==================== out_display
File: config.mk
export PLATFORM = sky130hd
export DESIGN_NAME = out_display
export DESIGN_NICKNAME = d
export VERILOG_FILES = /design/src/rtl/out_pkg.sv /design/src/rtl/out_display_hex_to_seg.sv /design/src/rtl/out_display.sv
export SDC_FILE = /design/constraint.sdc
export NUM_CORES = 1
export LEC_CHECK = 0
export CAP_MARGIN = 40
export CORE_UTILIZATION = 50
export CTS_BUF_LIST = sky130_fd_sc_hd__clkbuf_4 sky130_fd_sc_hd__clkbuf_8
export DETAILED_ROUTE_END_ITERATION = 10
export GPL_TIMING_DRIVEN = 0
export PLACE_DENSITY_LB_ADDON = 0.3
export SLEW_MARGIN = 25
export SYNTH_ARGS = -nofsm -noshare
export SYNTH_HDL_FRONTEND = slang
export SYNTH_HIERARCHICAL = 1
export SYNTH_SLANG_ARGS = --single-unit
File: constraint.sdc
create_clock -name clock -period 3.4 [get_ports clock]
set_input_delay 0.34 -clock clock [delete_from_list [all_inputs] [get_ports clock]]
set_output_delay 0.34 -clock clock [all_outputs]
set_load 0.03 [all_outputs]
File: src/rtl/out_pkg.sv
// Shared constants and types for the OUT display stage: slot geometry,
// active-low 7-segment codes ({dp,g,f,e,d,c,b,a}) and the digit index type.
package out_pkg;

  localparam int OUT_SLOTS = 8;
  localparam int OUT_SEL_W = 3;
  localparam int OUT_VAL_W = 16;

  localparam logic [7:0] SEG_BLANK = 8'hFF;

  localparam logic [7:0] SEG_0 = 8'hC0;
  localparam logic [7:0] SEG_1 = 8'hF9;
  localparam logic [7:0] SEG_2 = 8'hA4;
  localparam logic [7:0] SEG_3 = 8'hB0;
  localparam logic [7:0] SEG_4 = 8'h99;
  localparam logic [7:0] SEG_5 = 8'h92;
  localparam logic [7:0] SEG_6 = 8'h82;
  localparam logic [7:0] SEG_7 = 8'hF8;
  localparam logic [7:0] SEG_8 = 8'h80;
  localparam logic [7:0] SEG_9 = 8'h90;
  localparam logic [7:0] SEG_A = 8'h88;
  localparam logic [7:0] SEG_B = 8'h83;
  localparam logic [7:0] SEG_C = 8'hC6;
  localparam logic [7:0] SEG_D = 8'hA1;
  localparam logic [7:0] SEG_E = 8'h86;
  localparam logic [7:0] SEG_F = 8'h8E;

  typedef logic [1:0] digit_idx_t;

endpackage

File: src/rtl/out_display_hex_to_seg.sv
// Combinational hex nibble to active-low 7-segment decoder; dp is held off.
module hex_to_seg
  import out_pkg::*;
(
  input  logic [3:0] nibble_i,
  output logic [7:0] seg_o
);

  always_comb begin
    seg_o = SEG_BLANK;
    case (nibble_i)
      4'h0: seg_o = SEG_0;
      4'h1: seg_o = SEG_1;
      4'h2: seg_o = SEG_2;
      4'h3: seg_o = SEG_3;
      4'h4: seg_o = SEG_4;
      4'h5: seg_o = SEG_5;
      4'h6: seg_o = SEG_6;
      4'h7: seg_o = SEG_7;
      4'h8: seg_o = SEG_8;
      4'h9: seg_o = SEG_9;
      4'hA: seg_o = SEG_A;
      4'hB: seg_o = SEG_B;
      4'hC: seg_o = SEG_C;
      4'hD: seg_o = SEG_D;
      4'hE: seg_o = SEG_E;
      4'hF: seg_o = SEG_F;
      default: seg_o = SEG_BLANK;
    endcase
  end

endmodule

File: src/rtl/out_display.sv
// OUT command capture into 8 slots plus a 4-digit multiplexed hex display.
// Define OUT_DISPLAY_LZB_EN to blank leading zero digits (digit 0 always shown).
module out_display
  import out_pkg::*;
#(
  parameter int SCAN_DIV   = 50000,
  parameter int NUM_DIGITS = 4
) (
  input  logic                 clock,
  input  logic                 reset,
  input  logic                 out_valid,
  input  logic [OUT_SEL_W-1:0] outsel,
  input  logic [OUT_VAL_W-1:0] outval,
  input  logic [OUT_SEL_W-1:0] view_sel,
  output logic [7:0]           seg,
  output logic [3:0]           an,
  output logic [OUT_SLOTS-1:0] written
);

  if (NUM_DIGITS != 4 || SCAN_DIV < 2 || SCAN_DIV > 65535) begin : g_bad_param
    $error("out_display: NUM_DIGITS must be 4 and SCAN_DIV within 2..65535");
  end

  localparam logic [15:0] SCAN_LAST = 16'(SCAN_DIV - 1);

  logic [OUT_VAL_W-1:0] slot_q [OUT_SLOTS];
  logic [OUT_SLOTS-1:0] written_q;
  logic [15:0]          scan_cnt_q, scan_cnt_d;
  digit_idx_t           digit_q, digit_d;
  logic [7:0]           seg_q, seg_d;
  logic [3:0]           an_q, an_d;

  logic [OUT_VAL_W-1:0] view_val;
  logic [3:0]           nibble;
  logic [7:0]           hex_seg;

  assign view_val = slot_q[view_sel];

  always_comb begin
    nibble = view_val[3:0];
    case (digit_q)
      2'd0: nibble = view_val[3:0];
      2'd1: nibble = view_val[7:4];
      2'd2: nibble = view_val[11:8];
      2'd3: nibble = view_val[15:12];
      default: nibble = view_val[3:0];
    endcase
  end

  hex_to_seg u_hex_to_seg (
    .nibble_i (nibble),
    .seg_o    (hex_seg)
  );

`ifdef OUT_DISPLAY_LZB_EN
  // A digit is blank when it and every digit above it are zero.
  logic blank;
  always_comb begin
    blank = 1'b0;
    case (digit_q)
      2'd1: blank = (view_val[15:4] == 12'h000);
      2'd2: blank = (view_val[15:8] == 8'h00);
      2'd3: blank = (view_val[15:12] == 4'h0);
      default: blank = 1'b0;
    endcase
  end
  assign seg_d = blank ? SEG_BLANK : hex_seg;
`else
  assign seg_d = hex_seg;
`endif

  assign an_d = ~(4'b0001 << digit_q);

  always_comb begin
    scan_cnt_d = scan_cnt_q + 16'd1;
    digit_d    = digit_q;
    if (scan_cnt_q == SCAN_LAST) begin
      scan_cnt_d = 16'd0;
      digit_d    = digit_q + 2'd1;
    end
  end

  always_ff @(posedge clock) begin
    if (reset) begin
      for (int i = 0; i < OUT_SLOTS; i++) slot_q[i] <= '0;
      written_q  <= '0;
      scan_cnt_q <= '0;
      digit_q    <= '0;
      seg_q      <= SEG_BLANK;
      an_q       <= 4'b1111;
    end else begin
      if (out_valid) begin
        slot_q[outsel]    <= outval;
        written_q[outsel] <= 1'b1;
      end
      scan_cnt_q <= scan_cnt_d;
      digit_q    <= digit_d;
      seg_q      <= seg_d;
      an_q       <= an_d;
    end
  end

  assign seg     = seg_q;
  assign an      = an_q;
  assign written = written_q;

endmodule

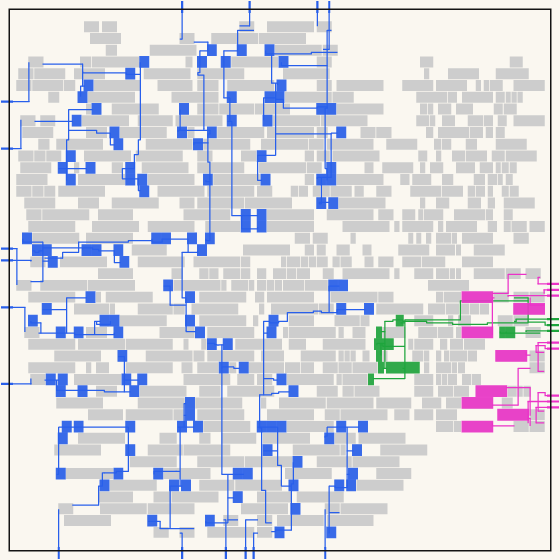
(out_display/io_fan.png)
Key: outval = blue [direction input, end cells 128, buffers 16, wire 1110 um]; seg = magenta [direction output, end cells 8, buffers 8, wire 126 um]; outsel = green [direction input, end cells 9, buffers 3, wire 152 um]

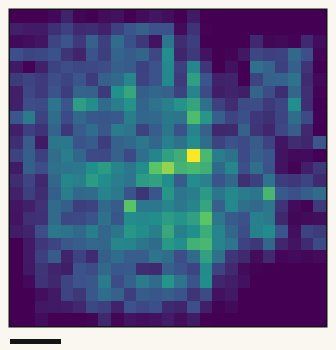
(out_display/metal_density.png)
Bar = 20 um. The die is cut into 25 by 25 equal tiles; dark purple is low, yellow is high, scaled to the fullest tile. Values are wire area over tile area, all layers added.
The fullest tile reaches 0.75. The emptiest ninth of the die: lower right. 17% of the tiles are nearly empty. 6.1% of the tiles are over half the peak. The densest ninth of the die: center.
GRT Resource Usage Total: 23.1%
WL per Instance: 20.6 um
final WL: 16.8 mm

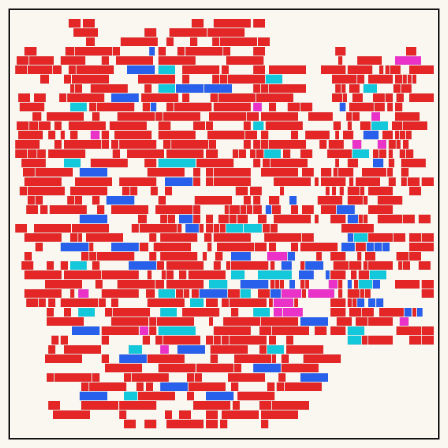
(out_display/sizes.png)
Key: _3 and _4 cells = magenta [cells 17, share 2.7%]; _2 cells = blue [cells 53, share 8.4%]; _6 and larger = cyan [cells 32, share 5.1%]; _0 and _1 cells = red [cells 529, share 84%]
Non-CTS buffers: 76
cell area after layout: 8750 um^2
setup ws final: 0.157 ns
P&R area growth vs syn: 15.9%

==> results.sh <==
# flow metrics
export IMPL_required_ns=3.76
export IMPL_portBuffers=42
export IMPL_violations="design-rule violations"
export IMPL_r2r_cells=11
export IMPL_setup_viol=0
export IMPL_syn_num_nets=590
export IMPL_flops=166
export IMPL_outcome="finished, violations left"
export IMPL_cp_end_kind="flop"
export IMPL_wl_met2_mm=8.33
export IMPL_drc=8
export IMPL_overflow=0
export IMPL_min_from="reset"
export IMPL_hold_violations=0
export IMPL_nFillCells=1129
export IMPL_busiest_layer="met2"
export IMPL_crit_top_cell="inv_1"
export IMPL_top_area_cell="edfxtp_1"
export IMPL_row_count=44
export IMPL_ys_top_cells_by_count="131 x and2_1, 128 x edfxtp_1, 38 x dfxtp_1"
export IMPL_clock_path_buffers=2
export IMPL_path_depth=11
export IMPL_n_antenna_cell=0
export IMPL_finalClockPeriodUsage_pct=95.4
export IMPL_clock_latency_late_pin_ns=0.48
==> cells by family after synthesis <==
family,Yosys count
adder cells (fa/ha/maj),13
AND/OR/NAND/NOR,219
flip-flops,166
XOR/XNOR,11
AND-OR/OR-AND,53
other,1
buffers and inverters,36
multiplexers,53
==> power groups by stage <==
| stage | clock, uW | sequential [uW] | combinational, uW |
|---|---|---|---|
| floorplan | 0 | 2400 | 237 |
| global placement | 0 | 2370 | 427 |
| detailed placement | 0 | 2380 | 456 |
| CTS | 1440 | 2330 | 461 |
| global route | 1500 | 2340 | 497 |
| finish | 1420 | 2330 | 464 |
==> layout by cell type, fill, tap and decap left out, types with 8 or more instances in the layout <==
cell type	n
a21o_1	8
and2_1	131
clkbuf_1	12
clkbuf_8	17
clkdlybuf4s50_1	42
dfxtp_1	38
edfxtp_1	128
ha_1	12
mux2i_1	27
mux4_2	22
nand2_1	13
nor2_1	26
o22ai_1	10
or2_2	10
==> what timing repair did <==
action	CTS	global route
setup endpoints to repair	4	2
setup buffers	0	1
resized	2	4
pin swaps	0	1

==================== clock_set_ctrl_flat
[config.mk]
export PLATFORM = sky130hd
export DESIGN_NAME = clock_set_ctrl_flat
export DESIGN_NICKNAME = d
export VERILOG_FILES = /design/src/rtl/clock_set_ctrl_if.sv /design/src/rtl/clock_set_ctrl.sv /design/src/flat_wrapper.sv
export SDC_FILE = /design/constraint.sdc
export NUM_CORES = 1
export LEC_CHECK = 0
export CAP_MARGIN = 20
export CORE_ASPECT_RATIO = 0.5
export CORE_MARGIN = 5
export CORE_UTILIZATION = 45
export CTS_CLUSTER_SIZE = 40
export DETAILED_ROUTE_END_ITERATION = 8
export PLACE_DENSITY = 0.69
export SKIP_LAST_GASP = 1
export SLEW_MARGIN = 20
export SYNTH_ARGS = -nofsm -noshare
export SYNTH_HDL_FRONTEND = slang
export SYNTH_SLANG_ARGS = --single-unit
[constraint.sdc]
create_clock -name clk -period 3.3 [get_ports clk]
set_input_delay 0.66 -clock clk [delete_from_list [all_inputs] [get_ports clk]]
set_output_delay 0.66 -clock clk [all_outputs]
set_load 0.02 [all_outputs]
[src/rtl/clock_set_ctrl_if.sv]
// Front-panel / counter bundle for the time-set controller.
// slave = controller view, master = panel+counter view.
interface clock_set_ctrl_if;
  logic       mode_btn;
  logic       inc_btn;
  logic       cancel_btn;
  logic [4:0] cur_hr;
  logic [5:0] cur_min;
  logic       tick;
  logic       load;
  logic [4:0] load_hr;
  logic [5:0] load_min;
  logic [5:0] load_sec;
  logic [1:0] mode;
  logic [4:0] disp_hr;
  logic [5:0] disp_min;

  modport slave (
    input  mode_btn,
    input  inc_btn,
    input  cancel_btn,
    input  cur_hr,
    input  cur_min,
    output tick,
    output load,
    output load_hr,
    output load_min,
    output load_sec,
    output mode,
    output disp_hr,
    output disp_min
  );

  modport master (
    output mode_btn,
    output inc_btn,
    output cancel_btn,
    output cur_hr,
    output cur_min,
    input  tick,
    input  load,
    input  load_hr,
    input  load_min,
    input  load_sec,
    input  mode,
    input  disp_hr,
    input  disp_min
  );
endinterface

[src/rtl/clock_set_ctrl.sv]
// 1 Hz tick prescaler and hr/min time-set FSM.
// Commit issues a one-cycle parallel load to the counter.
module clock_set_ctrl #(
  parameter int unsigned TICK_DIV = 50000000,
  parameter int unsigned DIV_W    = 26
) (
  input logic              clk,
  input logic              rst,
  clock_set_ctrl_if.slave  bus
);

  typedef enum logic [1:0] {
    RUN     = 2'd0,
    SET_HR  = 2'd1,
    SET_MIN = 2'd2,
    COMMIT  = 2'd3
  } state_t;

  localparam logic [DIV_W-1:0] TOP =
    DIV_W'(TICK_DIV - 1);

  state_t           state;
  state_t           state_d;
  logic [DIV_W-1:0] presc;
  logic [DIV_W-1:0] presc_d;
  logic             tick_q;
  logic             tick_d;
  logic [4:0]       shr;
  logic [4:0]       shr_d;
  logic [5:0]       smin;
  logic [5:0]       smin_d;
  logic             prev_m;
  logic             prev_i;
  logic             prev_c;

  logic             m_raw;
  logic             i_raw;
  logic             c_ev;
  logic             m_ev;
  logic             i_ev;
  logic             setting;

  assign m_raw = bus.mode_btn & ~prev_m;
  assign i_raw = bus.inc_btn & ~prev_i;

  // losing edges are dropped, not queued
  assign c_ev = bus.cancel_btn & ~prev_c;
  assign m_ev = m_raw & ~c_ev;
  assign i_ev = i_raw & ~m_raw & ~c_ev;

  always_ff @(posedge clk or negedge rst) begin
    if (!rst) begin
      state  <= RUN;
      presc  <= '0;
      tick_q <= 1'b0;
      shr    <= '0;
      smin   <= '0;
      prev_m <= 1'b0;
      prev_i <= 1'b0;
      prev_c <= 1'b0;
    end else begin
      state  <= state_d;
      presc  <= presc_d;
      tick_q <= tick_d;
      shr    <= shr_d;
      smin   <= smin_d;
      prev_m <= bus.mode_btn;
      prev_i <= bus.inc_btn;
      prev_c <= bus.cancel_btn;
    end
  end

  always_comb begin
    state_d = state;
    presc_d = presc;
    tick_d  = 1'b0;
    shr_d   = shr;
    smin_d  = smin;
    unique case (state)
      RUN: begin
        if (presc == TOP) begin
          presc_d = '0;
          tick_d  = 1'b1;
        end else begin
          presc_d = presc + DIV_W'(1);
        end
        if (m_ev) begin
          state_d = SET_HR;
          shr_d   = bus.cur_hr;
          smin_d  = bus.cur_min;
        end
      end
      SET_HR: begin
        unique case (1'b1)
          c_ev: state_d = RUN;
          m_ev: state_d = SET_MIN;
          i_ev: shr_d = (shr >= 5'd23) ?
                  5'd0 : shr + 5'd1;
          default: ;
        endcase
      end
      SET_MIN: begin
        unique case (1'b1)
          c_ev: state_d = RUN;
          m_ev: state_d = COMMIT;
          i_ev: smin_d = (smin >= 6'd59) ?
                  6'd0 : smin + 6'd1;
          default: ;
        endcase
      end
      COMMIT: begin
        // next second after a load is a full period
        presc_d = '0;
        state_d = RUN;
      end
      default: state_d = RUN;
    endcase
  end

  assign setting = (state != RUN);

  assign bus.tick     = tick_q;
  assign bus.load     = (state == COMMIT);
  assign bus.load_hr  = bus.load ? shr : 5'd0;
  assign bus.load_min = bus.load ? smin : 6'd0;
  assign bus.load_sec = 6'd0;
  assign bus.mode     = state;
  assign bus.disp_hr  = setting ? shr : bus.cur_hr;
  assign bus.disp_min = setting ? smin : bus.cur_min;

endmodule
[src/flat_wrapper.sv]
// flat-port wrapper written by rule: the top's interface ports become plain ports
module clock_set_ctrl_flat 
#(
  parameter int unsigned TICK_DIV = 50000000,
  parameter int unsigned DIV_W    = 26
)
  (clk, rst, bus_mode_btn, bus_inc_btn, bus_cancel_btn, bus_cur_hr, bus_cur_min, bus_tick, bus_load, bus_load_hr, bus_load_min, bus_load_sec, bus_mode, bus_disp_hr, bus_disp_min);
  clock_set_ctrl_if bus_i ();
  input logic clk;
  input logic rst;
  input wire logic [$bits(bus_i.mode_btn)-1:0] bus_mode_btn;
  input wire logic [$bits(bus_i.inc_btn)-1:0] bus_inc_btn;
  input wire logic [$bits(bus_i.cancel_btn)-1:0] bus_cancel_btn;
  input wire logic [$bits(bus_i.cur_hr)-1:0] bus_cur_hr;
  input wire logic [$bits(bus_i.cur_min)-1:0] bus_cur_min;
  output wire logic [$bits(bus_i.tick)-1:0] bus_tick;
  output wire logic [$bits(bus_i.load)-1:0] bus_load;
  output wire logic [$bits(bus_i.load_hr)-1:0] bus_load_hr;
  output wire logic [$bits(bus_i.load_min)-1:0] bus_load_min;
  output wire logic [$bits(bus_i.load_sec)-1:0] bus_load_sec;
  output wire logic [$bits(bus_i.mode)-1:0] bus_mode;
  output wire logic [$bits(bus_i.disp_hr)-1:0] bus_disp_hr;
  output wire logic [$bits(bus_i.disp_min)-1:0] bus_disp_min;
  assign bus_i.mode_btn = bus_mode_btn;
  assign bus_i.inc_btn = bus_inc_btn;
  assign bus_i.cancel_btn = bus_cancel_btn;
  assign bus_i.cur_hr = bus_cur_hr;
  assign bus_i.cur_min = bus_cur_min;
  assign bus_tick = bus_i.tick;
  assign bus_load = bus_i.load;
  assign bus_load_hr = bus_i.load_hr;
  assign bus_load_min = bus_i.load_min;
  assign bus_load_sec = bus_i.load_sec;
  assign bus_mode = bus_i.mode;
  assign bus_disp_hr = bus_i.disp_hr;
  assign bus_disp_min = bus_i.disp_min;
  clock_set_ctrl #(.TICK_DIV(TICK_DIV), .DIV_W(DIV_W)) u_core (.clk(clk), .rst(rst), .bus(bus_i));
endmodule
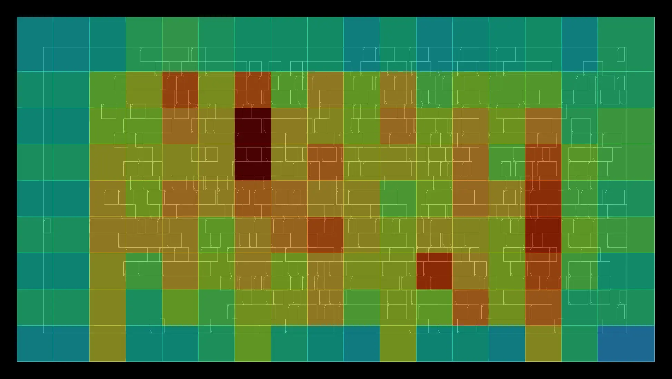
(clock_set_ctrl_flat/congestion.png)
GRT Max-Usage Layer: met2
GRT Resource Usage Total: 17.2%
Global Route met3 Usage: 3.78%
WL per Instance: 16.0 um

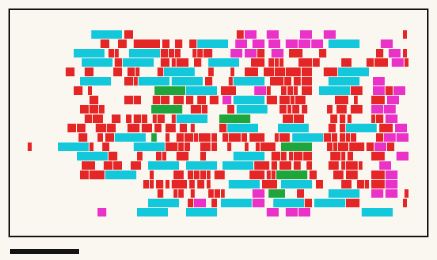
(clock_set_ctrl_flat/placement_by_type.png)
Bar = 20 um.
Key: clock drivers and dummy loads = green [cells 7, share of their area 4.4%]; sequential cells = cyan [cells 43, share of their area 33%]; remaining buffers and delay cells = magenta [cells 42, share of their area 13%]; combinational and other logic = red [cells 239, share of their area 50%]

==> results.sh <==
# flow metrics
export IMPL_outcome="finished clean"
export IMPL_timing_critical_path_from="u_core.bus.mode[0]"
export IMPL_synthTopCellsByArea="dfrtp_1 39%, mux2_2 5.7%, ha_1 3.6%"
export IMPL_seq_share_pct=32.0
export IMPL_peakVddDrop_v=0.000389
export IMPL_n_tap_cell=88
export IMPL_flop_area_um2=1080
export IMPL_synth_warning_count=0
export IMPL_comb_area_um2=1550
export IMPL_power_uw=2770
export IMPL_setup_viol=0
export IMPL_flop_cell="dfrtp_1"
export IMPL_grt_pass1_wl_mm=11.2
export IMPL_overflow=0
export IMPL_slowest_stage="ha_1"
export IMPL_clock_path_buffers=2
export IMPL_grtUsageMet2_pct=31.7
export IMPL_min_path_type="input port to async pin"
export IMPL_cp_num_buf_inv=2
export IMPL_area_growth_pct=20.7
export IMPL_area_share_clock_buf_inv_pct=4.28
export IMPL_num_nonclk_buffers=42
export IMPL_grt_pass1_vias=2386
export IMPL_buffer_area_share_pct=12.4
export IMPL_use_met1_pct=20.1
export IMPL_dp_cells=412
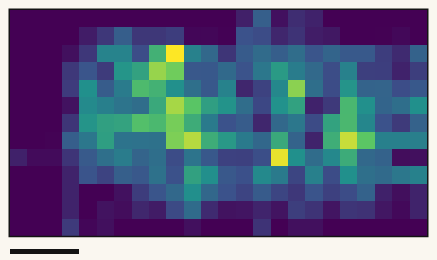
(clock_set_ctrl_flat/metal_density.png)
Bar = 20 um. The die is cut into 24 by 13 equal tiles; dark purple is low, yellow is high, scaled to the fullest tile. Values are wire area over tile area, all layers added.
25% of the tiles are nearly empty. The densest ninth of the die: center. 13% of the tiles are over half the peak. The emptiest ninth of the die: lower left. The fullest tile reaches 0.56.

-- cell usage after synthesis, types with 3 or more instances --
cell type	instances
nand2_1	21
buf_2	3
a22oi_1	12
nand3_1	18
o2111ai_1	5
dfrtp_1	43
o21ai_0	14
mux2_2	14
and4_1	4
nor2_1	8
o31ai_1	12
and3_1	4
or4_1	6
mux2i_1	6
and2_1	11
inv_1	16
o21ai_1	4
o2bb2ai_1	9
ha_1	8
nand4_1	10
a21oi_1	6
xor2_1	3
clkbuf_1	8
buf_4	8
nand2b_1	5
or3_1	6
nor3_1	4
-- where the power goes --
group	leakage (uW)	switching (uW)	internal, uW	total, uW
Sequential	0.000554	162	654	816
Clock	0.0000727	193	295	488
Combinational	0.000768	841	629	1470
Total	0.00139	1200	1580	2770
-- state kept, by name, summed over array words and instances (netlist names) --
name,count
u_core.presc,26
u_core.prev_c,1
u_core.bus.mode,2
u_core.shr,5
u_core.prev_i,1
u_core.prev_m,1
u_core.bus.tick,1
u_core.smin,6
-- logic make-up after synthesis --
family	Yosys count
compound gates	75
fa+ha+maj	8
xor+xnor	4
flops	43
simple gates	110
buf+inv	36
mux	20
other cells	1

==================== mux_arb_nch_flat
<file path="config.mk">
export PLATFORM = sky130hd
export DESIGN_NAME = mux_arb_nch_flat
export DESIGN_NICKNAME = d
export VERILOG_FILES = /design/src/rtl/mux_arb_nch_pkg.sv /design/src/rtl/mux_arb_nch_if.sv /design/src/rtl/mux_arb_nch_rr.sv /design/src/rtl/mux_arb_nch.sv /design/src/flat_wrapper.sv
export SDC_FILE = /design/constraint.sdc
export NUM_CORES = 1
export LEC_CHECK = 0
export CAP_MARGIN = 20
export CORE_ASPECT_RATIO = 0.7
export CORE_MARGIN = 1
export CORE_UTILIZATION = 40
export DETAILED_ROUTE_END_ITERATION = 10
export GPL_TIMING_DRIVEN = 0
export PLACE_DENSITY = 0.84
export SKIP_LAST_GASP = 1
export SYNTH_ARGS = -nofsm -noshare
export SYNTH_HDL_FRONTEND = slang
export SYNTH_SLANG_ARGS = --single-unit
</file>
<file path="constraint.sdc">
create_clock -name clk -period 8.7 [get_ports clk]
set_input_delay 1.74 -clock clk [delete_from_list [all_inputs] [get_ports clk]]
set_output_delay 1.74 -clock clk [all_outputs]
set_load 0.01 [all_outputs]
</file>
<file path="src/rtl/mux_arb_nch_pkg.sv">
// Shared types and helpers for the N-channel registered mux/arbiter.
// The select width is derived from the channel count and is never overridden.
package mux_arb_pkg;

  typedef enum logic {
    MODE_FIXED = 1'b0,
    MODE_RR    = 1'b1
  } mode_e;

  // Width of a channel index. A two-channel mux still needs one bit.
  function automatic int sel_w(input int n);
    return (n > 2) ? $clog2(n) : 1;
  endfunction

endpackage

</file>
<file path="src/rtl/mux_arb_nch_if.sv">
// Producer/consumer handshake bundle for mux_arb_nch.
// The master side is the environment and the slave side is the mux.
interface mux_arb_nch_if #(
  parameter int WIDTH  = 32,
  parameter int NUM_IN = 5
);
  import mux_arb_pkg::*;

  localparam int SEL_W = sel_w(NUM_IN);

  logic [NUM_IN*WIDTH-1:0] in_data;
  logic [NUM_IN-1:0]       in_valid;
  logic [NUM_IN-1:0]       in_ready;
  mode_e                   mode;
  logic [SEL_W-1:0]        sel;
  logic [WIDTH-1:0]        out_data;
  logic [SEL_W-1:0]        out_chan;
  logic                    out_valid;
  logic                    out_ready;
  logic                    sel_err;

  modport master (
    output in_data, in_valid, mode, sel, out_ready,
    input  in_ready, out_data, out_chan, out_valid, sel_err
  );

  modport slave (
    input  in_data, in_valid, mode, sel, out_ready,
    output in_ready, out_data, out_chan, out_valid, sel_err
  );

endinterface

</file>
<file path="src/rtl/mux_arb_nch_rr.sv">
// Round-robin arbiter: grants the first requester after the last granted one.
// The pointer moves only when the caller reports that the grant was consumed.
module rr_arbiter_nch
  import mux_arb_pkg::*;
#(
  parameter int NUM_IN = 5
) (
  input  logic                         clk,
  input  logic                         rst_n,
  input  logic [NUM_IN-1:0]            req,
  input  logic                         advance,
  output logic [NUM_IN-1:0]            grant,
  output logic [sel_w(NUM_IN)-1:0]     grantIdx
);

  localparam int SEL_W = sel_w(NUM_IN);

  logic [SEL_W-1:0] rrLastReg;
  logic             found;

  // Walk rrLast+1, rrLast+2, ... modulo NUM_IN; the first request wins.
  always_comb begin
    found    = 1'b0;
    grantIdx = '0;
    for (int k = 1; k <= NUM_IN; k++) begin
      int idx;
      idx = (int'(rrLastReg) + k) % NUM_IN;
      if (!found && req[idx]) begin
        found    = 1'b1;
        grantIdx = SEL_W'(idx);
      end
    end
  end

  for (genvar gi = 0; gi < NUM_IN; gi++) begin : g_onehot
    assign grant[gi] = found && (grantIdx == SEL_W'(gi));
  end

  // Reset to the last channel so channel 0 is first in line.
  always_ff @(posedge clk or negedge rst_n) begin
    if (!rst_n) begin
      rrLastReg <= SEL_W'(NUM_IN - 1);
    end else if (advance) begin
      rrLastReg <= grantIdx;
    end
  end

endmodule

</file>
<file path="src/rtl/mux_arb_nch.sv">
// N-channel W-bit registered mux with fixed-select or round-robin grant,
// feeding a one-deep output register with valid/ready on both sides.
module mux_arb_nch
  import mux_arb_pkg::*;
#(
  parameter int WIDTH  = 32,
  parameter int NUM_IN = 5
) (
  input  logic          clk,
  input  logic          rst_n,
  mux_arb_nch_if.slave  bus
);

  localparam int SEL_W = sel_w(NUM_IN);

  logic                  load;
  logic                  selLegal;
  logic                  isRr;
  logic                  transfer;
  logic [NUM_IN-1:0]     fixedGrant;
  logic [NUM_IN-1:0]     rrGrant;
  logic [NUM_IN-1:0]     grant;
  logic [SEL_W-1:0]      rrIdx;
  logic [SEL_W-1:0]      grantIdx;
  logic [WIDTH-1:0]      chanMasked [NUM_IN];
  logic [WIDTH-1:0]      selData;

  logic [WIDTH-1:0]      outDataReg;
  logic [SEL_W-1:0]      outChanReg;
  logic                  outValidReg;
  logic                  selErrReg;

  // The register can accept a word when empty or when its word leaves now.
  assign load     = !outValidReg || bus.out_ready;
  assign isRr     = (bus.mode == MODE_RR);
  assign selLegal = ({1'b0, bus.sel} < (SEL_W + 1)'(NUM_IN));

  for (genvar gi = 0; gi < NUM_IN; gi++) begin : g_fixed
    assign fixedGrant[gi] = (bus.sel == SEL_W'(gi));
  end

  rr_arbiter_nch #(
    .NUM_IN (NUM_IN)
  ) u_rr (
    .clk      (clk),
    .rst_n    (rst_n),
    .req      (bus.in_valid),
    .advance  (transfer && isRr),
    .grant    (rrGrant),
    .grantIdx (rrIdx)
  );

  assign grant        = isRr ? rrGrant : fixedGrant;
  assign grantIdx     = isRr ? rrIdx : bus.sel;
  assign bus.in_ready = load ? grant : '0;
  assign transfer     = |(bus.in_ready & bus.in_valid);

  // One-hot AND-OR select keeps an out-of-range sel from indexing past in_data.
  for (genvar gi = 0; gi < NUM_IN; gi++) begin : g_mask
    assign chanMasked[gi] = bus.in_data[gi*WIDTH +: WIDTH] & {WIDTH{grant[gi]}};
  end

  always_comb begin
    selData = '0;
    for (int i = 0; i < NUM_IN; i++) begin
      selData = selData | chanMasked[i];
    end
  end

  always_ff @(posedge clk or negedge rst_n) begin
    if (!rst_n) begin
      outDataReg  <= '0;
      outChanReg  <= '0;
      outValidReg <= 1'b0;
      selErrReg   <= 1'b0;
    end else begin
      if (transfer) begin
        outDataReg  <= selData;
        outChanReg  <= grantIdx;
        outValidReg <= 1'b1;
      end else if (load) begin
        outValidReg <= 1'b0;
      end
      selErrReg <= !isRr && !selLegal;
    end
  end

  assign bus.out_data  = outDataReg;
  assign bus.out_chan  = outChanReg;
  assign bus.out_valid = outValidReg;
  assign bus.sel_err   = selErrReg;

endmodule

</file>
<file path="src/flat_wrapper.sv">
// flat-port wrapper written by rule: the top's interface ports become plain ports
module mux_arb_nch_flat import mux_arb_pkg::*;
#(
  parameter int WIDTH  = 32,
  parameter int NUM_IN = 5
)
  (clk, rst_n, bus_in_data, bus_in_valid, bus_mode, bus_sel, bus_out_ready, bus_in_ready, bus_out_data, bus_out_chan, bus_out_valid, bus_sel_err);
  mux_arb_nch_if #(.WIDTH(WIDTH), .NUM_IN(NUM_IN)) bus_i ();
  input  logic clk;
  input  logic rst_n;
  input wire logic [$bits(bus_i.in_data)-1:0] bus_in_data;
  input wire logic [$bits(bus_i.in_valid)-1:0] bus_in_valid;
  input wire logic [$bits(bus_i.mode)-1:0] bus_mode;
  input wire logic [$bits(bus_i.sel)-1:0] bus_sel;
  input wire logic [$bits(bus_i.out_ready)-1:0] bus_out_ready;
  output wire logic [$bits(bus_i.in_ready)-1:0] bus_in_ready;
  output wire logic [$bits(bus_i.out_data)-1:0] bus_out_data;
  output wire logic [$bits(bus_i.out_chan)-1:0] bus_out_chan;
  output wire logic [$bits(bus_i.out_valid)-1:0] bus_out_valid;
  output wire logic [$bits(bus_i.sel_err)-1:0] bus_sel_err;
  assign bus_i.in_data = bus_in_data;
  assign bus_i.in_valid = bus_in_valid;
  assign bus_i.mode = bus_mode;
  assign bus_i.sel = bus_sel;
  assign bus_i.out_ready = bus_out_ready;
  assign bus_in_ready = bus_i.in_ready;
  assign bus_out_data = bus_i.out_data;
  assign bus_out_chan = bus_i.out_chan;
  assign bus_out_valid = bus_i.out_valid;
  assign bus_sel_err = bus_i.sel_err;
  mux_arb_nch #(.WIDTH(WIDTH), .NUM_IN(NUM_IN)) u_core (.clk(clk), .rst_n(rst_n), .bus(bus_i));
endmodule
</file>
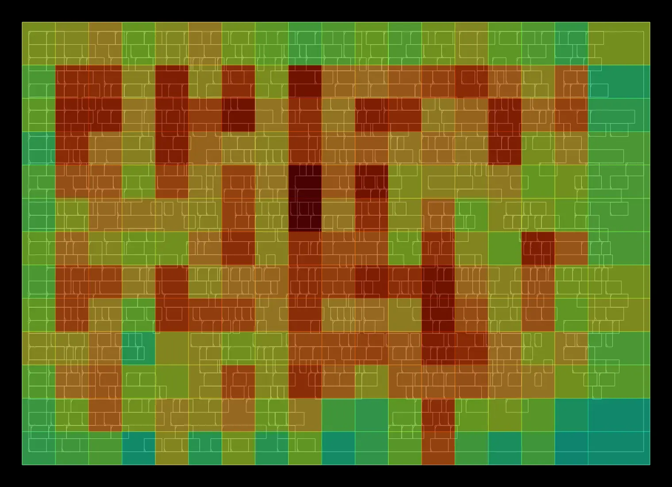
(mux_arb_nch_flat/congestion.png)
met2 Resource Use GR: 51.6%
GRT Resource Usage Total: 32.8%
Final Util: 64.5%
WL per Instance: 20.3 um
met1 usage: 44.4%

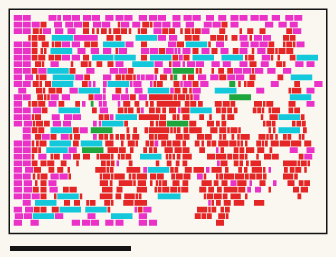
(mux_arb_nch_flat/placement_by_type.png)
Bar = 50 um.
Key: combinational and other logic = red [cells 506, share of their area 50%]; sequential cells = cyan [cells 40, share of their area 14%]; clock drivers and dummy loads = green [cells 8, share of their area 2.0%]; remaining buffers and delay cells = magenta [cells 257, share of their area 34%]
cell area after layout: 7160 um^2
CORE AREA: 11100 um^2
Rows: 32

==> results.sh <==
# flow metrics
export IMPL_n_tap_cell=153
export IMPL_buffer_area_share_pct=32.8
export IMPL_die_y_um=91.7
export IMPL_async_flop_share_pct=100
export IMPL_flop_area_um2=1000
export IMPL_outcome="finished clean"
export IMPL_use_met3_pct=6.18
export IMPL_grt_pass1_vias=5581
export IMPL_drtPass1Iterations=5
export IMPL_area_share_clock_buf_inv_pct=1.98
export IMPL_fmax_mhz=120
export IMPL_ys_area_um2=4600
export IMPL_ys_cells=588
export IMPL_io_pins=214
export IMPL_crit_chain="buf_2 -> inv_1 -> clkbuf_4 -> ha_1 -> ha_1 -> nor3b_1 -> o31ai_1 -> xnor2_2 -> inv_1 -> ha_1 -> nor2b_1 -> a2111oi_2 -> or3_1 -> clkbuf_2 -> nor3_1 -> o21ai_0 -> a31oi_1 -> nor4b_4 -> o21ai_1 -> o21ai_2 -> clkbuf_2 -> and2_1 -> clkdlybuf4s50_1"
export IMPL_lay_top_cells="212 x clkdlybuf4s50_1, 90 x nand2_1, 66 x a22oi_1"
export IMPL_nFillCells=921
export IMPL_synth_distinct_cells=72
export IMPL_min_from="u_core.bus.out_data[11]"
export IMPL_cts_root_buf="clkbuf_16"
export IMPL_worst_slack_ns=0.346
export IMPL_rrSetupSlack_ns=2.01
export IMPL_hold_slack_ns=0.472
export IMPL_worst_slew_pin_slew_ns=0.586
export IMPL_synthDominantCellAreaShare_pct=21.2
export IMPL_flop_cell="dfrtp_1"
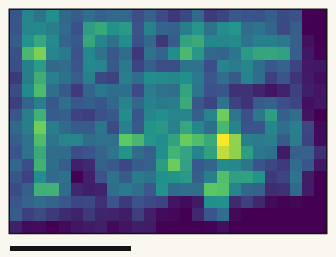
(mux_arb_nch_flat/metal_density.png)
Bar = 50 um. The die is cut into 26 by 18 equal tiles; dark purple is low, yellow is high, scaled to the fullest tile. Values are wire area over tile area, all layers added.
The fullest tile reaches 0.87. The mean over all tiles is 0.27. 7.7% of the tiles are nearly empty. 14% of the tiles are over half the peak.

==> per-layer routing <==
| metal | vias to the layer above | wire length (um) |
|---|---|---|
| met5 | - | 0 |
| met4 | 0 | 696 |
| met3 | 52 | 1700 |
| met2 | 352 | 9100 |
| met1 | 2839 | 8130 |
| li1 | 2716 | - |
==> cells by family (layout without fill, tap and decap cells) <==
group / count (synthesis) / after routing / share of synthesized area [%]
compound gates: 246 / 246 / 40.5
other cells: 0 / 1 / 0
mux: 12 / 12 / 2.70
flops: 40 / 40 / 21.8
fa+ha+maj: 24 / 24 / 6.53
simple gates: 190 / 190 / 19.9
xor+xnor: 12 / 12 / 2.78
buf+inv: 64 / 287 / 5.74
==> metrics by stage <==
stage                     util (%)  area, um^2
after global routing          64.5        7160
after detailed placement      62.6        6950
final                         64.5        7160
after floorplan                  -        4600
after CTS                     64.1        7110
after global placement        62.4        6920

==================== pc16_flat
==> src/rtl/pc16_pkg.sv <==
// Shared constants and types for the pc16 program counter.
//   PC_WIDTH_DEF       default counter/address width
//   PC_STACK_DEPTH_DEF default return-stack depth
//   pc_state_e         control FSM states (RUN / FAULT)
package pc16_pkg;

  localparam int unsigned PC_WIDTH_DEF       = 16;
  localparam int unsigned PC_STACK_DEPTH_DEF = 4;

  typedef enum logic {
    PC_ST_RUN   = 1'b0,
    PC_ST_FAULT = 1'b1
  } pc_state_e;

endpackage

==> src/rtl/pc16_if.sv <==
// Control/data bundle between the CPU datapath and the program counter.
//   master: drives in/load/inc/push/pop, observes out/stack flags/err
//   slave : the PC itself (pc16)
interface pc16_if #(
  parameter int unsigned WIDTH = 16
);
  logic [WIDTH-1:0] in;
  logic             load;
  logic             inc;
  logic             push;
  logic             pop;
  logic [WIDTH-1:0] out;
  logic             stack_empty;
  logic             stack_full;
  logic             err;

  modport master (
    output in, load, inc, push, pop,
    input  out, stack_empty, stack_full, err
  );

  modport slave (
    input  in, load, inc, push, pop,
    output out, stack_empty, stack_full, err
  );
endinterface

==> src/rtl/pc16_ret_stack.sv <==
// ret_stack: LIFO of return addresses.
//   clk, reset : clock, synchronous active-high reset (clears pointer only)
//   push/wdata : store wdata on top (ignored when full)
//   pop        : discard top (ignored when empty); pop beats push
//   rdata      : current top entry (valid when !empty)
//   full/empty : registered occupancy flags
module ret_stack #(
  parameter int unsigned WIDTH       = 16,
  parameter int unsigned STACK_DEPTH = 4
) (
  input  logic             clk,
  input  logic             reset,
  input  logic             push,
  input  logic             pop,
  input  logic [WIDTH-1:0] wdata,
  output logic [WIDTH-1:0] rdata,
  output logic             full,
  output logic             empty
);
  localparam int unsigned AW = $clog2(STACK_DEPTH);
  localparam int unsigned PW = AW + 1;

  logic [WIDTH-1:0] mem_q [STACK_DEPTH];
  logic [PW-1:0]    sp_q, sp_d;
  logic             full_q, full_d;
  logic             empty_q, empty_d;
  logic             do_push, do_pop;

  always_comb begin
    do_pop  = pop && !empty_q;
    do_push = push && !pop && !full_q;
    sp_d    = sp_q;
    if (do_pop)       sp_d = sp_q - 1'b1;
    else if (do_push) sp_d = sp_q + 1'b1;
    empty_d = (sp_d == '0);
    full_d  = (sp_d == PW'(STACK_DEPTH));
  end

  always_ff @(posedge clk) begin
    if (reset) begin
      sp_q    <= '0;
      empty_q <= 1'b1;
      full_q  <= 1'b0;
    end else begin
      sp_q    <= sp_d;
      empty_q <= empty_d;
      full_q  <= full_d;
    end
  end

  // Storage is never cleared; only the pointer defines what is live.
  always_ff @(posedge clk) begin
    if (!reset && do_push) mem_q[sp_q[AW-1:0]] <= wdata;
  end

  assign rdata = mem_q[AW'(sp_q - 1'b1)];
  assign full  = full_q;
  assign empty = empty_q;
endmodule

==> src/rtl/pc16.sv <==
// pc16: Hack-CPU program counter with optional return-address stack.
//   clk, reset : clock, synchronous active-high reset
//   bus        : pc16_if.slave (in, load, inc, push, pop -> out,
//                stack_empty, stack_full, err)
// Build option PC_CALL_STACK_EN: enables call/return stack, flags and
// sticky err. Without it push/pop are ignored and the flags are constant.
// Priority per edge: reset > pop > push > load > inc > hold.
module pc16
  import pc16_pkg::*;
#(
  parameter int unsigned WIDTH       = PC_WIDTH_DEF,
  parameter int unsigned STACK_DEPTH = PC_STACK_DEPTH_DEF
) (
  input logic   clk,
  input logic   reset,
  pc16_if.slave bus
);
  logic [WIDTH-1:0] pc_q, pc_d;
  logic [WIDTH-1:0] pc_inc;

  assign pc_inc = pc_q + WIDTH'(1);

`ifdef PC_CALL_STACK_EN
  logic             stk_full, stk_empty;
  logic [WIDTH-1:0] stk_top;
  logic             fault_ev;
  logic             err_o;
  pc_state_e        state_q, state_d;

  ret_stack #(
    .WIDTH       (WIDTH),
    .STACK_DEPTH (STACK_DEPTH)
  ) u_stack (
    .clk   (clk),
    .reset (reset),
    .push  (bus.push),
    .pop   (bus.pop),
    .wdata (pc_inc),
    .rdata (stk_top),
    .full  (stk_full),
    .empty (stk_empty)
  );

  // A push that loses to a same-cycle pop never counts as an overflow.
  assign fault_ev = (bus.pop && stk_empty) ||
                    (bus.push && !bus.pop && stk_full);

  always_comb begin
    pc_d = pc_q;
    if (bus.pop)       pc_d = stk_empty ? pc_q : stk_top;
    else if (bus.push) pc_d = stk_full ? pc_q : bus.in;
    else if (bus.load) pc_d = bus.in;
    else if (bus.inc)  pc_d = pc_inc;
  end

  always_ff @(posedge clk) begin
    if (reset) state_q <= PC_ST_RUN;
    else       state_q <= state_d;
  end

  always_comb begin
    state_d = state_q;
    unique case (state_q)
      PC_ST_RUN:   if (fault_ev) state_d = PC_ST_FAULT;
      PC_ST_FAULT: state_d = PC_ST_FAULT;
      default:     state_d = PC_ST_RUN;
    endcase
  end

  always_comb begin
    err_o = (state_q == PC_ST_FAULT);
  end

  assign bus.stack_empty = stk_empty;
  assign bus.stack_full  = stk_full;
  assign bus.err         = err_o;
`else
  logic unused_stack_req;
  assign unused_stack_req = bus.push ^ bus.pop;

  always_comb begin
    pc_d = pc_q;
    if (bus.load)     pc_d = bus.in;
    else if (bus.inc) pc_d = pc_inc;
  end

  assign bus.stack_empty = 1'b1;
  assign bus.stack_full  = 1'b0;
  assign bus.err         = 1'b0;
`endif

  always_ff @(posedge clk) begin
    if (reset) pc_q <= '0;
    else       pc_q <= pc_d;
  end

  assign bus.out = pc_q;
endmodule
==> src/flat_wrapper.sv <==
// flat-port wrapper written by rule: the top's interface ports become plain ports
module pc16_flat import pc16_pkg::*;
#(
  parameter int unsigned WIDTH       = PC_WIDTH_DEF,
  parameter int unsigned STACK_DEPTH = PC_STACK_DEPTH_DEF
)
  (clk, reset, bus_in, bus_load, bus_inc, bus_push, bus_pop, bus_out, bus_stack_empty, bus_stack_full, bus_err);
  pc16_if #(.WIDTH(WIDTH)) bus_i ();
  input logic clk;
  input logic reset;
  input wire logic [$bits(bus_i.in)-1:0] bus_in;
  input wire logic [$bits(bus_i.load)-1:0] bus_load;
  input wire logic [$bits(bus_i.inc)-1:0] bus_inc;
  input wire logic [$bits(bus_i.push)-1:0] bus_push;
  input wire logic [$bits(bus_i.pop)-1:0] bus_pop;
  output wire logic [$bits(bus_i.out)-1:0] bus_out;
  output wire logic [$bits(bus_i.stack_empty)-1:0] bus_stack_empty;
  output wire logic [$bits(bus_i.stack_full)-1:0] bus_stack_full;
  output wire logic [$bits(bus_i.err)-1:0] bus_err;
  assign bus_i.in = bus_in;
  assign bus_i.load = bus_load;
  assign bus_i.inc = bus_inc;
  assign bus_i.push = bus_push;
  assign bus_i.pop = bus_pop;
  assign bus_out = bus_i.out;
  assign bus_stack_empty = bus_i.stack_empty;
  assign bus_stack_full = bus_i.stack_full;
  assign bus_err = bus_i.err;
  pc16 #(.WIDTH(WIDTH), .STACK_DEPTH(STACK_DEPTH)) u_core (.clk(clk), .reset(reset), .bus(bus_i));
endmodule
==> config.mk <==
export PLATFORM = sky130hd
export DESIGN_NAME = pc16_flat
export DESIGN_NICKNAME = d
export VERILOG_FILES = /design/src/rtl/pc16_pkg.sv /design/src/rtl/pc16_if.sv /design/src/rtl/pc16_ret_stack.sv /design/src/rtl/pc16.sv /design/src/flat_wrapper.sv
export SDC_FILE = /design/constraint.sdc
export NUM_CORES = 1
export LEC_CHECK = 0
export ABC_AREA = 1
export CORE_MARGIN = 3
export CORE_UTILIZATION = 43
export DETAILED_ROUTE_END_ITERATION = 16
export PLACE_DENSITY = 0.79
export SYNTH_ARGS = -nofsm -noshare
export SYNTH_HDL_FRONTEND = slang
export SYNTH_SLANG_ARGS = --single-unit
==> constraint.sdc <==
create_clock -name clk -period 1.75 [get_ports clk]
set_clock_uncertainty 0.1 [all_clocks]
set_input_delay 0.525 -clock clk [delete_from_list [all_inputs] [get_ports clk]]
set_output_delay 0.525 -clock clk [all_outputs]
set_load 0.1 [all_outputs]
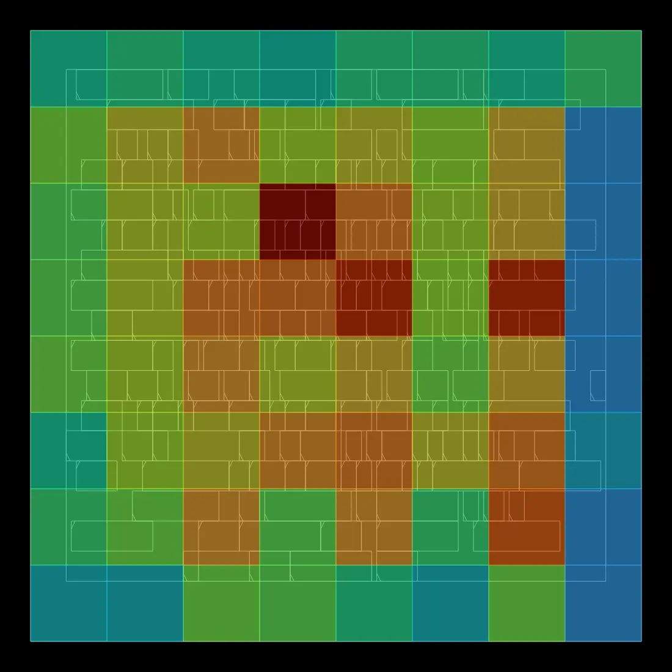
(pc16_flat/congestion.png)
met1 usage: 24.0%
met2 Resource Use GR: 33.6%

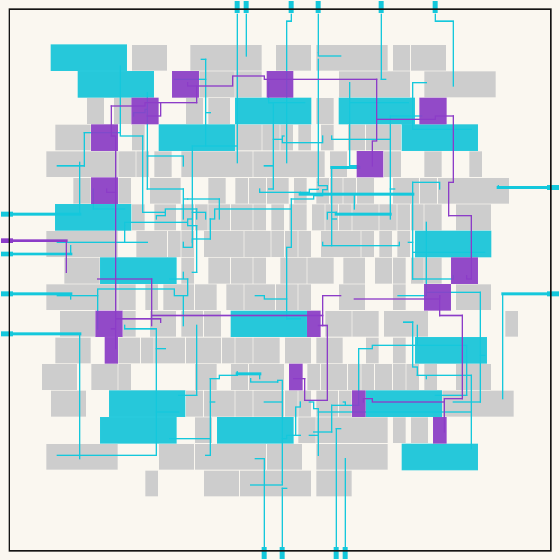
(pc16_flat/io_fan.png)
Key: bus_load = purple [direction input, end cells 15, buffers 3, wire 196 um]; bus_out = cyan [direction output, end cells 16, buffers 16, wire 698 um]
Port Buffers: 35
I/O pins: 41

==> results.sh <==
# flow metrics
export IMPL_ys_ff=16
export IMPL_hold_buffers=0
export IMPL_netlist_area_um2=1040
export IMPL_ys_area_um2=1040
export IMPL_p_sw_uw=432
export IMPL_min_from="u_core.bus.out[4]"
export IMPL_seqPwrFrac_pct=40.9
export IMPL_synth_distinct_cells=24
export IMPL_period_needed_ns=1.59
export IMPL_cts_tree="yes"
export IMPL_xor_share_pct=5.89
export IMPL_r2r_start="u_core.bus.out[0]"
export IMPL_die_x_um=55.2
export IMPL_crit_chain="clkdlybuf4s50_1 -> inv_1 -> nand2_1 -> inv_1 -> buf_4 -> nand2_1 -> nand3_1 -> nand2_1 -> inv_1"
export IMPL_worst_slack_ns=0.163
export IMPL_fmax_mhz=630
export IMPL_fin_area_um2=1660
export IMPL_required_ns=1.85
export IMPL_synth_warning_count=0
export IMPL_outcome="finished clean"
export IMPL_hold_violations=0
-- layout make-up --
| cell class | count | area, um^2 | area share (%) |
|---|---|---|---|
| Sequential cell | 16 | 339 | 20.4 |
| Inverter | 15 | 56.3 | 3.38 |
| Clock buffer | 3 | 22.5 | 1.35 |
| Timing Repair Buffer | 45 | 586 | 35.2 |
| Tap cell | 28 | 35.0 | 2.11 |
| Multi-Input combinational cell | 116 | 626 | 37.6 |
-- routing by layer --
metal	part of all wire, %	track usage (%)	vias up	wire length [um]
met5	0	0	-	0
met4	1.8	7.99	0	54
met3	6.1	4.21	7	181
met2	50	33.6	43	1500
met1	42	24.0	565	1240
li1	-	-	589	-
-- final timing paths --
path,slack (ns),endpoint
worst min register to register,0.45,u_core.bus.out[4]
worst min-delay path,0.45,u_core.bus.out[4]
worst max register to register,0.24,u_core.bus.out[10]
worst max-delay path,0.16,u_core.bus.out[1]
-- stage by stage --
stage,utilization [%],total power (uW),TNS (ns),std cells
global placement,72.8,869,-0.295,220
floorplan,-,696,-0.0286,154
global route,73.8,1110,0,223
detailed placement,72.8,876,-0.723,220
CTS,73.8,1080,0,223
finish,73.8,1070,0,223

==================== logic_pod_fifo_arbiter
==> logic_pod_fifo_arbiter/metal_density.png <==
Bar = 100 um. The die is cut into 24 by 19 equal tiles; dark purple is low, yellow is high, scaled to the fullest tile. Values are wire area over tile area, all layers added.
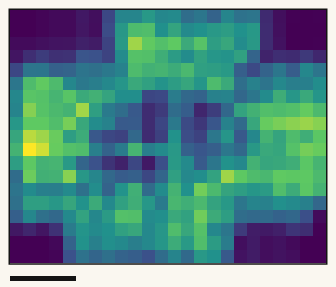
==> logic_pod_fifo_arbiter/placement_by_type.png <==
Bar = 100 um.
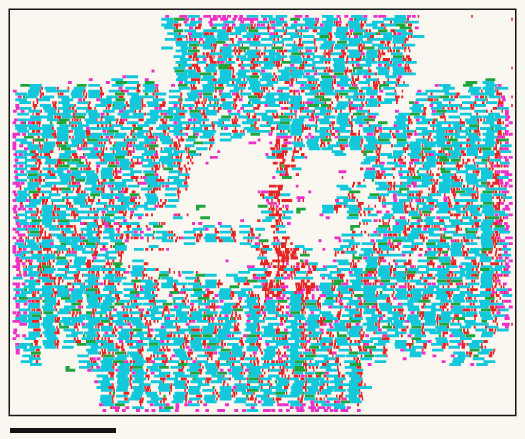
==> logic_pod_fifo_arbiter/io_fan.png <==
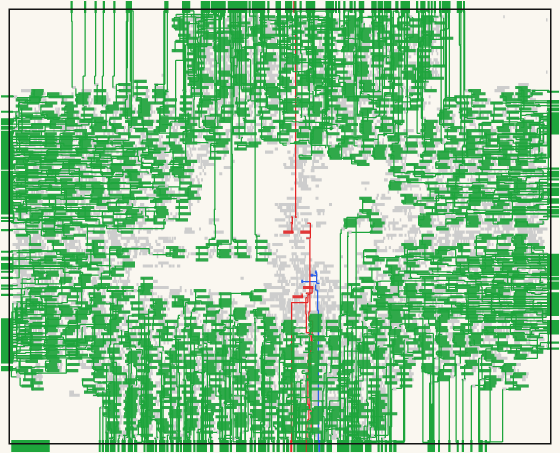
--- src/rtl/logic_pod_arb_pkg.sv ---
// rtl/logic_pod_arb_pkg.sv - shared types, tag layout and word packing for the logic-pod FIFO arbiter
package logic_pod_arb_pkg;

  typedef enum logic [1:0] {IDLE, RUN, DRAIN, DONE} arb_state_t;

  localparam int DATA_BITS   = 119;
  localparam int TAG_MSB     = 127;
  localparam int TAG_LSB     = 124;
  localparam int WORD_BITS   = TAG_MSB + 1;
  localparam int POD_ID_BITS = TAG_MSB - TAG_LSB + 1;
  localparam int PAD_BITS    = TAG_LSB - DATA_BITS;

  function automatic logic [WORD_BITS-1:0] tag_word(input logic [POD_ID_BITS-1:0] pod_id,
                                                    input logic [DATA_BITS-1:0]   data);
    return {pod_id, {PAD_BITS{1'b0}}, data};
  endfunction

endpackage

--- src/rtl/logic_pod_arb_buffer.sv ---
// rtl/logic_pod_arb_buffer.sv - per-source synchronous FIFO; a push on full is taken only when a pop frees the slot
module logic_pod_arb_buffer
  import logic_pod_arb_pkg::*;
#(
  parameter int BUF_DEPTH = 4,
  parameter int WIDTH     = DATA_BITS
) (
  input  logic             clk,
  input  logic             rst_n,
  input  logic             push,
  input  logic             pop,
  input  logic [WIDTH-1:0] din,
  output logic [WIDTH-1:0] dout,
  output logic             empty,
  output logic             full,
  output logic             overflow
);

  localparam int AW = $clog2(BUF_DEPTH);

  logic [AW:0]      wr_ptr;
  logic [AW:0]      rd_ptr;
  logic [WIDTH-1:0] mem [BUF_DEPTH];
  logic             do_push;
  logic             do_pop;

  // Extra pointer bit separates the full and empty cases when the indices match.
  assign empty    = (wr_ptr == rd_ptr);
  assign full     = (wr_ptr[AW] != rd_ptr[AW]) && (wr_ptr[AW-1:0] == rd_ptr[AW-1:0]);
  assign do_pop   = pop && !empty;
  assign do_push  = push && (!full || do_pop);
  assign overflow = push && full && !do_pop;
  assign dout     = mem[rd_ptr[AW-1:0]];

  always_ff @(posedge clk or negedge rst_n) begin
    if (!rst_n) begin
      wr_ptr <= '0;
      rd_ptr <= '0;
    end else begin
      if (do_push) wr_ptr <= wr_ptr + (AW+1)'(1);
      if (do_pop)  rd_ptr <= rd_ptr + (AW+1)'(1);
    end
  end

  always_ff @(posedge clk) begin
    if (do_push) mem[wr_ptr[AW-1:0]] <= din;
  end

endmodule

--- src/rtl/logic_pod_fifo_arbiter.sv ---
// rtl/logic_pod_fifo_arbiter.sv - round-robin merge of NUM_PODS deserializer streams onto one tagged FIFO write port
// Optional per-source word/drop counters under LOGIC_POD_ARB_STATS_EN.
module logic_pod_fifo_arbiter
  import logic_pod_arb_pkg::*;
#(
  parameter int NUM_PODS  = 4,
  parameter int BUF_DEPTH = 4
) (
  input  logic                                 clk,
  input  logic                                 rst_n,
  input  logic                                 run,
  input  logic [NUM_PODS-1:0]                  in_valid,
  input  logic [NUM_PODS-1:0][WORD_BITS-1:0]   in_data,
  input  logic                                 fifo_full,
  output logic                                 fifo_wr,
  output logic [WORD_BITS-1:0]                 fifo_wdata,
  output logic [NUM_PODS-1:0]                  overflow,
  output logic                                 drain_done,
  output logic                                 busy
`ifdef LOGIC_POD_ARB_STATS_EN
  ,
  output logic [NUM_PODS-1:0][31:0]            word_count,
  output logic [NUM_PODS-1:0][31:0]            drop_count
`endif
);

  localparam int PTR_W = (NUM_PODS > 1) ? $clog2(NUM_PODS) : 1;

  arb_state_t           state;
  logic [PTR_W-1:0]     rr_ptr;
  logic [PTR_W-1:0]     grant_idx;
  logic                 grant_valid;
  logic [NUM_PODS-1:0]  buf_push;
  logic [NUM_PODS-1:0]  buf_pop;
  logic [NUM_PODS-1:0]  buf_empty;
  logic [NUM_PODS-1:0]  buf_full;
  logic [NUM_PODS-1:0]  buf_drop;
  logic [DATA_BITS-1:0] buf_dout [NUM_PODS];
  logic                 all_empty;
  logic                 go_run;
  int                   scan_idx;

  assign all_empty = &buf_empty;
  assign go_run    = run && ((state == IDLE) || (state == DONE));

  for (genvar i = 0; i < NUM_PODS; i++) begin : g_pod
    logic unused_pad;
    assign unused_pad  = ^{in_data[i][WORD_BITS-1:DATA_BITS], buf_full[i]};
    assign buf_push[i] = in_valid[i] && (state == RUN);
    assign buf_pop[i]  = grant_valid && (grant_idx == PTR_W'(i));

    logic_pod_arb_buffer #(
      .BUF_DEPTH (BUF_DEPTH),
      .WIDTH     (DATA_BITS)
    ) u_buf (
      .clk      (clk),
      .rst_n    (rst_n),
      .push     (buf_push[i]),
      .pop      (buf_pop[i]),
      .din      (in_data[i][DATA_BITS-1:0]),
      .dout     (buf_dout[i]),
      .empty    (buf_empty[i]),
      .full     (buf_full[i]),
      .overflow (buf_drop[i])
    );
  end

  // First non-empty source at or after the pointer, wrapping modulo NUM_PODS.
  always_comb begin
    grant_valid = 1'b0;
    grant_idx   = '0;
    scan_idx    = 0;
    if (!fifo_full) begin
      for (int k = 0; k < NUM_PODS; k++) begin
        scan_idx = int'(rr_ptr) + k;
        if (scan_idx >= NUM_PODS) scan_idx = scan_idx - NUM_PODS;
        if (!grant_valid && !buf_empty[scan_idx]) begin
          grant_valid = 1'b1;
          grant_idx   = PTR_W'(scan_idx);
        end
      end
    end
  end

  always_ff @(posedge clk or negedge rst_n) begin
    if (!rst_n) begin
      state      <= IDLE;
      busy       <= 1'b0;
      drain_done <= 1'b0;
    end else begin
      case (state)
        IDLE, DONE: if (run) begin
          state      <= RUN;
          busy       <= 1'b1;
          drain_done <= 1'b0;
        end
        RUN: if (!run) state <= DRAIN;
        // fifo_wr still high means the last popped word is only now leaving.
        DRAIN: if (all_empty && !fifo_wr) begin
          state      <= DONE;
          busy       <= 1'b0;
          drain_done <= 1'b1;
        end
        default: state <= IDLE;
      endcase
    end
  end

  always_ff @(posedge clk or negedge rst_n) begin
    if (!rst_n) begin
      fifo_wr    <= 1'b0;
      fifo_wdata <= '0;
      rr_ptr     <= '0;
      overflow   <= '0;
    end else begin
      fifo_wr  <= grant_valid;
      overflow <= go_run ? '0 : (overflow | buf_drop);
      if (grant_valid) begin
        fifo_wdata <= tag_word(POD_ID_BITS'(grant_idx), buf_dout[grant_idx]);
        rr_ptr     <= (grant_idx == PTR_W'(NUM_PODS - 1)) ? '0 : grant_idx + PTR_W'(1);
      end
    end
  end

`ifdef LOGIC_POD_ARB_STATS_EN
  always_ff @(posedge clk or negedge rst_n) begin
    if (!rst_n) begin
      word_count <= '0;
      drop_count <= '0;
    end else begin
      for (int i = 0; i < NUM_PODS; i++) begin
        if (go_run) begin
          word_count[i] <= '0;
          drop_count[i] <= '0;
        end else begin
          if (buf_pop[i] && (word_count[i] != 32'hFFFF_FFFF)) word_count[i] <= word_count[i] + 32'd1;
          if (buf_drop[i] && (drop_count[i] != 32'hFFFF_FFFF)) drop_count[i] <= drop_count[i] + 32'd1;
        end
      end
    end
  end
`endif

endmodule

--- config.mk ---
export PLATFORM = sky130hd
export DESIGN_NAME = logic_pod_fifo_arbiter
export DESIGN_NICKNAME = d
export VERILOG_FILES = /design/src/rtl/logic_pod_arb_pkg.sv /design/src/rtl/logic_pod_arb_buffer.sv /design/src/rtl/logic_pod_fifo_arbiter.sv
export SDC_FILE = /design/constraint.sdc
export NUM_CORES = 2
export LEC_CHECK = 0
export ABC_AREA = 1
export CAP_MARGIN = 10
export CORE_ASPECT_RATIO = 0.8
export CORE_MARGIN = 2
export CORE_UTILIZATION = 45
export DETAILED_ROUTE_END_ITERATION = 10
export HOLD_SLACK_MARGIN = 0.08
export PLACE_DENSITY = 0.69
export SETUP_SLACK_MARGIN = 0.05
export SKIP_CTS_REPAIR_TIMING = 1
export SYNTH_ARGS = -nofsm -noshare
export SYNTH_HDL_FRONTEND = slang
export SYNTH_SLANG_ARGS = --single-unit
--- constraint.sdc ---
create_clock -name clk -period 10 [get_ports clk]
set_input_delay 2 -clock clk [delete_from_list [all_inputs] [get_ports clk]]
set_output_delay 2 -clock clk [all_outputs]
set_load 0.01 [all_outputs]
==> results.sh <==
# flow metrics
export IMPL_grt_pass1_vias=49600
export IMPL_max_stage_delay_ns=1.00
export IMPL_ys_cells=6256
export IMPL_hold_slack_ns=0.478
export IMPL_lay_top_count="edfxtp_1"
export IMPL_dpl_cell_area_um2=88800
export IMPL_lay_top_cells="1904 x edfxtp_1, 975 x nor2_1, 962 x o21ai_0"
export IMPL_worst_slew_pin_slew_ns=1.17
export IMPL_max_cap_violations=0
export IMPL_outcome="finished clean"
export IMPL_worst_slack_ns=3.49
export IMPL_comb_area_um2=17600
export IMPL_area_growth_pct=18.4
export IMPL_clock_path_buffers=3
export IMPL_power_uw=28700
export IMPL_reg2reg_to="g_pod[1].u_buf.mem[2][100]"
export IMPL_dp_cells=8879
export IMPL_netlist_area_um2=80700
Notes on logic_pod_fifo_arbiter/metal_density.png above:
The mean over all tiles is 0.22. The emptiest ninth of the die: upper left. The fullest tile reaches 0.53. 41% of the tiles are over half the peak. 5.9% of the tiles are nearly empty.

Notes on logic_pod_fifo_arbiter/placement_by_type.png above:
Key: sequential cells = cyan [cells 2060, share of their area 66%]; remaining buffers and delay cells = magenta [cells 688, share of their area 7.4%]; clock drivers and dummy loads = green [cells 362, share of their area 7.1%]; combinational and other logic = red [cells 3751, share of their area 19%]
Rows: 138
Final Util: 53.8%
Seq area share: 64.0%
cell area after layout: 95500 um^2
CORE AREA: 178000 um^2

Notes on logic_pod_fifo_arbiter/io_fan.png above:
Key: overflow = red [direction output, end cells 4, buffers 4, wire 714 um]; fifo_full = blue [direction input, end cells 3, buffers 1, wire 175 um]; in_data = green [direction input, end cells 1904, buffers 476, wire 47.9 mm]
Port Buffers: 611
I/O pins: 655

## cell usage after synthesis, drive strengths merged
cell and instances:
a21oi 7, a31oi 4, buf 127, clkbuf 324
conb 1, dfrtp 156, edfxtp 1904, ha 26
inv 65, nand2 570, nand3 616, nand3b 1
nand4 6, nor2 993, o21a 1, o21ai 962
o21bai 1, o22ai 476, xor2 16
## worst max-delay path: cells and delay by family (launching register included)
family	cells	cell delay, ns
flip-flops	1	0.90
buffers and inverters	4	1.76
adder cells (fa/ha/maj)	1	0.21
AND/OR/NAND/NOR	11	3.10
## sequential cells by signal, summed over array words and instances, names as in the netlist
name	flops
g_pod.u_buf.mem	1904
state	2
fifo_wr	1
g_pod.u_buf.wr_ptr	12
overflow	4
drain_done	1
busy	1
fifo_wdata	121
g_pod.u_buf.rd_ptr	12
rr_ptr	2
## routing by layer
layer  global-route usage, %  wire, um  vias up
met4                    12.5     11100       68
met1                    31.7     87600    26300
met5                       0       406        -
li1                        -         -    24000
met2                    41.2    117000     2438
met3                    6.50     22400      439
## power by group
part | internal (uW) | switching (uW)
Clock | 4330 | 3280
Sequential | 10700 | 647
Combinational | 2810 | 7030
Total | 17800 | 11000

==================== frame_packet_queue
==> frame_packet_queue/congestion.png <==
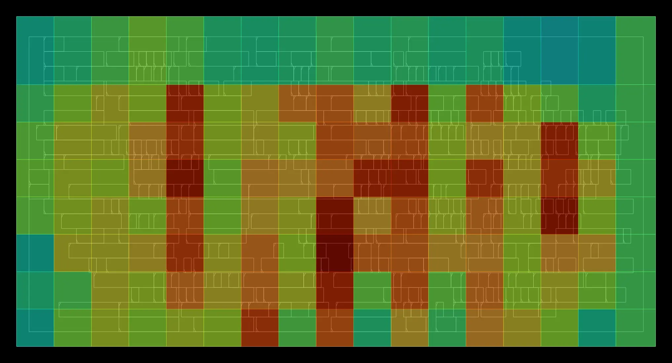
==> frame_packet_queue/io_fan.png <==
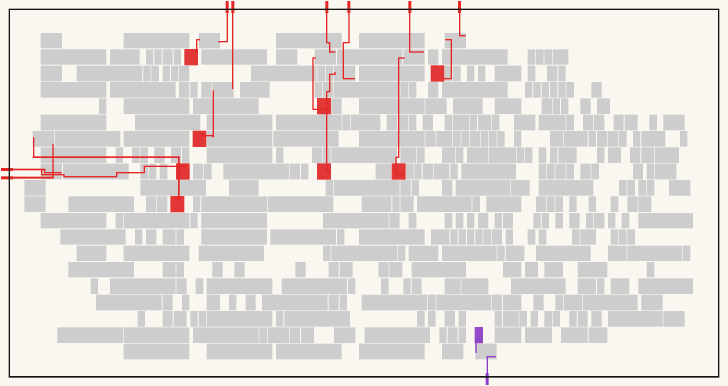
===== src/rtl/frame_packet_queue.sv =====
// Store-and-forward frame FIFO: words become visible to the reader only once
// their frame's end_frame word has been written without any overflow.
module frame_packet_queue #(
    parameter int width_p    = 8,
    parameter int log2_els_p = 3
) (
    input  logic               clk,
    input  logic               rst,
    input  logic               wr_req,
    input  logic [width_p-1:0] wr_data,
    input  logic               start_frame,
    input  logic               end_frame,
    output logic               full,
    input  logic               rd_req,
    output logic               empty,
    output logic [width_p-1:0] rd_data
);

    localparam int els_lp   = 1 << log2_els_p;
    localparam int ptr_w_lp = log2_els_p + 1;
    localparam logic [ptr_w_lp-1:0] depth_lp = ptr_w_lp'(els_lp);
    localparam logic [ptr_w_lp-1:0] one_lp   = ptr_w_lp'(1);
    localparam logic [ptr_w_lp-1:0] zero_lp  = '0;

    logic [ptr_w_lp-1:0] rd_ptr;
    logic [ptr_w_lp-1:0] wr_ptr;
    logic [ptr_w_lp-1:0] commit_ptr;
    logic                in_frame;
    logic                drop;

    logic [width_p-1:0]  mem [els_lp];

    logic [ptr_w_lp-1:0] wr_base;
    logic [ptr_w_lp-1:0] wr_ptr_next;
    logic                frame_active;
    logic                has_space;
    logic                accept;
    logic                overflow;
    logic                drop_eff;
    logic                closing;
    logic                do_read;

    // A start_frame word rewinds to the last commit point, abandoning any
    // frame that never saw its end_frame.
    always_comb begin
        wr_base      = (wr_req && start_frame) ? commit_ptr : wr_ptr;
        frame_active = wr_req && (start_frame || in_frame);
        has_space    = (wr_base - rd_ptr) != depth_lp;
        accept       = frame_active && has_space;
        overflow     = frame_active && !has_space;
        wr_ptr_next  = accept ? (wr_base + one_lp) : wr_base;
        drop_eff     = (start_frame ? 1'b0 : drop) || overflow;
        closing      = frame_active && end_frame;
        do_read      = rd_req && !empty;
    end

    assign empty   = (rd_ptr == commit_ptr);
    assign full    = ((wr_ptr - rd_ptr) == depth_lp);
    assign rd_data = mem[rd_ptr[log2_els_p-1:0]];

    always_ff @(posedge clk or negedge rst) begin
        if (!rst) begin
            rd_ptr     <= zero_lp;
            wr_ptr     <= zero_lp;
            commit_ptr <= zero_lp;
            in_frame   <= 1'b0;
            drop       <= 1'b0;
        end else begin
            if (do_read) begin
                rd_ptr <= rd_ptr + one_lp;
            end
            if (closing) begin
                in_frame <= 1'b0;
                drop     <= 1'b0;
                // Any lost word poisons the whole frame, so roll back instead.
                if (!drop_eff) begin
                    wr_ptr     <= wr_ptr_next;
                    commit_ptr <= wr_ptr_next;
                end else begin
                    wr_ptr <= commit_ptr;
                end
            end else if (frame_active) begin
                in_frame <= 1'b1;
                drop     <= drop_eff;
                wr_ptr   <= wr_ptr_next;
            end
        end
    end

    // Storage carries no reset so it maps onto plain RAM.
    always_ff @(posedge clk) begin
        if (accept) begin
            mem[wr_base[log2_els_p-1:0]] <= wr_data;
        end
    end

endmodule


===== config.mk =====
export PLATFORM = sky130hd
export DESIGN_NAME = frame_packet_queue
export DESIGN_NICKNAME = d
export VERILOG_FILES = /design/src/rtl/frame_packet_queue.sv
export SDC_FILE = /design/constraint.sdc
export NUM_CORES = 1
export LEC_CHECK = 0
export ABC_AREA = 1
export CORE_ASPECT_RATIO = 0.5
export CORE_MARGIN = 2
export CORE_UTILIZATION = 56
export CTS_BUF_LIST = sky130_fd_sc_hd__clkbuf_8
export CTS_CLUSTER_SIZE = 25
export DETAILED_ROUTE_END_ITERATION = 8
export PLACE_DENSITY = 0.76
export SLEW_MARGIN = 15
export SYNTH_ARGS = -nofsm -noshare
export SYNTH_HDL_FRONTEND = slang
export SYNTH_SLANG_ARGS = --single-unit

===== constraint.sdc =====
create_clock -name clk -period 4.2 [get_ports clk]
set_input_delay 0.63 -clock clk [delete_from_list [all_inputs] [get_ports clk]]
set_output_delay 0.63 -clock clk [all_outputs]
set_load 0.005 [all_outputs]

==> results.sh <==
# flow metrics
export IMPL_ys_area_um2=3620
export IMPL_cts_tree="yes"
export IMPL_synth_distinct_cells=29
export IMPL_totalWireLength_mm=7.32
export IMPL_flop_area_um2=2270
export IMPL_grtUsageMet2_pct=40.4
export IMPL_mux_share_pct=0
export IMPL_clock_path_buffers=2
export IMPL_min_to="in_frame"
export IMPL_syn_inst=352
export IMPL_comb_cell_share_pct=29.1
export IMPL_htreeDepth=3
export IMPL_outcome="finished clean"
export IMPL_grt_pass1_vias=2608
export IMPL_busiest_layer="met2"
export IMPL_nFillCells=477
export IMPL_overflow=0
export IMPL_startpoint_type="flop"
export IMPL_yosys_area_share_simple_pct=18.7
export IMPL_area_share_clock_buf_inv_pct=3.77
export IMPL_r2r_start="rd_ptr[2]"
export IMPL_fin_skew_ns=0.0115
export IMPL_slowest_stage="dfrtp_1"
About frame_packet_queue/congestion.png:
met1 usage: 27.2%
GRT Resource Usage Total: 23.3%

About frame_packet_queue/io_fan.png:
Key: rd_data = red [direction output, end cells 8, buffers 8, wire 212 um]; empty = purple [direction output, end cells 1, buffers 1, wire 7.00 um]
I/O pins: 24
Port Buffers: 23

==> worst max-delay path by stage <==
stage | start | end | slack (ns) | depth (start not counted)
after CTS | rd_ptr[1] | full | 0.74 | 10
after floorplan | start_frame | mem[6][0] | 1.22 | 13
after detailed placement | wr_req | mem[3][3] | 0.66 | 13
after global routing | rd_ptr[1] | full | 0.47 | 10
final | rd_ptr[1] | full | 0.73 | 10
after global placement | start_frame | mem[3][4] | 0.83 | 13
==> per-stage QoR <==
stage | instance area [um^2] | hold WS [ns] | instances
floorplan | 3620 | 0.334 | 352
global placement | 3960 | 0.473 | 457
detailed placement | 3960 | 0.509 | 457
CTS | 4110 | 0.526 | 471
global route | 4110 | 0.534 | 471
finish | 4110 | 0.518 | 471
==> state kept, by name, summed over array words and instances (netlist names) <==
name,flops
commit_ptr,4
drop,1
in_frame,1
mem,64
rd_ptr,4
wr_ptr,4
==> power breakdown <==
group | internal [uW] | switching [uW] | leakage, uW
logic | 525 | 747 | 0.000776
registers | 971 | 96.4 | 0.000751
clock network | 204 | 256 | 0.0000798
total | 1700 | 1100 | 0.00161

==================== ddr_cmd_sequencer
==> ddr_cmd_sequencer/congestion.png <==
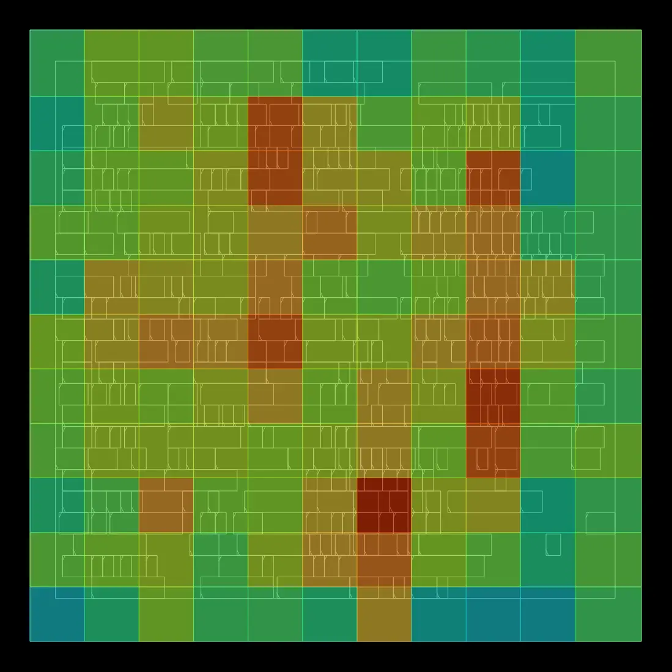
[src/rtl/ddr_cmd_sequencer.sv]
// Command-phase sequencer ahead of the DDR command generator: accepts single-burst
// read/write requests, schedules periodic auto-refresh and times each command phase.
module ddr_cmd_sequencer #(
  parameter int T_RCD            = 2,
  parameter int CAS_LAT          = 2,
  parameter int BURST_CYCLES     = 4,
  parameter int T_WR             = 2,
  parameter int T_RP             = 2,
  parameter int T_RFC            = 10,
  parameter int REFRESH_INTERVAL = 1040
) (
  input  logic        clk,
  input  logic        rst,
  input  logic        init_done,
  input  logic        req_valid,
  input  logic        req_we,
  input  logic [24:0] req_addr,
  output logic        req_ready,
  output logic [3:0]  cmd_state,
  output logic [24:0] ctrl_addr,
  output logic        rd_capture,
  output logic        wr_data_en,
  output logic        done,
  output logic        done_we
);

  function automatic int max2(input int a, input int b);
    return (a > b) ? a : b;
  endfunction

  localparam int WR_WAIT  = T_WR + T_RP;
  localparam int MAX_WAIT = max2(max2(max2(T_RCD - 1, CAS_LAT), max2(BURST_CYCLES, WR_WAIT)),
                                 max2(T_RFC - 1, 2));
  localparam int CNT_W    = $clog2(MAX_WAIT);
  localparam int RT_W     = $clog2(REFRESH_INTERVAL);

  typedef enum logic [3:0] {
    S_IDLE      = 4'd0,
    S_ACTIVE    = 4'd1,
    S_WAIT_RCD  = 4'd2,
    S_READ      = 4'd3,
    S_WAIT_CAS  = 4'd4,
    S_RD_BURST  = 4'd5,
    S_WRITE     = 4'd6,
    S_WR_BURST  = 4'd7,
    S_WR_RECOV  = 4'd8,
    S_AUTOREF   = 4'd9,
    S_WAIT_RFC  = 4'd10,
    S_DONE      = 4'd11,
    S_REF_DONE  = 4'd12
  } state_e;

  state_e             state, state_nxt;
  logic [CNT_W-1:0]   cnt, cnt_nxt;
  logic [RT_W-1:0]    ref_timer;
  logic               ref_pending;
  logic               we_flag;
  logic               accept;
  logic               ref_start;
  logic               cnt_zero;

  assign req_ready = (state == S_IDLE) && init_done && !ref_pending;
  assign accept    = req_valid && req_ready;
  assign ref_start = (state == S_IDLE) && init_done && ref_pending;
  assign cnt_zero  = (cnt == '0);

  // State, shared down-counter and the request latch
  always_ff @(posedge clk or negedge rst) begin
    if (!rst) begin
      state     <= S_IDLE;
      cnt       <= '0;
      we_flag   <= 1'b0;
      ctrl_addr <= '0;
    end else begin
      state <= state_nxt;
      cnt   <= cnt_nxt;
      if (accept) begin
        we_flag   <= req_we;
        ctrl_addr <= req_addr;
      end
    end
  end

  // Each wait state is entered with the counter at (duration - 1) and leaves at zero
  always_comb begin
    state_nxt = state;
    cnt_nxt   = cnt;
    case (state)
      S_IDLE: begin
        if (ref_start)   state_nxt = S_AUTOREF;
        else if (accept) state_nxt = S_ACTIVE;
      end
      S_ACTIVE: begin
        state_nxt = S_WAIT_RCD;
        cnt_nxt   = CNT_W'(T_RCD - 2);
      end
      S_WAIT_RCD: begin
        if (cnt_zero) state_nxt = we_flag ? S_WRITE : S_READ;
        else          cnt_nxt   = cnt - CNT_W'(1);
      end
      S_READ: begin
        state_nxt = S_WAIT_CAS;
        cnt_nxt   = CNT_W'(CAS_LAT - 1);
      end
      S_WAIT_CAS: begin
        if (cnt_zero) begin
          state_nxt = S_RD_BURST;
          cnt_nxt   = CNT_W'(BURST_CYCLES - 1);
        end else begin
          cnt_nxt = cnt - CNT_W'(1);
        end
      end
      S_RD_BURST: begin
        if (cnt_zero) state_nxt = S_DONE;
        else          cnt_nxt   = cnt - CNT_W'(1);
      end
      S_WRITE: begin
        state_nxt = S_WR_BURST;
        cnt_nxt   = CNT_W'(BURST_CYCLES - 1);
      end
      S_WR_BURST: begin
        if (cnt_zero) begin
          state_nxt = S_WR_RECOV;
          cnt_nxt   = CNT_W'(WR_WAIT - 1);
        end else begin
          cnt_nxt = cnt - CNT_W'(1);
        end
      end
      S_WR_RECOV: begin
        if (cnt_zero) state_nxt = S_DONE;
        else          cnt_nxt   = cnt - CNT_W'(1);
      end
      S_AUTOREF: begin
        state_nxt = S_WAIT_RFC;
        cnt_nxt   = CNT_W'(T_RFC - 2);
      end
      S_WAIT_RFC: begin
        if (cnt_zero) state_nxt = S_REF_DONE;
        else          cnt_nxt   = cnt - CNT_W'(1);
      end
      S_DONE:     state_nxt = S_IDLE;
      S_REF_DONE: state_nxt = S_IDLE;
      default:    state_nxt = S_IDLE;
    endcase
  end

  // Refresh timer: an expiry wins over the clear so a new request is never lost
  always_ff @(posedge clk or negedge rst) begin
    if (!rst) begin
      ref_timer   <= '0;
      ref_pending <= 1'b0;
    end else if (!init_done) begin
      ref_timer   <= '0;
      ref_pending <= 1'b0;
    end else if (ref_timer == RT_W'(REFRESH_INTERVAL - 1)) begin
      ref_timer   <= '0;
      ref_pending <= 1'b1;
    end else begin
      ref_timer <= ref_timer + RT_W'(1);
      if (ref_start) ref_pending <= 1'b0;
    end
  end

  assign cmd_state  = state;
  assign rd_capture = (state == S_RD_BURST);
  assign wr_data_en = (state == S_WR_BURST);
  assign done       = (state == S_DONE);
  assign done_we    = (state == S_DONE) && we_flag;

endmodule
[config.mk]
export PLATFORM = sky130hd
export DESIGN_NAME = ddr_cmd_sequencer
export DESIGN_NICKNAME = d
export VERILOG_FILES = /design/src/rtl/ddr_cmd_sequencer.sv
export SDC_FILE = /design/constraint.sdc
export NUM_CORES = 1
export LEC_CHECK = 0
export ABC_AREA = 1
export CAP_MARGIN = 20
export CORE_MARGIN = 3
export CORE_UTILIZATION = 45
export CTS_CLUSTER_SIZE = 40
export DETAILED_ROUTE_END_ITERATION = 6
export PLACE_DENSITY_LB_ADDON = 0.2
export SYNTH_ARGS = -nofsm -noshare
export SYNTH_HDL_FRONTEND = slang
export SYNTH_SLANG_ARGS = --single-unit
[constraint.sdc]
create_clock -name clk -period 2.3 [get_ports clk]
set_input_delay 0.46 -clock clk [delete_from_list [all_inputs] [get_ports clk]]
set_output_delay 0.46 -clock clk [all_outputs]
set_load 0.005 [all_outputs]
==> results.sh <==
# flow metrics
export IMPL_power_uw=3490
export IMPL_wl_met2_mm=2.37
export IMPL_crit_chain="inv_1 -> nor2_2 -> nand2_1 -> inv_1 -> clkdlybuf4s50_1"
export IMPL_path_depth=5
export IMPL_finalSetupTns_ns=0
export IMPL_relSlewSlack_pct=78.0
export IMPL_portBuffers=63
export IMPL_slowest_stage="clkdlybuf4s50_1"
export IMPL_cts_resized=2
export IMPL_grt_pass1_wl_mm=9.04
export IMPL_top_layer_used="met4"
export IMPL_cts_buffers=5
export IMPL_min_path_type="flop to flop"
export IMPL_ys_sh_adder_pct=1.09
export IMPL_area_growth_pct=37.1
export IMPL_flop_area_um2=1160
export IMPL_comb_area_um2=1010
export IMPL_totalWireLength_mm=5.12
export IMPL_reg2reg_to="we_flag"
export IMPL_rsz0062_at_grt="no"
export IMPL_xor_share_pct=1.91
export IMPL_lay_top_count="nand2_1"
export IMPL_synthDominantCellAreaShare_pct=50.2
export IMPL_synth_edff_count=0
export IMPL_worstPathArrival_ns=1.71
export IMPL_outcome="finished clean"
About ddr_cmd_sequencer/congestion.png:
GRT Resource Usage Total: 18.5%
Global Route met3 Usage: 5.45%
GRT Max-Usage Layer: met2
met2 Resource Use GR: 30.8%
Final Util: 65.3%

-- layout make-up --
cell class	instances	area share, %
clock buffers	5	2.19
clock inverters	3	0.796
inverters	23	2.75
multi-input cells	213	32.2
flip-flops and latches	46	36.8
well taps	67	2.67
repair buffers	74	22.7
-- flip-flops by register name, indices dropped and copies added (netlist names) --
name / flops
cnt: 4
ref_timer: 11
we_flag: 1
cmd_state: 4
ref_pending: 1
ctrl_addr: 25
-- through the flow --
| stage | hold WS (ns) | cell area [um^2] | instances | setup slack [ns] |
|---|---|---|---|---|
| after floorplan | 0.164 | 2290 | 290 | 0.627 |
| after global placement | 0.276 | 3000 | 419 | 0.0368 |
| after detailed placement | 0.271 | 3000 | 419 | 0.0430 |
| after CTS | 0.480 | 3100 | 428 | 0.0171 |
| after global routing | 0.498 | 3140 | 431 | 0.0211 |
| final | 0.480 | 3140 | 431 | 0.131 |
-- worst min-delay path, cell delays in order, from the launching register on --
cell and delay (ns):
dfrtp_1 0.35, nand2_1 0.05, nand2_1 0.05
-- power by group --
part           total (uW)  internal [uW]  switching (uW)
logic                1680            837             842
registers            1310           1090             220
clock network         500            219             280

==================== csa_resolver_flat
File: src/rtl/csa_resolver_if.sv
// Operand/result handshake bundle for csa_resolver.
// Both sides use valid/ready: a transfer happens on a rising clk edge where valid and ready are both high.
interface csa_resolver_if #(
    parameter int DATA_W = 8
);
    logic [DATA_W-1:0] i_s;
    logic [DATA_W-1:0] i_c;
    logic              i_valid;
    logic              o_ready;
    logic [DATA_W:0]   o_sum;
    logic              o_valid;
    logic              i_ready;

    modport master (
        output i_s, i_c, i_valid, i_ready,
        input  o_ready, o_sum, o_valid
    );

    modport slave (
        input  i_s, i_c, i_valid, i_ready,
        output o_ready, o_sum, o_valid
    );
endinterface

File: src/rtl/csa_resolver.sv
// Final carry-propagate stage of the CSA tree.
// Resolves a redundant (sum, carry) pair CHUNK_W bits per cycle, carrying between chunks through a register.
module csa_resolver #(
    parameter int DATA_W  = 8,
    parameter int CHUNK_W = 4
) (
    input  logic          clk,
    input  logic          rst_n,
    csa_resolver_if.slave bus,
    output logic [1:0]    dbg_state
);
    localparam int NCHUNK = (DATA_W + CHUNK_W - 1) / CHUNK_W;
    localparam int PAD_W  = NCHUNK * CHUNK_W;
    localparam int SUM_W  = CHUNK_W + 1;
    localparam int CNT_W  = (NCHUNK > 1) ? $clog2(NCHUNK) : 1;
    localparam int IDX_W  = $clog2(SUM_W);
    localparam logic [CNT_W-1:0] LAST_CNT = CNT_W'(NCHUNK - 1);
    // Bit of the top chunk's sum that lands on o_sum[DATA_W]; for a partial chunk this is its carry-out.
    localparam logic [IDX_W-1:0] LAST_IDX = IDX_W'(DATA_W - (NCHUNK - 1) * CHUNK_W);

    if (CHUNK_W < 1 || CHUNK_W > DATA_W) begin : g_bad_chunk
        $error("csa_resolver: CHUNK_W must be in 1..DATA_W");
    end

    typedef enum logic [1:0] {
        IDLE = 2'd0,
        CALC = 2'd1,
        DONE = 2'd2
    } state_t;

    state_t            state_q;
    logic [PAD_W-1:0]  s_q;
    logic [PAD_W-1:0]  c_q;
    logic              carry_q;
    logic [CNT_W-1:0]  cnt_q;
    logic [DATA_W:0]   res_q;
    logic              ready_q;
    logic              valid_q;
    logic [SUM_W-1:0]  chunk_sum;
    logic [DATA_W:0]   res_nxt;

    // Operands shift down one chunk per cycle, so the active chunk is always the low CHUNK_W bits.
    assign chunk_sum = {1'b0, s_q[CHUNK_W-1:0]} + {1'b0, c_q[CHUNK_W-1:0]} + SUM_W'(carry_q);

    for (genvar gi = 0; gi < DATA_W; gi++) begin : g_bit
        localparam logic [CNT_W-1:0] K = CNT_W'(gi / CHUNK_W);
        localparam logic [IDX_W-1:0] B = IDX_W'(gi % CHUNK_W);
        assign res_nxt[gi] = (cnt_q == K) ? chunk_sum[B] : res_q[gi];
    end
    assign res_nxt[DATA_W] = (cnt_q == LAST_CNT) ? chunk_sum[LAST_IDX] : res_q[DATA_W];

    always_ff @(posedge clk or negedge rst_n) begin
        if (!rst_n) begin
            state_q <= IDLE;
            s_q     <= '0;
            c_q     <= '0;
            carry_q <= 1'b0;
            cnt_q   <= '0;
            res_q   <= '0;
            ready_q <= 1'b0;
            valid_q <= 1'b0;
        end else begin
            case (state_q)
                IDLE: begin
                    if (bus.i_valid && ready_q) begin
                        s_q     <= PAD_W'(bus.i_s);
                        c_q     <= PAD_W'(bus.i_c);
                        carry_q <= 1'b0;
                        cnt_q   <= '0;
                        ready_q <= 1'b0;
                        state_q <= CALC;
                    end else begin
                        ready_q <= 1'b1;
                    end
                end
                CALC: begin
                    s_q     <= s_q >> CHUNK_W;
                    c_q     <= c_q >> CHUNK_W;
                    carry_q <= chunk_sum[CHUNK_W];
                    res_q   <= res_nxt;
                    if (cnt_q == LAST_CNT) begin
                        cnt_q   <= '0;
                        valid_q <= 1'b1;
                        state_q <= DONE;
                    end else begin
                        cnt_q <= cnt_q + 1'b1;
                    end
                end
                DONE: begin
                    if (bus.i_ready) begin
                        valid_q <= 1'b0;
                        ready_q <= 1'b1;
                        state_q <= IDLE;
                    end
                end
                default: begin
                    ready_q <= 1'b0;
                    valid_q <= 1'b0;
                    state_q <= IDLE;
                end
            endcase
        end
    end

    assign bus.o_ready = ready_q;
    assign bus.o_valid = valid_q;
    assign bus.o_sum   = res_q;
    assign dbg_state   = state_q;
endmodule
File: src/flat_wrapper.sv
// flat-port wrapper written by rule: the top's interface ports become plain ports
module csa_resolver_flat 
#(
    parameter int DATA_W  = 8,
    parameter int CHUNK_W = 4
)
  (clk, rst_n, dbg_state, bus_i_s, bus_i_c, bus_i_valid, bus_i_ready, bus_o_ready, bus_o_sum, bus_o_valid);
  csa_resolver_if #(.DATA_W(DATA_W)) bus_i ();
  input  logic clk;
  input  logic rst_n;
  output logic [1:0] dbg_state;
  input wire logic [$bits(bus_i.i_s)-1:0] bus_i_s;
  input wire logic [$bits(bus_i.i_c)-1:0] bus_i_c;
  input wire logic [$bits(bus_i.i_valid)-1:0] bus_i_valid;
  input wire logic [$bits(bus_i.i_ready)-1:0] bus_i_ready;
  output wire logic [$bits(bus_i.o_ready)-1:0] bus_o_ready;
  output wire logic [$bits(bus_i.o_sum)-1:0] bus_o_sum;
  output wire logic [$bits(bus_i.o_valid)-1:0] bus_o_valid;
  assign bus_i.i_s = bus_i_s;
  assign bus_i.i_c = bus_i_c;
  assign bus_i.i_valid = bus_i_valid;
  assign bus_i.i_ready = bus_i_ready;
  assign bus_o_ready = bus_i.o_ready;
  assign bus_o_sum = bus_i.o_sum;
  assign bus_o_valid = bus_i.o_valid;
  csa_resolver #(.DATA_W(DATA_W), .CHUNK_W(CHUNK_W)) u_core (.clk(clk), .rst_n(rst_n), .bus(bus_i), .dbg_state(dbg_state));
endmodule
File: config.mk
export PLATFORM = sky130hd
export DESIGN_NAME = csa_resolver_flat
export DESIGN_NICKNAME = d
export VERILOG_FILES = /design/src/rtl/csa_resolver_if.sv /design/src/rtl/csa_resolver.sv /design/src/flat_wrapper.sv
export SDC_FILE = /design/constraint.sdc
export NUM_CORES = 1
export LEC_CHECK = 0
export CAP_MARGIN = 20
export CORE_ASPECT_RATIO = 1.25
export CORE_MARGIN = 5
export CORE_UTILIZATION = 52
export CTS_CLUSTER_DIAMETER = 100
export DETAILED_ROUTE_END_ITERATION = 8
export PLACE_DENSITY_LB_ADDON = 0.2
export SYNTH_ARGS = -nofsm -noshare
export SYNTH_HDL_FRONTEND = slang
export SYNTH_SLANG_ARGS = --single-unit
File: constraint.sdc
create_clock -name clk -period 2.9 [get_ports clk]
set_input_delay 0.29 -clock clk [delete_from_list [all_inputs] [get_ports clk]]
set_output_delay 0.29 -clock clk [all_outputs]
set_load 0.005 [all_outputs]
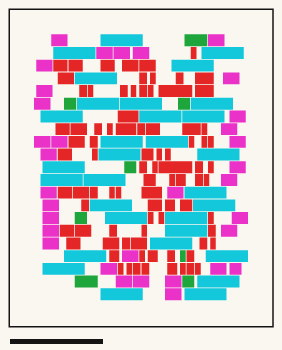
(csa_resolver_flat/placement_by_type.png)
Bar = 20 um.
Key: sequential cells = cyan [cells 31, share of their area 45%]; remaining buffers and delay cells = magenta [cells 33, share of their area 19%]; clock drivers and dummy loads = green [cells 8, share of their area 4.0%]; combinational and other logic = red [cells 86, share of their area 32%]

==> results.sh <==
# flow metrics
export IMPL_outcome="finished clean"
export IMPL_inverters=5
export IMPL_hold_violations=0
export IMPL_dp_slack_ns=1.08
export IMPL_synth_distinct_cells=23
export IMPL_drtPass1Iterations=4
export IMPL_period_needed_ns=1.80
export IMPL_drc=0
export IMPL_n_tap_cell=34
export IMPL_path_depth=7
export IMPL_die_x_um=56.1
export IMPL_synthTopCellsByArea="dfrtp_1 56%, o21ai_0 6.5%, mux2i_1 5.8%"
export IMPL_area_share_clock_buf_inv_pct=3.87
export IMPL_vias=993
export IMPL_crit_path_end="u_core.carry_q"
export IMPL_busiest_layer="met2"
export IMPL_htreeDepth=2
export IMPL_buffer_area_share_pct=18.5
export IMPL_cts_num_sinks=31
export IMPL_grt_max_degree=32
export IMPL_n_antenna_cell=0
layer usage:
metal	share of wire, %	up-vias
met5	0	-
met4	1.5	0
met3	6.6	4
met2	51	31
met1	41	470
li1	-	488
kinds of logic (layout without fill, tap and decap cells):
family / after synthesis / count (layout)
XOR/XNOR: 2 / 2
AND/OR/NAND/NOR: 31 / 31
flip-flops: 31 / 31
buffers and inverters: 11 / 46
multiplexers: 11 / 11
adder cells (fa/ha/maj): 5 / 5
AND-OR/OR-AND: 32 / 32
report_power, final:
group | switching [uW] | internal [uW]
registers | 138 | 621
logic | 396 | 440
clock network | 140 | 142
cell usage in the layout, fill, tap and decap left out, types with 2 or more instances in the layout:
cell              n
mux2_2            3
nand2b_1          3
a21o_1            2
a22o_1            8
inv_1             5
fa_1              2
nor2_1            3
o21ai_0          18
dfrtp_1          31
a21oi_1           4
mux2i_1           8
clkdlybuf4s50_1  32
nand2_1          21
clkbuf_8          2
clkbuf_4          5
ha_1              3
state kept, by name, summed over array words and instances, names as in the netlist:
name and count:
u_core.carry_q 1, u_core.s_q 8, u_core.cnt_q 1, u_core.dbg_state 2, u_core.bus.o_ready 1, u_core.bus.o_sum 9
u_core.c_q 8, u_core.bus.o_valid 1

==================== perf_monitor
==> perf_monitor/congestion.png <==
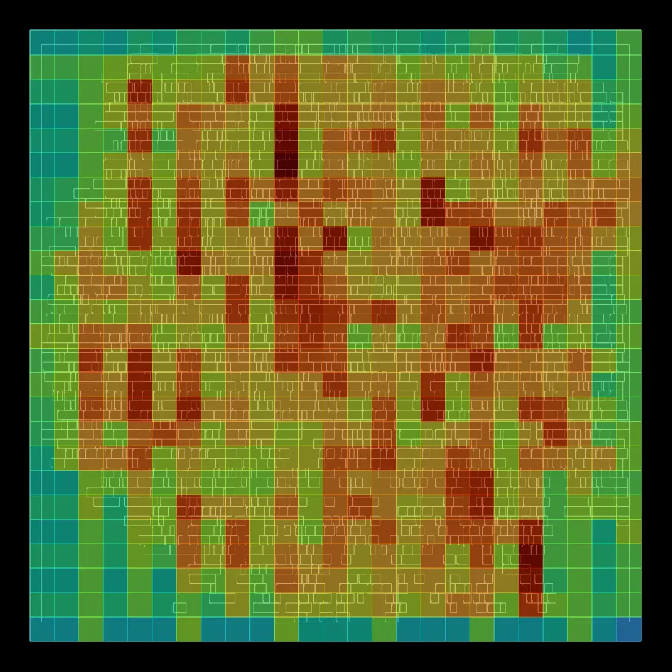
==> perf_monitor/metal_density.png <==
Bar = 50 um. The die is cut into 35 by 35 equal tiles; dark purple is low, yellow is high, scaled to the fullest tile. Values are wire area over tile area, all layers added.
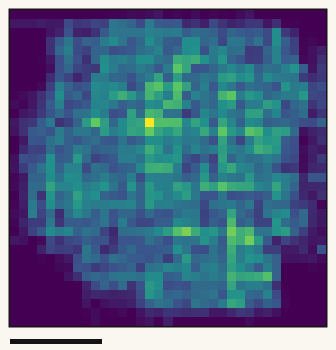
==> perf_monitor/io_fan.png <==
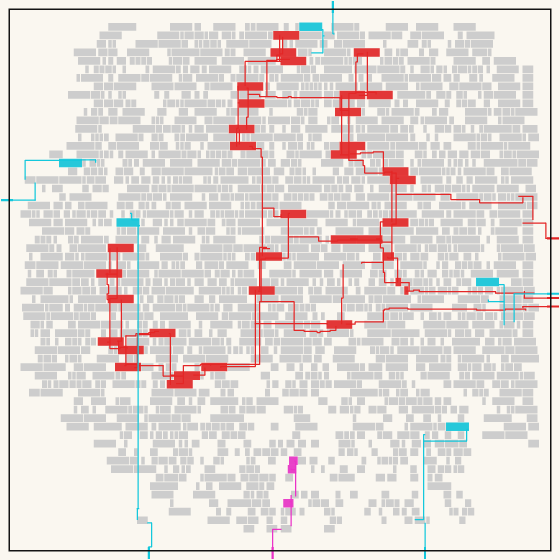
## config.mk

```make
export PLATFORM = sky130hd
export DESIGN_NAME = perf_monitor
export DESIGN_NICKNAME = d
export VERILOG_FILES = /design/src/rtl/perf_monitor_pkg.sv /design/src/rtl/sat_counter.sv /design/src/rtl/perf_monitor.sv
export SDC_FILE = /design/constraint.sdc
export NUM_CORES = 1
export LEC_CHECK = 0
export CAP_MARGIN = 20
export CORE_MARGIN = 3
export CORE_UTILIZATION = 55
export CTS_BUF_LIST = sky130_fd_sc_hd__clkbuf_4 sky130_fd_sc_hd__clkbuf_8 sky130_fd_sc_hd__clkbuf_16
export DETAILED_ROUTE_END_ITERATION = 7
export PLACE_DENSITY = 0.8
export SLEW_MARGIN = 20
export SYNTH_ARGS = -nofsm -noshare
export SYNTH_HDL_FRONTEND = slang
export SYNTH_SLANG_ARGS = --single-unit
export TNS_END_PERCENT = 50
```

## constraint.sdc

```tcl
create_clock -name clk_i -period 3.4 [get_ports clk_i]
set_clock_uncertainty 0.15 [all_clocks]
set_input_delay 0.68 -clock clk_i [delete_from_list [all_inputs] [get_ports clk_i]]
set_output_delay 0.68 -clock clk_i [all_outputs]
set_load 0.005 [all_outputs]
```

## src/rtl/perf_monitor_pkg.sv

```systemverilog
// Shared types and constants for the pipeline performance monitor.
package perf_monitor_pkg;

    typedef enum logic [1:0] {
        IDLE = 2'd0,
        RUN  = 2'd1,
        DONE = 2'd2
    } state_e;

    localparam int SEL_CYCLE    = 0;
    localparam int SEL_EVT_BASE = 1;

endpackage

```

## src/rtl/sat_counter.sv

```systemverilog
// Saturating counter with sticky overflow flag. cnt_next_o is the value the
// counter takes at the coming edge, so snapshots can include this cycle's increment.
module sat_counter #(
    parameter int W = 32
) (
    input  logic         clk_i,
    input  logic         rst_i,
    input  logic         clr_i,
    input  logic         inc_i,
    output logic [W-1:0] cnt_next_o,
    output logic         ovf_o
);

    logic [W-1:0] cnt_q, cnt_d;
    logic         ovf_q, ovf_d;

    always_comb begin
        cnt_d = cnt_q;
        ovf_d = ovf_q;
        if (clr_i) begin
            cnt_d = '0;
            ovf_d = 1'b0;
        end else if (inc_i) begin
            if (&cnt_q) ovf_d = 1'b1;
            else        cnt_d = cnt_q + W'(1);
        end
    end

    always_ff @(posedge clk_i) begin
        if (rst_i) begin
            cnt_q <= '0;
            ovf_q <= 1'b0;
        end else begin
            cnt_q <= cnt_d;
            ovf_q <= ovf_d;
        end
    end

    assign cnt_next_o = cnt_d;
    assign ovf_o      = ovf_q;

endmodule

```

## src/rtl/perf_monitor.sv

```systemverilog
// Pipeline performance monitor: run-cycle and event counters, run-limit FSM,
// atomic snapshot shadow bank and registered select readout.
module perf_monitor
    import perf_monitor_pkg::*;
#(
    parameter int NUM_EVENTS  = 4,
    parameter int CNT_W       = 32,
    parameter int CYCLE_LIMIT = 64,
    localparam int SEL_W      = $clog2(NUM_EVENTS + 1)
) (
    input  logic                  clk_i,
    input  logic                  rst_i,
    input  logic                  start_i,
    input  logic                  clear_i,
    input  logic [NUM_EVENTS-1:0] event_i,
    input  logic                  snap_i,
    input  logic [SEL_W-1:0]      rd_sel_i,
    output logic [CNT_W-1:0]      rd_data_o,
    output logic                  snap_valid_o,
    output logic [NUM_EVENTS:0]   ovf_o,
    output logic                  running_o,
    output logic                  done_o
);

    localparam int NCH = NUM_EVENTS + 1;

    state_e                     state_q, state_d;
    logic                       counting;
    logic [NCH-1:0]             inc;
    logic [NCH-1:0][CNT_W-1:0]  cnt_nx;
    logic [NCH-1:0][CNT_W-1:0]  shadow_q, shadow_d;
    logic                       snap_valid_q, snap_valid_d;
    logic [CNT_W-1:0]           rd_q, rd_d;

    assign counting = (state_q == RUN) && start_i;

    always_comb begin
        inc            = '0;
        inc[SEL_CYCLE] = counting;
        for (int k = 0; k < NUM_EVENTS; k++)
            inc[SEL_EVT_BASE + k] = counting & event_i[k];
    end

    for (genvar g = 0; g < NCH; g++) begin : g_cnt
        sat_counter #(.W(CNT_W)) u_cnt (
            .clk_i      (clk_i),
            .rst_i      (rst_i),
            .clr_i      (clear_i),
            .inc_i      (inc[g]),
            .cnt_next_o (cnt_nx[g]),
            .ovf_o      (ovf_o[g])
        );
    end

    always_comb begin
        state_d = state_q;
        unique case (state_q)
            IDLE: if (start_i) state_d = RUN;
            RUN: begin
                if (!start_i)
                    state_d = IDLE;
                else if (CYCLE_LIMIT != 0 && cnt_nx[SEL_CYCLE] == CNT_W'(CYCLE_LIMIT))
                    state_d = DONE;
            end
            DONE:    state_d = DONE;
            default: state_d = IDLE;
        endcase
        if (clear_i) state_d = IDLE;
    end

    // Shadows take the post-edge counter values so this cycle's increments land in the snapshot.
    always_comb begin
        shadow_d     = shadow_q;
        snap_valid_d = snap_valid_q;
        if (clear_i) begin
            shadow_d     = '0;
            snap_valid_d = 1'b0;
        end else if (snap_i) begin
            shadow_d     = cnt_nx;
            snap_valid_d = 1'b1;
        end
    end

    always_comb begin
        rd_d = '0;
        if (int'(rd_sel_i) < NCH) rd_d = shadow_q[rd_sel_i];
    end

    always_ff @(posedge clk_i) begin
        if (rst_i) begin
            state_q      <= IDLE;
            shadow_q     <= '0;
            snap_valid_q <= 1'b0;
            rd_q         <= '0;
        end else begin
            state_q      <= state_d;
            shadow_q     <= shadow_d;
            snap_valid_q <= snap_valid_d;
            rd_q         <= rd_d;
        end
    end

    assign rd_data_o    = rd_q;
    assign snap_valid_o = snap_valid_q;
    assign running_o    = (state_q == RUN);
    assign done_o       = (state_q == DONE);

endmodule

```

==> results.sh <==
# flow metrics
export IMPL_fmax_mhz=309
export IMPL_die_area_um2=29800
export IMPL_syn_num_nets=1720
export IMPL_post_cts_buffers=0
export IMPL_min_path_type="flop to flop"
export IMPL_m1WireLength_mm=19.0
export IMPL_outcome="finished clean"
export IMPL_netlist_logic_family_top="simple AND/OR/NAND/NOR gates"
export IMPL_synth_edff_count=0
export IMPL_aoi_share_pct=12.5
export IMPL_xor_share_pct=8.02
export IMPL_p_per_area_nw_per_um2=484
export IMPL_path_clk_slew_ns=0.06
export IMPL_grt_pass1_wl_mm=67.9
export IMPL_ys_cells=1703
export IMPL_async_flop_share_pct=0
## Picture notes: perf_monitor/congestion.png
met1 usage: 39.6%
met2 Resource Use GR: 44.1%
GRT Resource Usage Total: 28.0%

## Picture notes: perf_monitor/metal_density.png
The densest ninth of the die: center. 12% of the tiles are over half the peak. The emptiest ninth of the die: lower left.
vias post-DR: 13100
WL per Instance: 19.9 um
final WL: 43.3 mm

## Picture notes: perf_monitor/io_fan.png
Key: start_i = magenta [direction input, end cells 3, buffers 2, wire 32.8 um]; rd_sel_i = red [direction input, end cells 35, buffers 6, wire 1020 um]; ovf_o = cyan [direction output, end cells 5, buffers 5, wire 270 um]
I/O pins: 52
Port Buffers: 51

routing by layer:
layer | vias up | track usage (%)
li1 | 6176 | -
met1 | 6322 | 39.6
met2 | 498 | 44.1
met3 | 79 | 4.22
met4 | 0 | 9.70
met5 | - | 0
worst register-to-register path: stages, from the launching register on:
cell,delay [ns]
dfxtp_1,0.52
nand4_1,0.30
nor4_4,0.56
a21o_4,0.24
mux2i_1,0.11
or3_1,0.37
or4_1,0.50
nor4b_2,0.27
a21oi_1,0.09
layout make-up:
| class | count | area [um^2] | area share, % |
|---|---|---|---|
| multi-input combinational | 1213 | 7570 | 42.4 |
| sequential | 360 | 7210 | 40.4 |
| tap | 372 | 465 | 2.61 |
| clock inverter | 13 | 155 | 0.869 |
| inverter | 14 | 52.6 | 0.294 |
| timing repair buffer | 153 | 1380 | 7.71 |
| clock buffer | 48 | 1020 | 5.69 |
final timing paths:
path | start | to | slack, ns | depth (start not counted)
max | g_cnt[0].u_cnt.cnt_q[11] | state_q[0] | 0.16 | 8
min | shadow_q[133] | shadow_q[133] | 0.33 | 2
max reg2reg | g_cnt[0].u_cnt.cnt_q[11] | state_q[0] | 0.16 | 8
min reg2reg | shadow_q[133] | shadow_q[133] | 0.33 | 2

==================== bus_uart_tx_periph
===== src/rtl/uart_tx_pkg.sv =====
// Shared definitions for the memory-mapped UART transmitter: register offsets,
// STATUS bit positions, bus width code and the transmit FSM state type.
// Build option: UART_TX_PARITY_EN adds the PARITY state (even parity bit).
package uart_tx_pkg;

  // Register offsets inside the 16-byte window
  localparam logic [3:0] OFF_TXDATA  = 4'h0;
  localparam logic [3:0] OFF_STATUS  = 4'h4;
  localparam logic [3:0] OFF_BAUDDIV = 4'h8;

  // STATUS bit indices; the FIFO count occupies [ST_COUNT_LO+3:ST_COUNT_LO]
  localparam int ST_FULL     = 0;
  localparam int ST_EMPTY    = 1;
  localparam int ST_BUSY     = 2;
  localparam int ST_OVF      = 3;
  localparam int ST_COUNT_LO = 4;

  // RV32 funct3 code for a full-word access
  localparam logic [2:0] FUNCT3_WORD = 3'b010;

`ifdef UART_TX_PARITY_EN
  typedef enum logic [2:0] {
    IDLE,
    START,
    DATA,
    PARITY,
    STOP
  } tx_state_e;
`else
  // Without parity the encoding holds exactly four states
  typedef enum logic [1:0] {
    IDLE,
    START,
    DATA,
    STOP
  } tx_state_e;
`endif

  // Even parity over one data byte (XOR of all bits)
  function automatic logic even_parity(input logic [7:0] b);
    return ^b;
  endfunction

endpackage


===== src/rtl/sync_fifo.sv =====
// Generic synchronous FIFO with combinational read of the head entry.
// Latency: a pushed entry is visible on pop_data/empty one cycle after the push edge.
// Backpressure: push while full and pop while empty are ignored; the caller reads full/empty.
module sync_fifo #(
  parameter int WIDTH = 8,
  parameter int DEPTH = 8
) (
  input  logic                     clk,
  input  logic                     reset,
  input  logic                     push,
  input  logic [WIDTH-1:0]         push_data,
  input  logic                     pop,
  output logic [WIDTH-1:0]         pop_data,
  output logic                     full,
  output logic                     empty,
  output logic [$clog2(DEPTH):0]   count
);

  localparam int AW = $clog2(DEPTH);
  localparam int CW = AW + 1;

  logic [WIDTH-1:0] mem [DEPTH];
  logic [AW-1:0]    wr_ptr;
  logic [AW-1:0]    rd_ptr;
  logic [CW-1:0]    cnt;
  logic             do_push;
  logic             do_pop;

  assign do_push  = push && !full;
  assign do_pop   = pop && !empty;
  assign full     = (cnt == CW'(DEPTH));
  assign empty    = (cnt == '0);
  assign count    = cnt;
  assign pop_data = mem[rd_ptr];

  // Storage array: written only on an accepted push, no reset needed
  always_ff @(posedge clk) begin
    if (do_push) begin
      mem[wr_ptr] <= push_data;
    end
  end

  // Pointers wrap naturally because DEPTH is a power of two
  always_ff @(posedge clk) begin
    if (reset) begin
      wr_ptr <= '0;
      rd_ptr <= '0;
      cnt    <= '0;
    end else begin
      if (do_push) begin
        wr_ptr <= wr_ptr + AW'(1);
      end
      if (do_pop) begin
        rd_ptr <= rd_ptr + AW'(1);
      end
      cnt <= cnt + CW'(do_push) - CW'(do_pop);
    end
  end

endmodule


===== src/rtl/bus_uart_tx_periph.sv =====
// Bus-mapped UART transmitter: CPU pushes bytes to a TX FIFO, FSM sends 8N1 (or 8E1) frames on tx.
// Latency: tx start bit begins one clk edge after the push edge when idle; reads are combinational.
// Backpressure: none on the bus; a push into a full FIFO is dropped and sets sticky overflow.
// Build option: UART_TX_PARITY_EN inserts an even parity bit between data and stop.
module bus_uart_tx_periph
  import uart_tx_pkg::*;
#(
  parameter logic [31:0] BASE_ADDR   = 32'h1000_0000,
  parameter int          FIFO_DEPTH  = 8,
  parameter logic [15:0] DEFAULT_DIV = 16'd867
) (
  input  logic        clk,
  input  logic        reset,
  input  logic        busWe,
  input  logic [31:0] busAddr,
  input  logic [31:0] busWData,
  input  logic [2:0]  ramControl,
  output logic [31:0] busRData,
  output logic        tx,
  output logic        irq_empty
);

  localparam int CW = $clog2(FIFO_DEPTH) + 1;

  // Address decode
  logic        hit;
  logic [3:0]  off;
  logic        wr_txdata;
  logic        wr_status;
  logic        wr_baud;

  // FIFO interface
  logic          push;
  logic          pop;
  logic [7:0]    pop_data;
  logic          fifo_full;
  logic          fifo_empty;
  logic [CW-1:0] fifo_count;
  logic [CW-1:0] fifo_count_next;
  logic [3:0]    count_field;

  // Registers
  logic        overflow;
  logic [15:0] baud_div;

  // Transmit engine
  tx_state_e   state;
  tx_state_e   state_n;
  logic [15:0] baud_cnt;
  logic [15:0] baud_cnt_n;
  logic [7:0]  shift_reg;
  logic [7:0]  shift_n;
  logic [2:0]  bit_idx;
  logic [2:0]  bit_n;
  logic        tx_n;
  logic        bit_end;
  logic        busy;

  // Upper write-data bits have no register behind them
  logic        unused_wdata;
  assign unused_wdata = ^busWData[31:16];

  assign hit       = (busAddr[31:4] == BASE_ADDR[31:4]);
  assign off       = busAddr[3:0];
  assign wr_txdata = busWe && hit && (off == OFF_TXDATA);
  assign wr_status = busWe && hit && (off == OFF_STATUS);
  assign wr_baud   = busWe && hit && (off == OFF_BAUDDIV);

  // Full FIFO drops the byte even if the FSM pops in the same cycle
  assign push = wr_txdata && !fifo_full;

  assign busy            = (state != IDLE);
  assign bit_end         = (baud_cnt == baud_div);
  assign count_field     = 4'(fifo_count);
  assign fifo_count_next = fifo_count + CW'(push) - CW'(pop);

  sync_fifo #(
    .WIDTH (8),
    .DEPTH (FIFO_DEPTH)
  ) u_fifo (
    .clk       (clk),
    .reset     (reset),
    .push      (push),
    .push_data (busWData[7:0]),
    .pop       (pop),
    .pop_data  (pop_data),
    .full      (fifo_full),
    .empty     (fifo_empty),
    .count     (fifo_count)
  );

  // Sticky overflow: set by a dropped push, cleared by writing 1 to its STATUS bit
  always_ff @(posedge clk) begin
    if (reset) begin
      overflow <= 1'b0;
    end else if (wr_txdata && fifo_full) begin
      overflow <= 1'b1;
    end else if (wr_status && busWData[ST_OVF]) begin
      overflow <= 1'b0;
    end
  end

  // Baud divisor: only full-word writes are honoured
  always_ff @(posedge clk) begin
    if (reset) begin
      baud_div <= DEFAULT_DIV;
    end else if (wr_baud && (ramControl == FUNCT3_WORD)) begin
      baud_div <= busWData[15:0];
    end
  end

  // Combinational read mux; zero outside the window and for write-only/reserved offsets
  always_comb begin
    busRData = '0;
    if (hit) begin
      case (off)
        OFF_STATUS: begin
          busRData[ST_FULL]                    = fifo_full;
          busRData[ST_EMPTY]                   = fifo_empty;
          busRData[ST_BUSY]                    = busy;
          busRData[ST_OVF]                     = overflow;
          busRData[ST_COUNT_LO+3:ST_COUNT_LO]  = count_field;
        end
        OFF_BAUDDIV: busRData[15:0] = baud_div;
        default:     busRData = '0;
      endcase
    end
  end

  // FSM state, bit timer, shift register and registered tx line
  always_ff @(posedge clk) begin
    if (reset) begin
      state     <= IDLE;
      baud_cnt  <= '0;
      shift_reg <= '0;
      bit_idx   <= '0;
      tx        <= 1'b1;
    end else begin
      state     <= state_n;
      baud_cnt  <= baud_cnt_n;
      shift_reg <= shift_n;
      bit_idx   <= bit_n;
      tx        <= tx_n;
    end
  end

  // Next-state logic; the timer runs freely and clears on every state entry.
  // The shift register rotates rather than shifts so the byte's parity is preserved.
  always_comb begin
    state_n    = state;
    baud_cnt_n = baud_cnt + 16'd1;
    shift_n    = shift_reg;
    bit_n      = bit_idx;
    tx_n       = tx;
    pop        = 1'b0;
    case (state)
      IDLE: begin
        baud_cnt_n = '0;
        tx_n       = 1'b1;
        if (!fifo_empty) begin
          pop     = 1'b1;
          shift_n = pop_data;
          state_n = START;
          tx_n    = 1'b0;
        end
      end
      START: begin
        if (bit_end) begin
          state_n    = DATA;
          baud_cnt_n = '0;
          bit_n      = '0;
          tx_n       = shift_reg[0];
        end
      end
      DATA: begin
        if (bit_end) begin
          baud_cnt_n = '0;
          if (bit_idx == 3'd7) begin
`ifdef UART_TX_PARITY_EN
            state_n = PARITY;
            tx_n    = even_parity(shift_reg);
`else
            state_n = STOP;
            tx_n    = 1'b1;
`endif
          end else begin
            bit_n   = bit_idx + 3'd1;
            shift_n = {shift_reg[0], shift_reg[7:1]};
            tx_n    = shift_reg[1];
          end
        end
      end
`ifdef UART_TX_PARITY_EN
      PARITY: begin
        if (bit_end) begin
          state_n    = STOP;
          baud_cnt_n = '0;
          tx_n       = 1'b1;
        end
      end
`endif
      STOP: begin
        if (bit_end) begin
          baud_cnt_n = '0;
          if (!fifo_empty) begin
            pop     = 1'b1;
            shift_n = pop_data;
            state_n = START;
            tx_n    = 1'b0;
          end else begin
            state_n = IDLE;
            tx_n    = 1'b1;
          end
        end
      end
      default: begin
        state_n    = IDLE;
        baud_cnt_n = '0;
        tx_n       = 1'b1;
      end
    endcase
  end

  // Interrupt reflects the state after this edge: FIFO drained and FSM idle
  always_ff @(posedge clk) begin
    if (reset) begin
      irq_empty <= 1'b1;
    end else begin
      irq_empty <= (fifo_count_next == '0) && (state_n == IDLE);
    end
  end

endmodule


===== config.mk =====
export PLATFORM = sky130hd
export DESIGN_NAME = bus_uart_tx_periph
export DESIGN_NICKNAME = d
export VERILOG_FILES = /design/src/rtl/uart_tx_pkg.sv /design/src/rtl/sync_fifo.sv /design/src/rtl/bus_uart_tx_periph.sv
export SDC_FILE = /design/constraint.sdc
export NUM_CORES = 1
export LEC_CHECK = 0
export ABC_AREA = 1
export ABC_CLOCK_PERIOD_IN_PS = 3200
export CAP_MARGIN = 20
export CORE_MARGIN = 4
export CORE_UTILIZATION = 54
export CTS_CLUSTER_SIZE = 25
export DETAILED_ROUTE_END_ITERATION = 6
export PLACE_DENSITY = 0.8
export SYNTH_ARGS = -nofsm -noshare
export SYNTH_HDL_FRONTEND = slang
export SYNTH_HIERARCHICAL = 1
export SYNTH_SLANG_ARGS = --single-unit

===== constraint.sdc =====
create_clock -name clk -period 3.2 [get_ports clk]
set_input_delay 0.32 -clock clk [delete_from_list [all_inputs] [get_ports clk]]
set_output_delay 0.32 -clock clk [all_outputs]
set_load 0.05 [all_outputs]

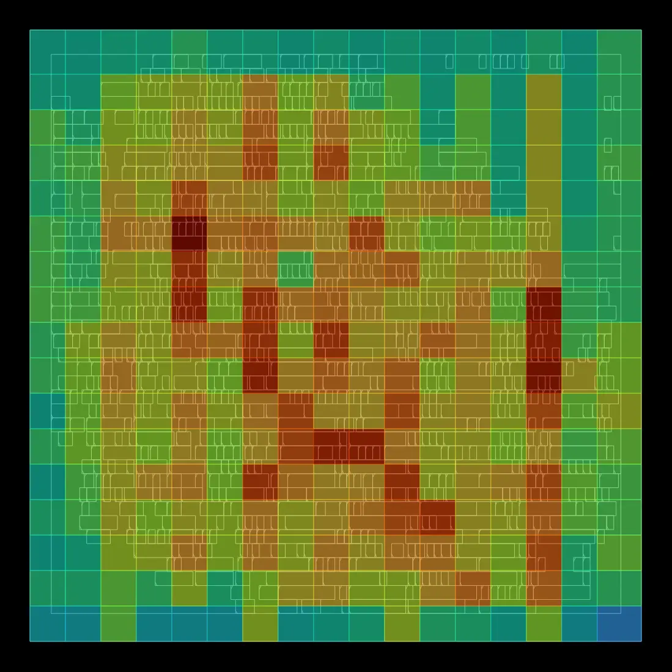
(bus_uart_tx_periph/congestion.png)
Global Route met3 Usage: 5.03%
Final Util: 68.5%
met1 usage: 26.9%
met2 Resource Use GR: 36.3%
WL per Instance: 13.1 um

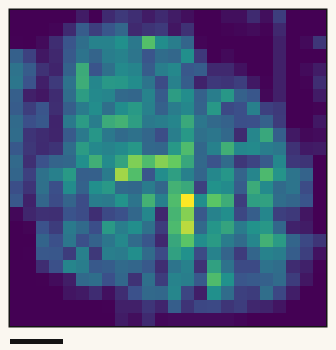
(bus_uart_tx_periph/metal_density.png)
Bar = 20 um. The die is cut into 24 by 24 equal tiles; dark purple is low, yellow is high, scaled to the fullest tile. Values are wire area over tile area, all layers added.
The emptiest ninth of the die: upper right. 12% of the tiles are over half the peak. The fullest tile reaches 0.64. 18% of the tiles are nearly empty. The densest ninth of the die: center.
final WL: 14.9 mm
GRT Resource Usage Total: 21.5%
vias post-DR: 5662

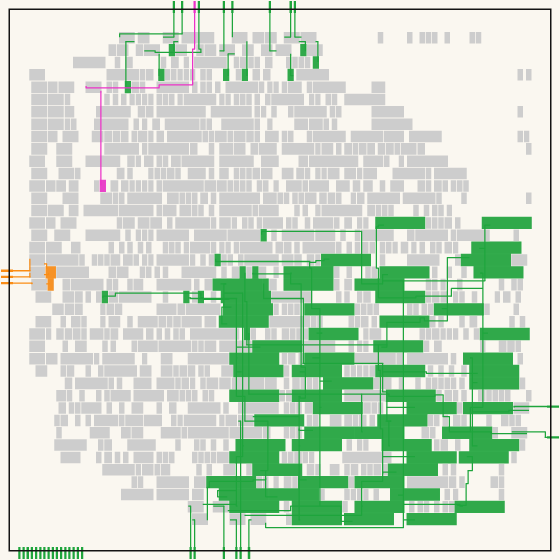
(bus_uart_tx_periph/io_fan.png)
Key: ramControl = orange [direction input, end cells 2, buffers 3, wire 19.1 um]; busWData = green [direction input, end cells 81, buffers 16, wire 1300 um]; busWe = magenta [direction input, end cells 1, buffers 1, wire 61.8 um]
Port Buffers: 71
I/O pins: 104

through the flow:
step	hold WS, ns	area, um^2	util (%)
after detailed placement	0.470	7610	63.1
final	0.474	8260	68.5
after floorplan	0.387	6710	-
after CTS	0.476	8230	68.2
after global routing	0.491	8260	68.5
after global placement	0.453	7610	63.1
path summary, 6_finish.rpt:
path	end	slack, ns
max	irq_empty	0.16
min	bit_idx[1]	0.47
max reg2reg	irq_empty	0.16
min reg2reg	bit_idx[1]	0.47
cell type report:
cell class,count,share of cell area (%)
Clock buffer,17,5.15
Clock inverter,15,2.36
Inverter,152,7.00
Multi-Input combinational cell,564,33.2
Sequential cell,125,38.3
Tap cell,168,2.55
Timing Repair Buffer,99,11.4
where the power goes:
part	internal, uW	switching [uW]	leakage (uW)
Combinational	112	179	0.00245
Clock	1300	720	0.000295
Sequential	1700	15.6	0.00107
Yosys cell counts, drive strengths merged, types with 2 or more instances:
cell type and n:
clkbuf 6, nand2 268, nand3b 2, fa 2, buf 30, a21oi 24
edfxtp 64, ha 19, o22ai 5, nand4 7, clkinv 3, dfxtp 61
inv 149, nor3 17, nand3 61, nor4 10, nor3b 5, o21bai 3
xor2 3, nor2 99, o21ai 14, a21boi 2
==> results.sh <==
# flow metrics
export IMPL_netlist_area_um2=6650
export IMPL_power_uw=4020
export IMPL_warning_count=48
export IMPL_flop_cell="edfxtp_1"
export IMPL_min_path_type="flop to flop"
export IMPL_ys_seq_share_pct=47.2
export IMPL_worst_slew_pin_slew_ns=0.652
export IMPL_ys_sh_adder_pct=4.17
export IMPL_n_antenna_cell=0
export IMPL_nFillCells=972
export IMPL_clock_latency_late_pin_ns=0.41
export IMPL_comb_area_um2=2740
export IMPL_drive_gt1_share_pct=12.3
export IMPL_lay_top_cells="261 x nand2_1, 141 x inv_1, 95 x nor2_1"
export IMPL_flop_area_um2=3160
export IMPL_cp_end_kind="flop"
export IMPL_slew_violations=0
export IMPL_startpoint_type="flop"
export IMPL_post_cts_buffers=0
export IMPL_worstSetupPathType="flop to flop"
export IMPL_dp_final_hpwl_mm=10.3
export IMPL_row_count=40
export IMPL_relSlewSlack_pct=56.4
export IMPL_place_congestion=0.849
export IMPL_outcome="finished clean"
export IMPL_r2r_cells=21


==> layout pictures side by side <==
Port wiring.
picture 1
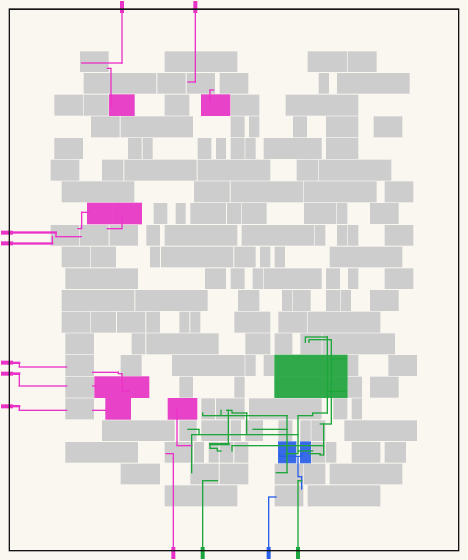
picture 2
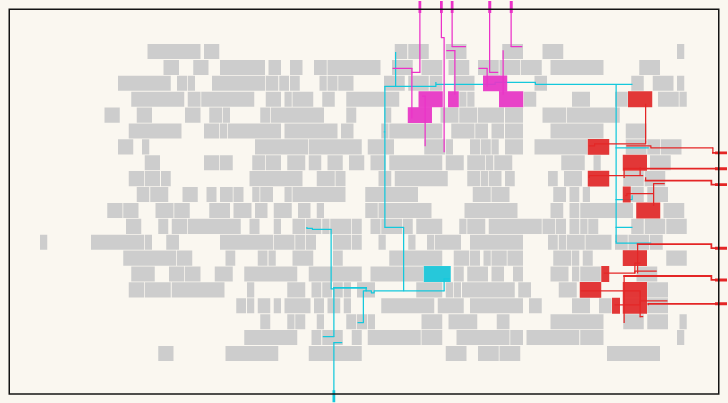
picture 3
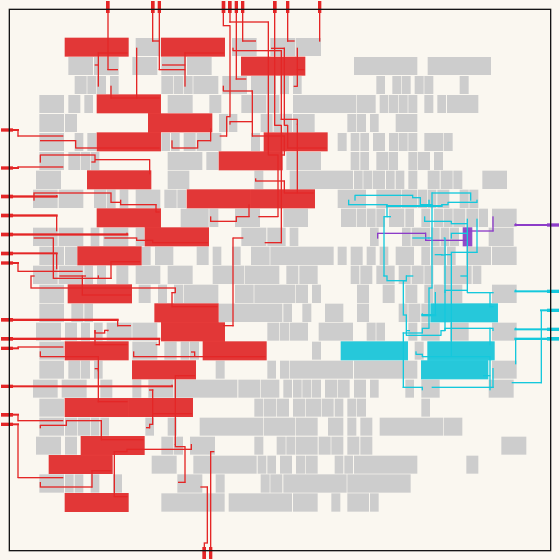
picture 4
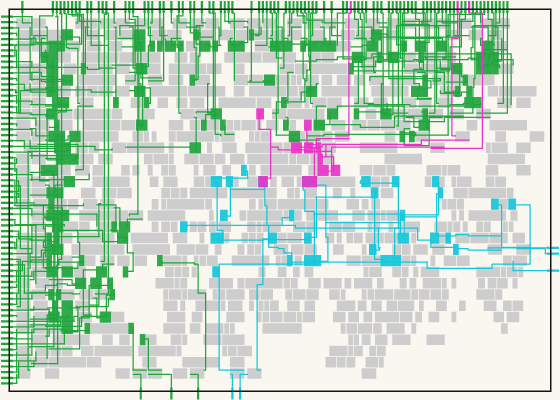
The one with the most cells is picture 4.
picture 4: mux_arb_nch_flat
picture 3: ddr_cmd_sequencer
picture 2: clock_set_ctrl_flat
picture 1: csa_resolver_flat


==> layout pictures side by side <==
Routed metal per tile.
shot_01.png
Bar = 20 um. The die is cut into 11 by 11 equal tiles; dark purple is low, yellow is high, scaled to the fullest tile. Values are wire area over tile area, all layers added.
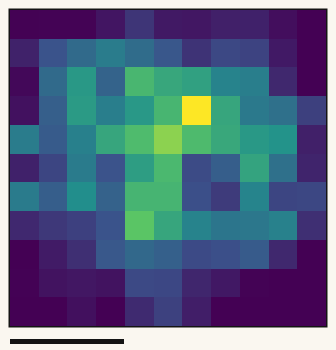
shot_02.png
Bar = 20 um. The die is cut into 24 by 12 equal tiles; dark purple is low, yellow is high, scaled to the fullest tile. Values are wire area over tile area, all layers added.
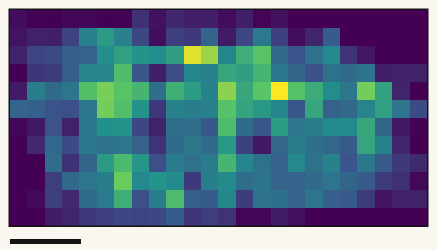
shot_03.png
Bar = 20 um. The die is cut into 15 by 15 equal tiles; dark purple is low, yellow is high, scaled to the fullest tile. Values are wire area over tile area, all layers added.
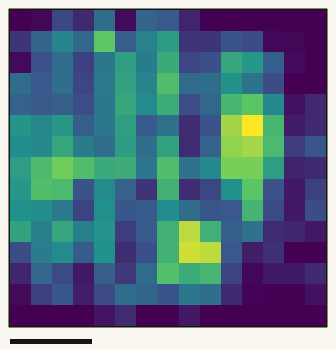
shot_04.png
Bar = 20 um. The die is cut into 11 by 14 equal tiles; dark purple is low, yellow is high, scaled to the fullest tile. Values are wire area over tile area, all layers added.
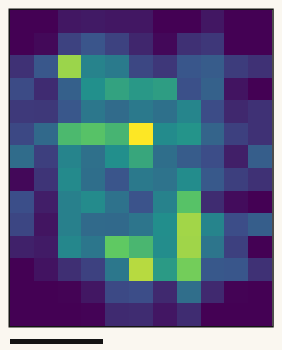
pc16_flat -> shot_01.png
frame_packet_queue -> shot_02.png
csa_resolver_flat -> shot_04.png
ddr_cmd_sequencer -> shot_03.png
Of these, largest die: shot_02.png
Of these, smallest die: shot_01.png

Key to shot_04.png:
12% of the tiles are over half the peak. The emptiest ninth of the die: lower left. The fullest tile reaches 0.39.

No activity file was given, so power comes from the tool's default toggle rates.
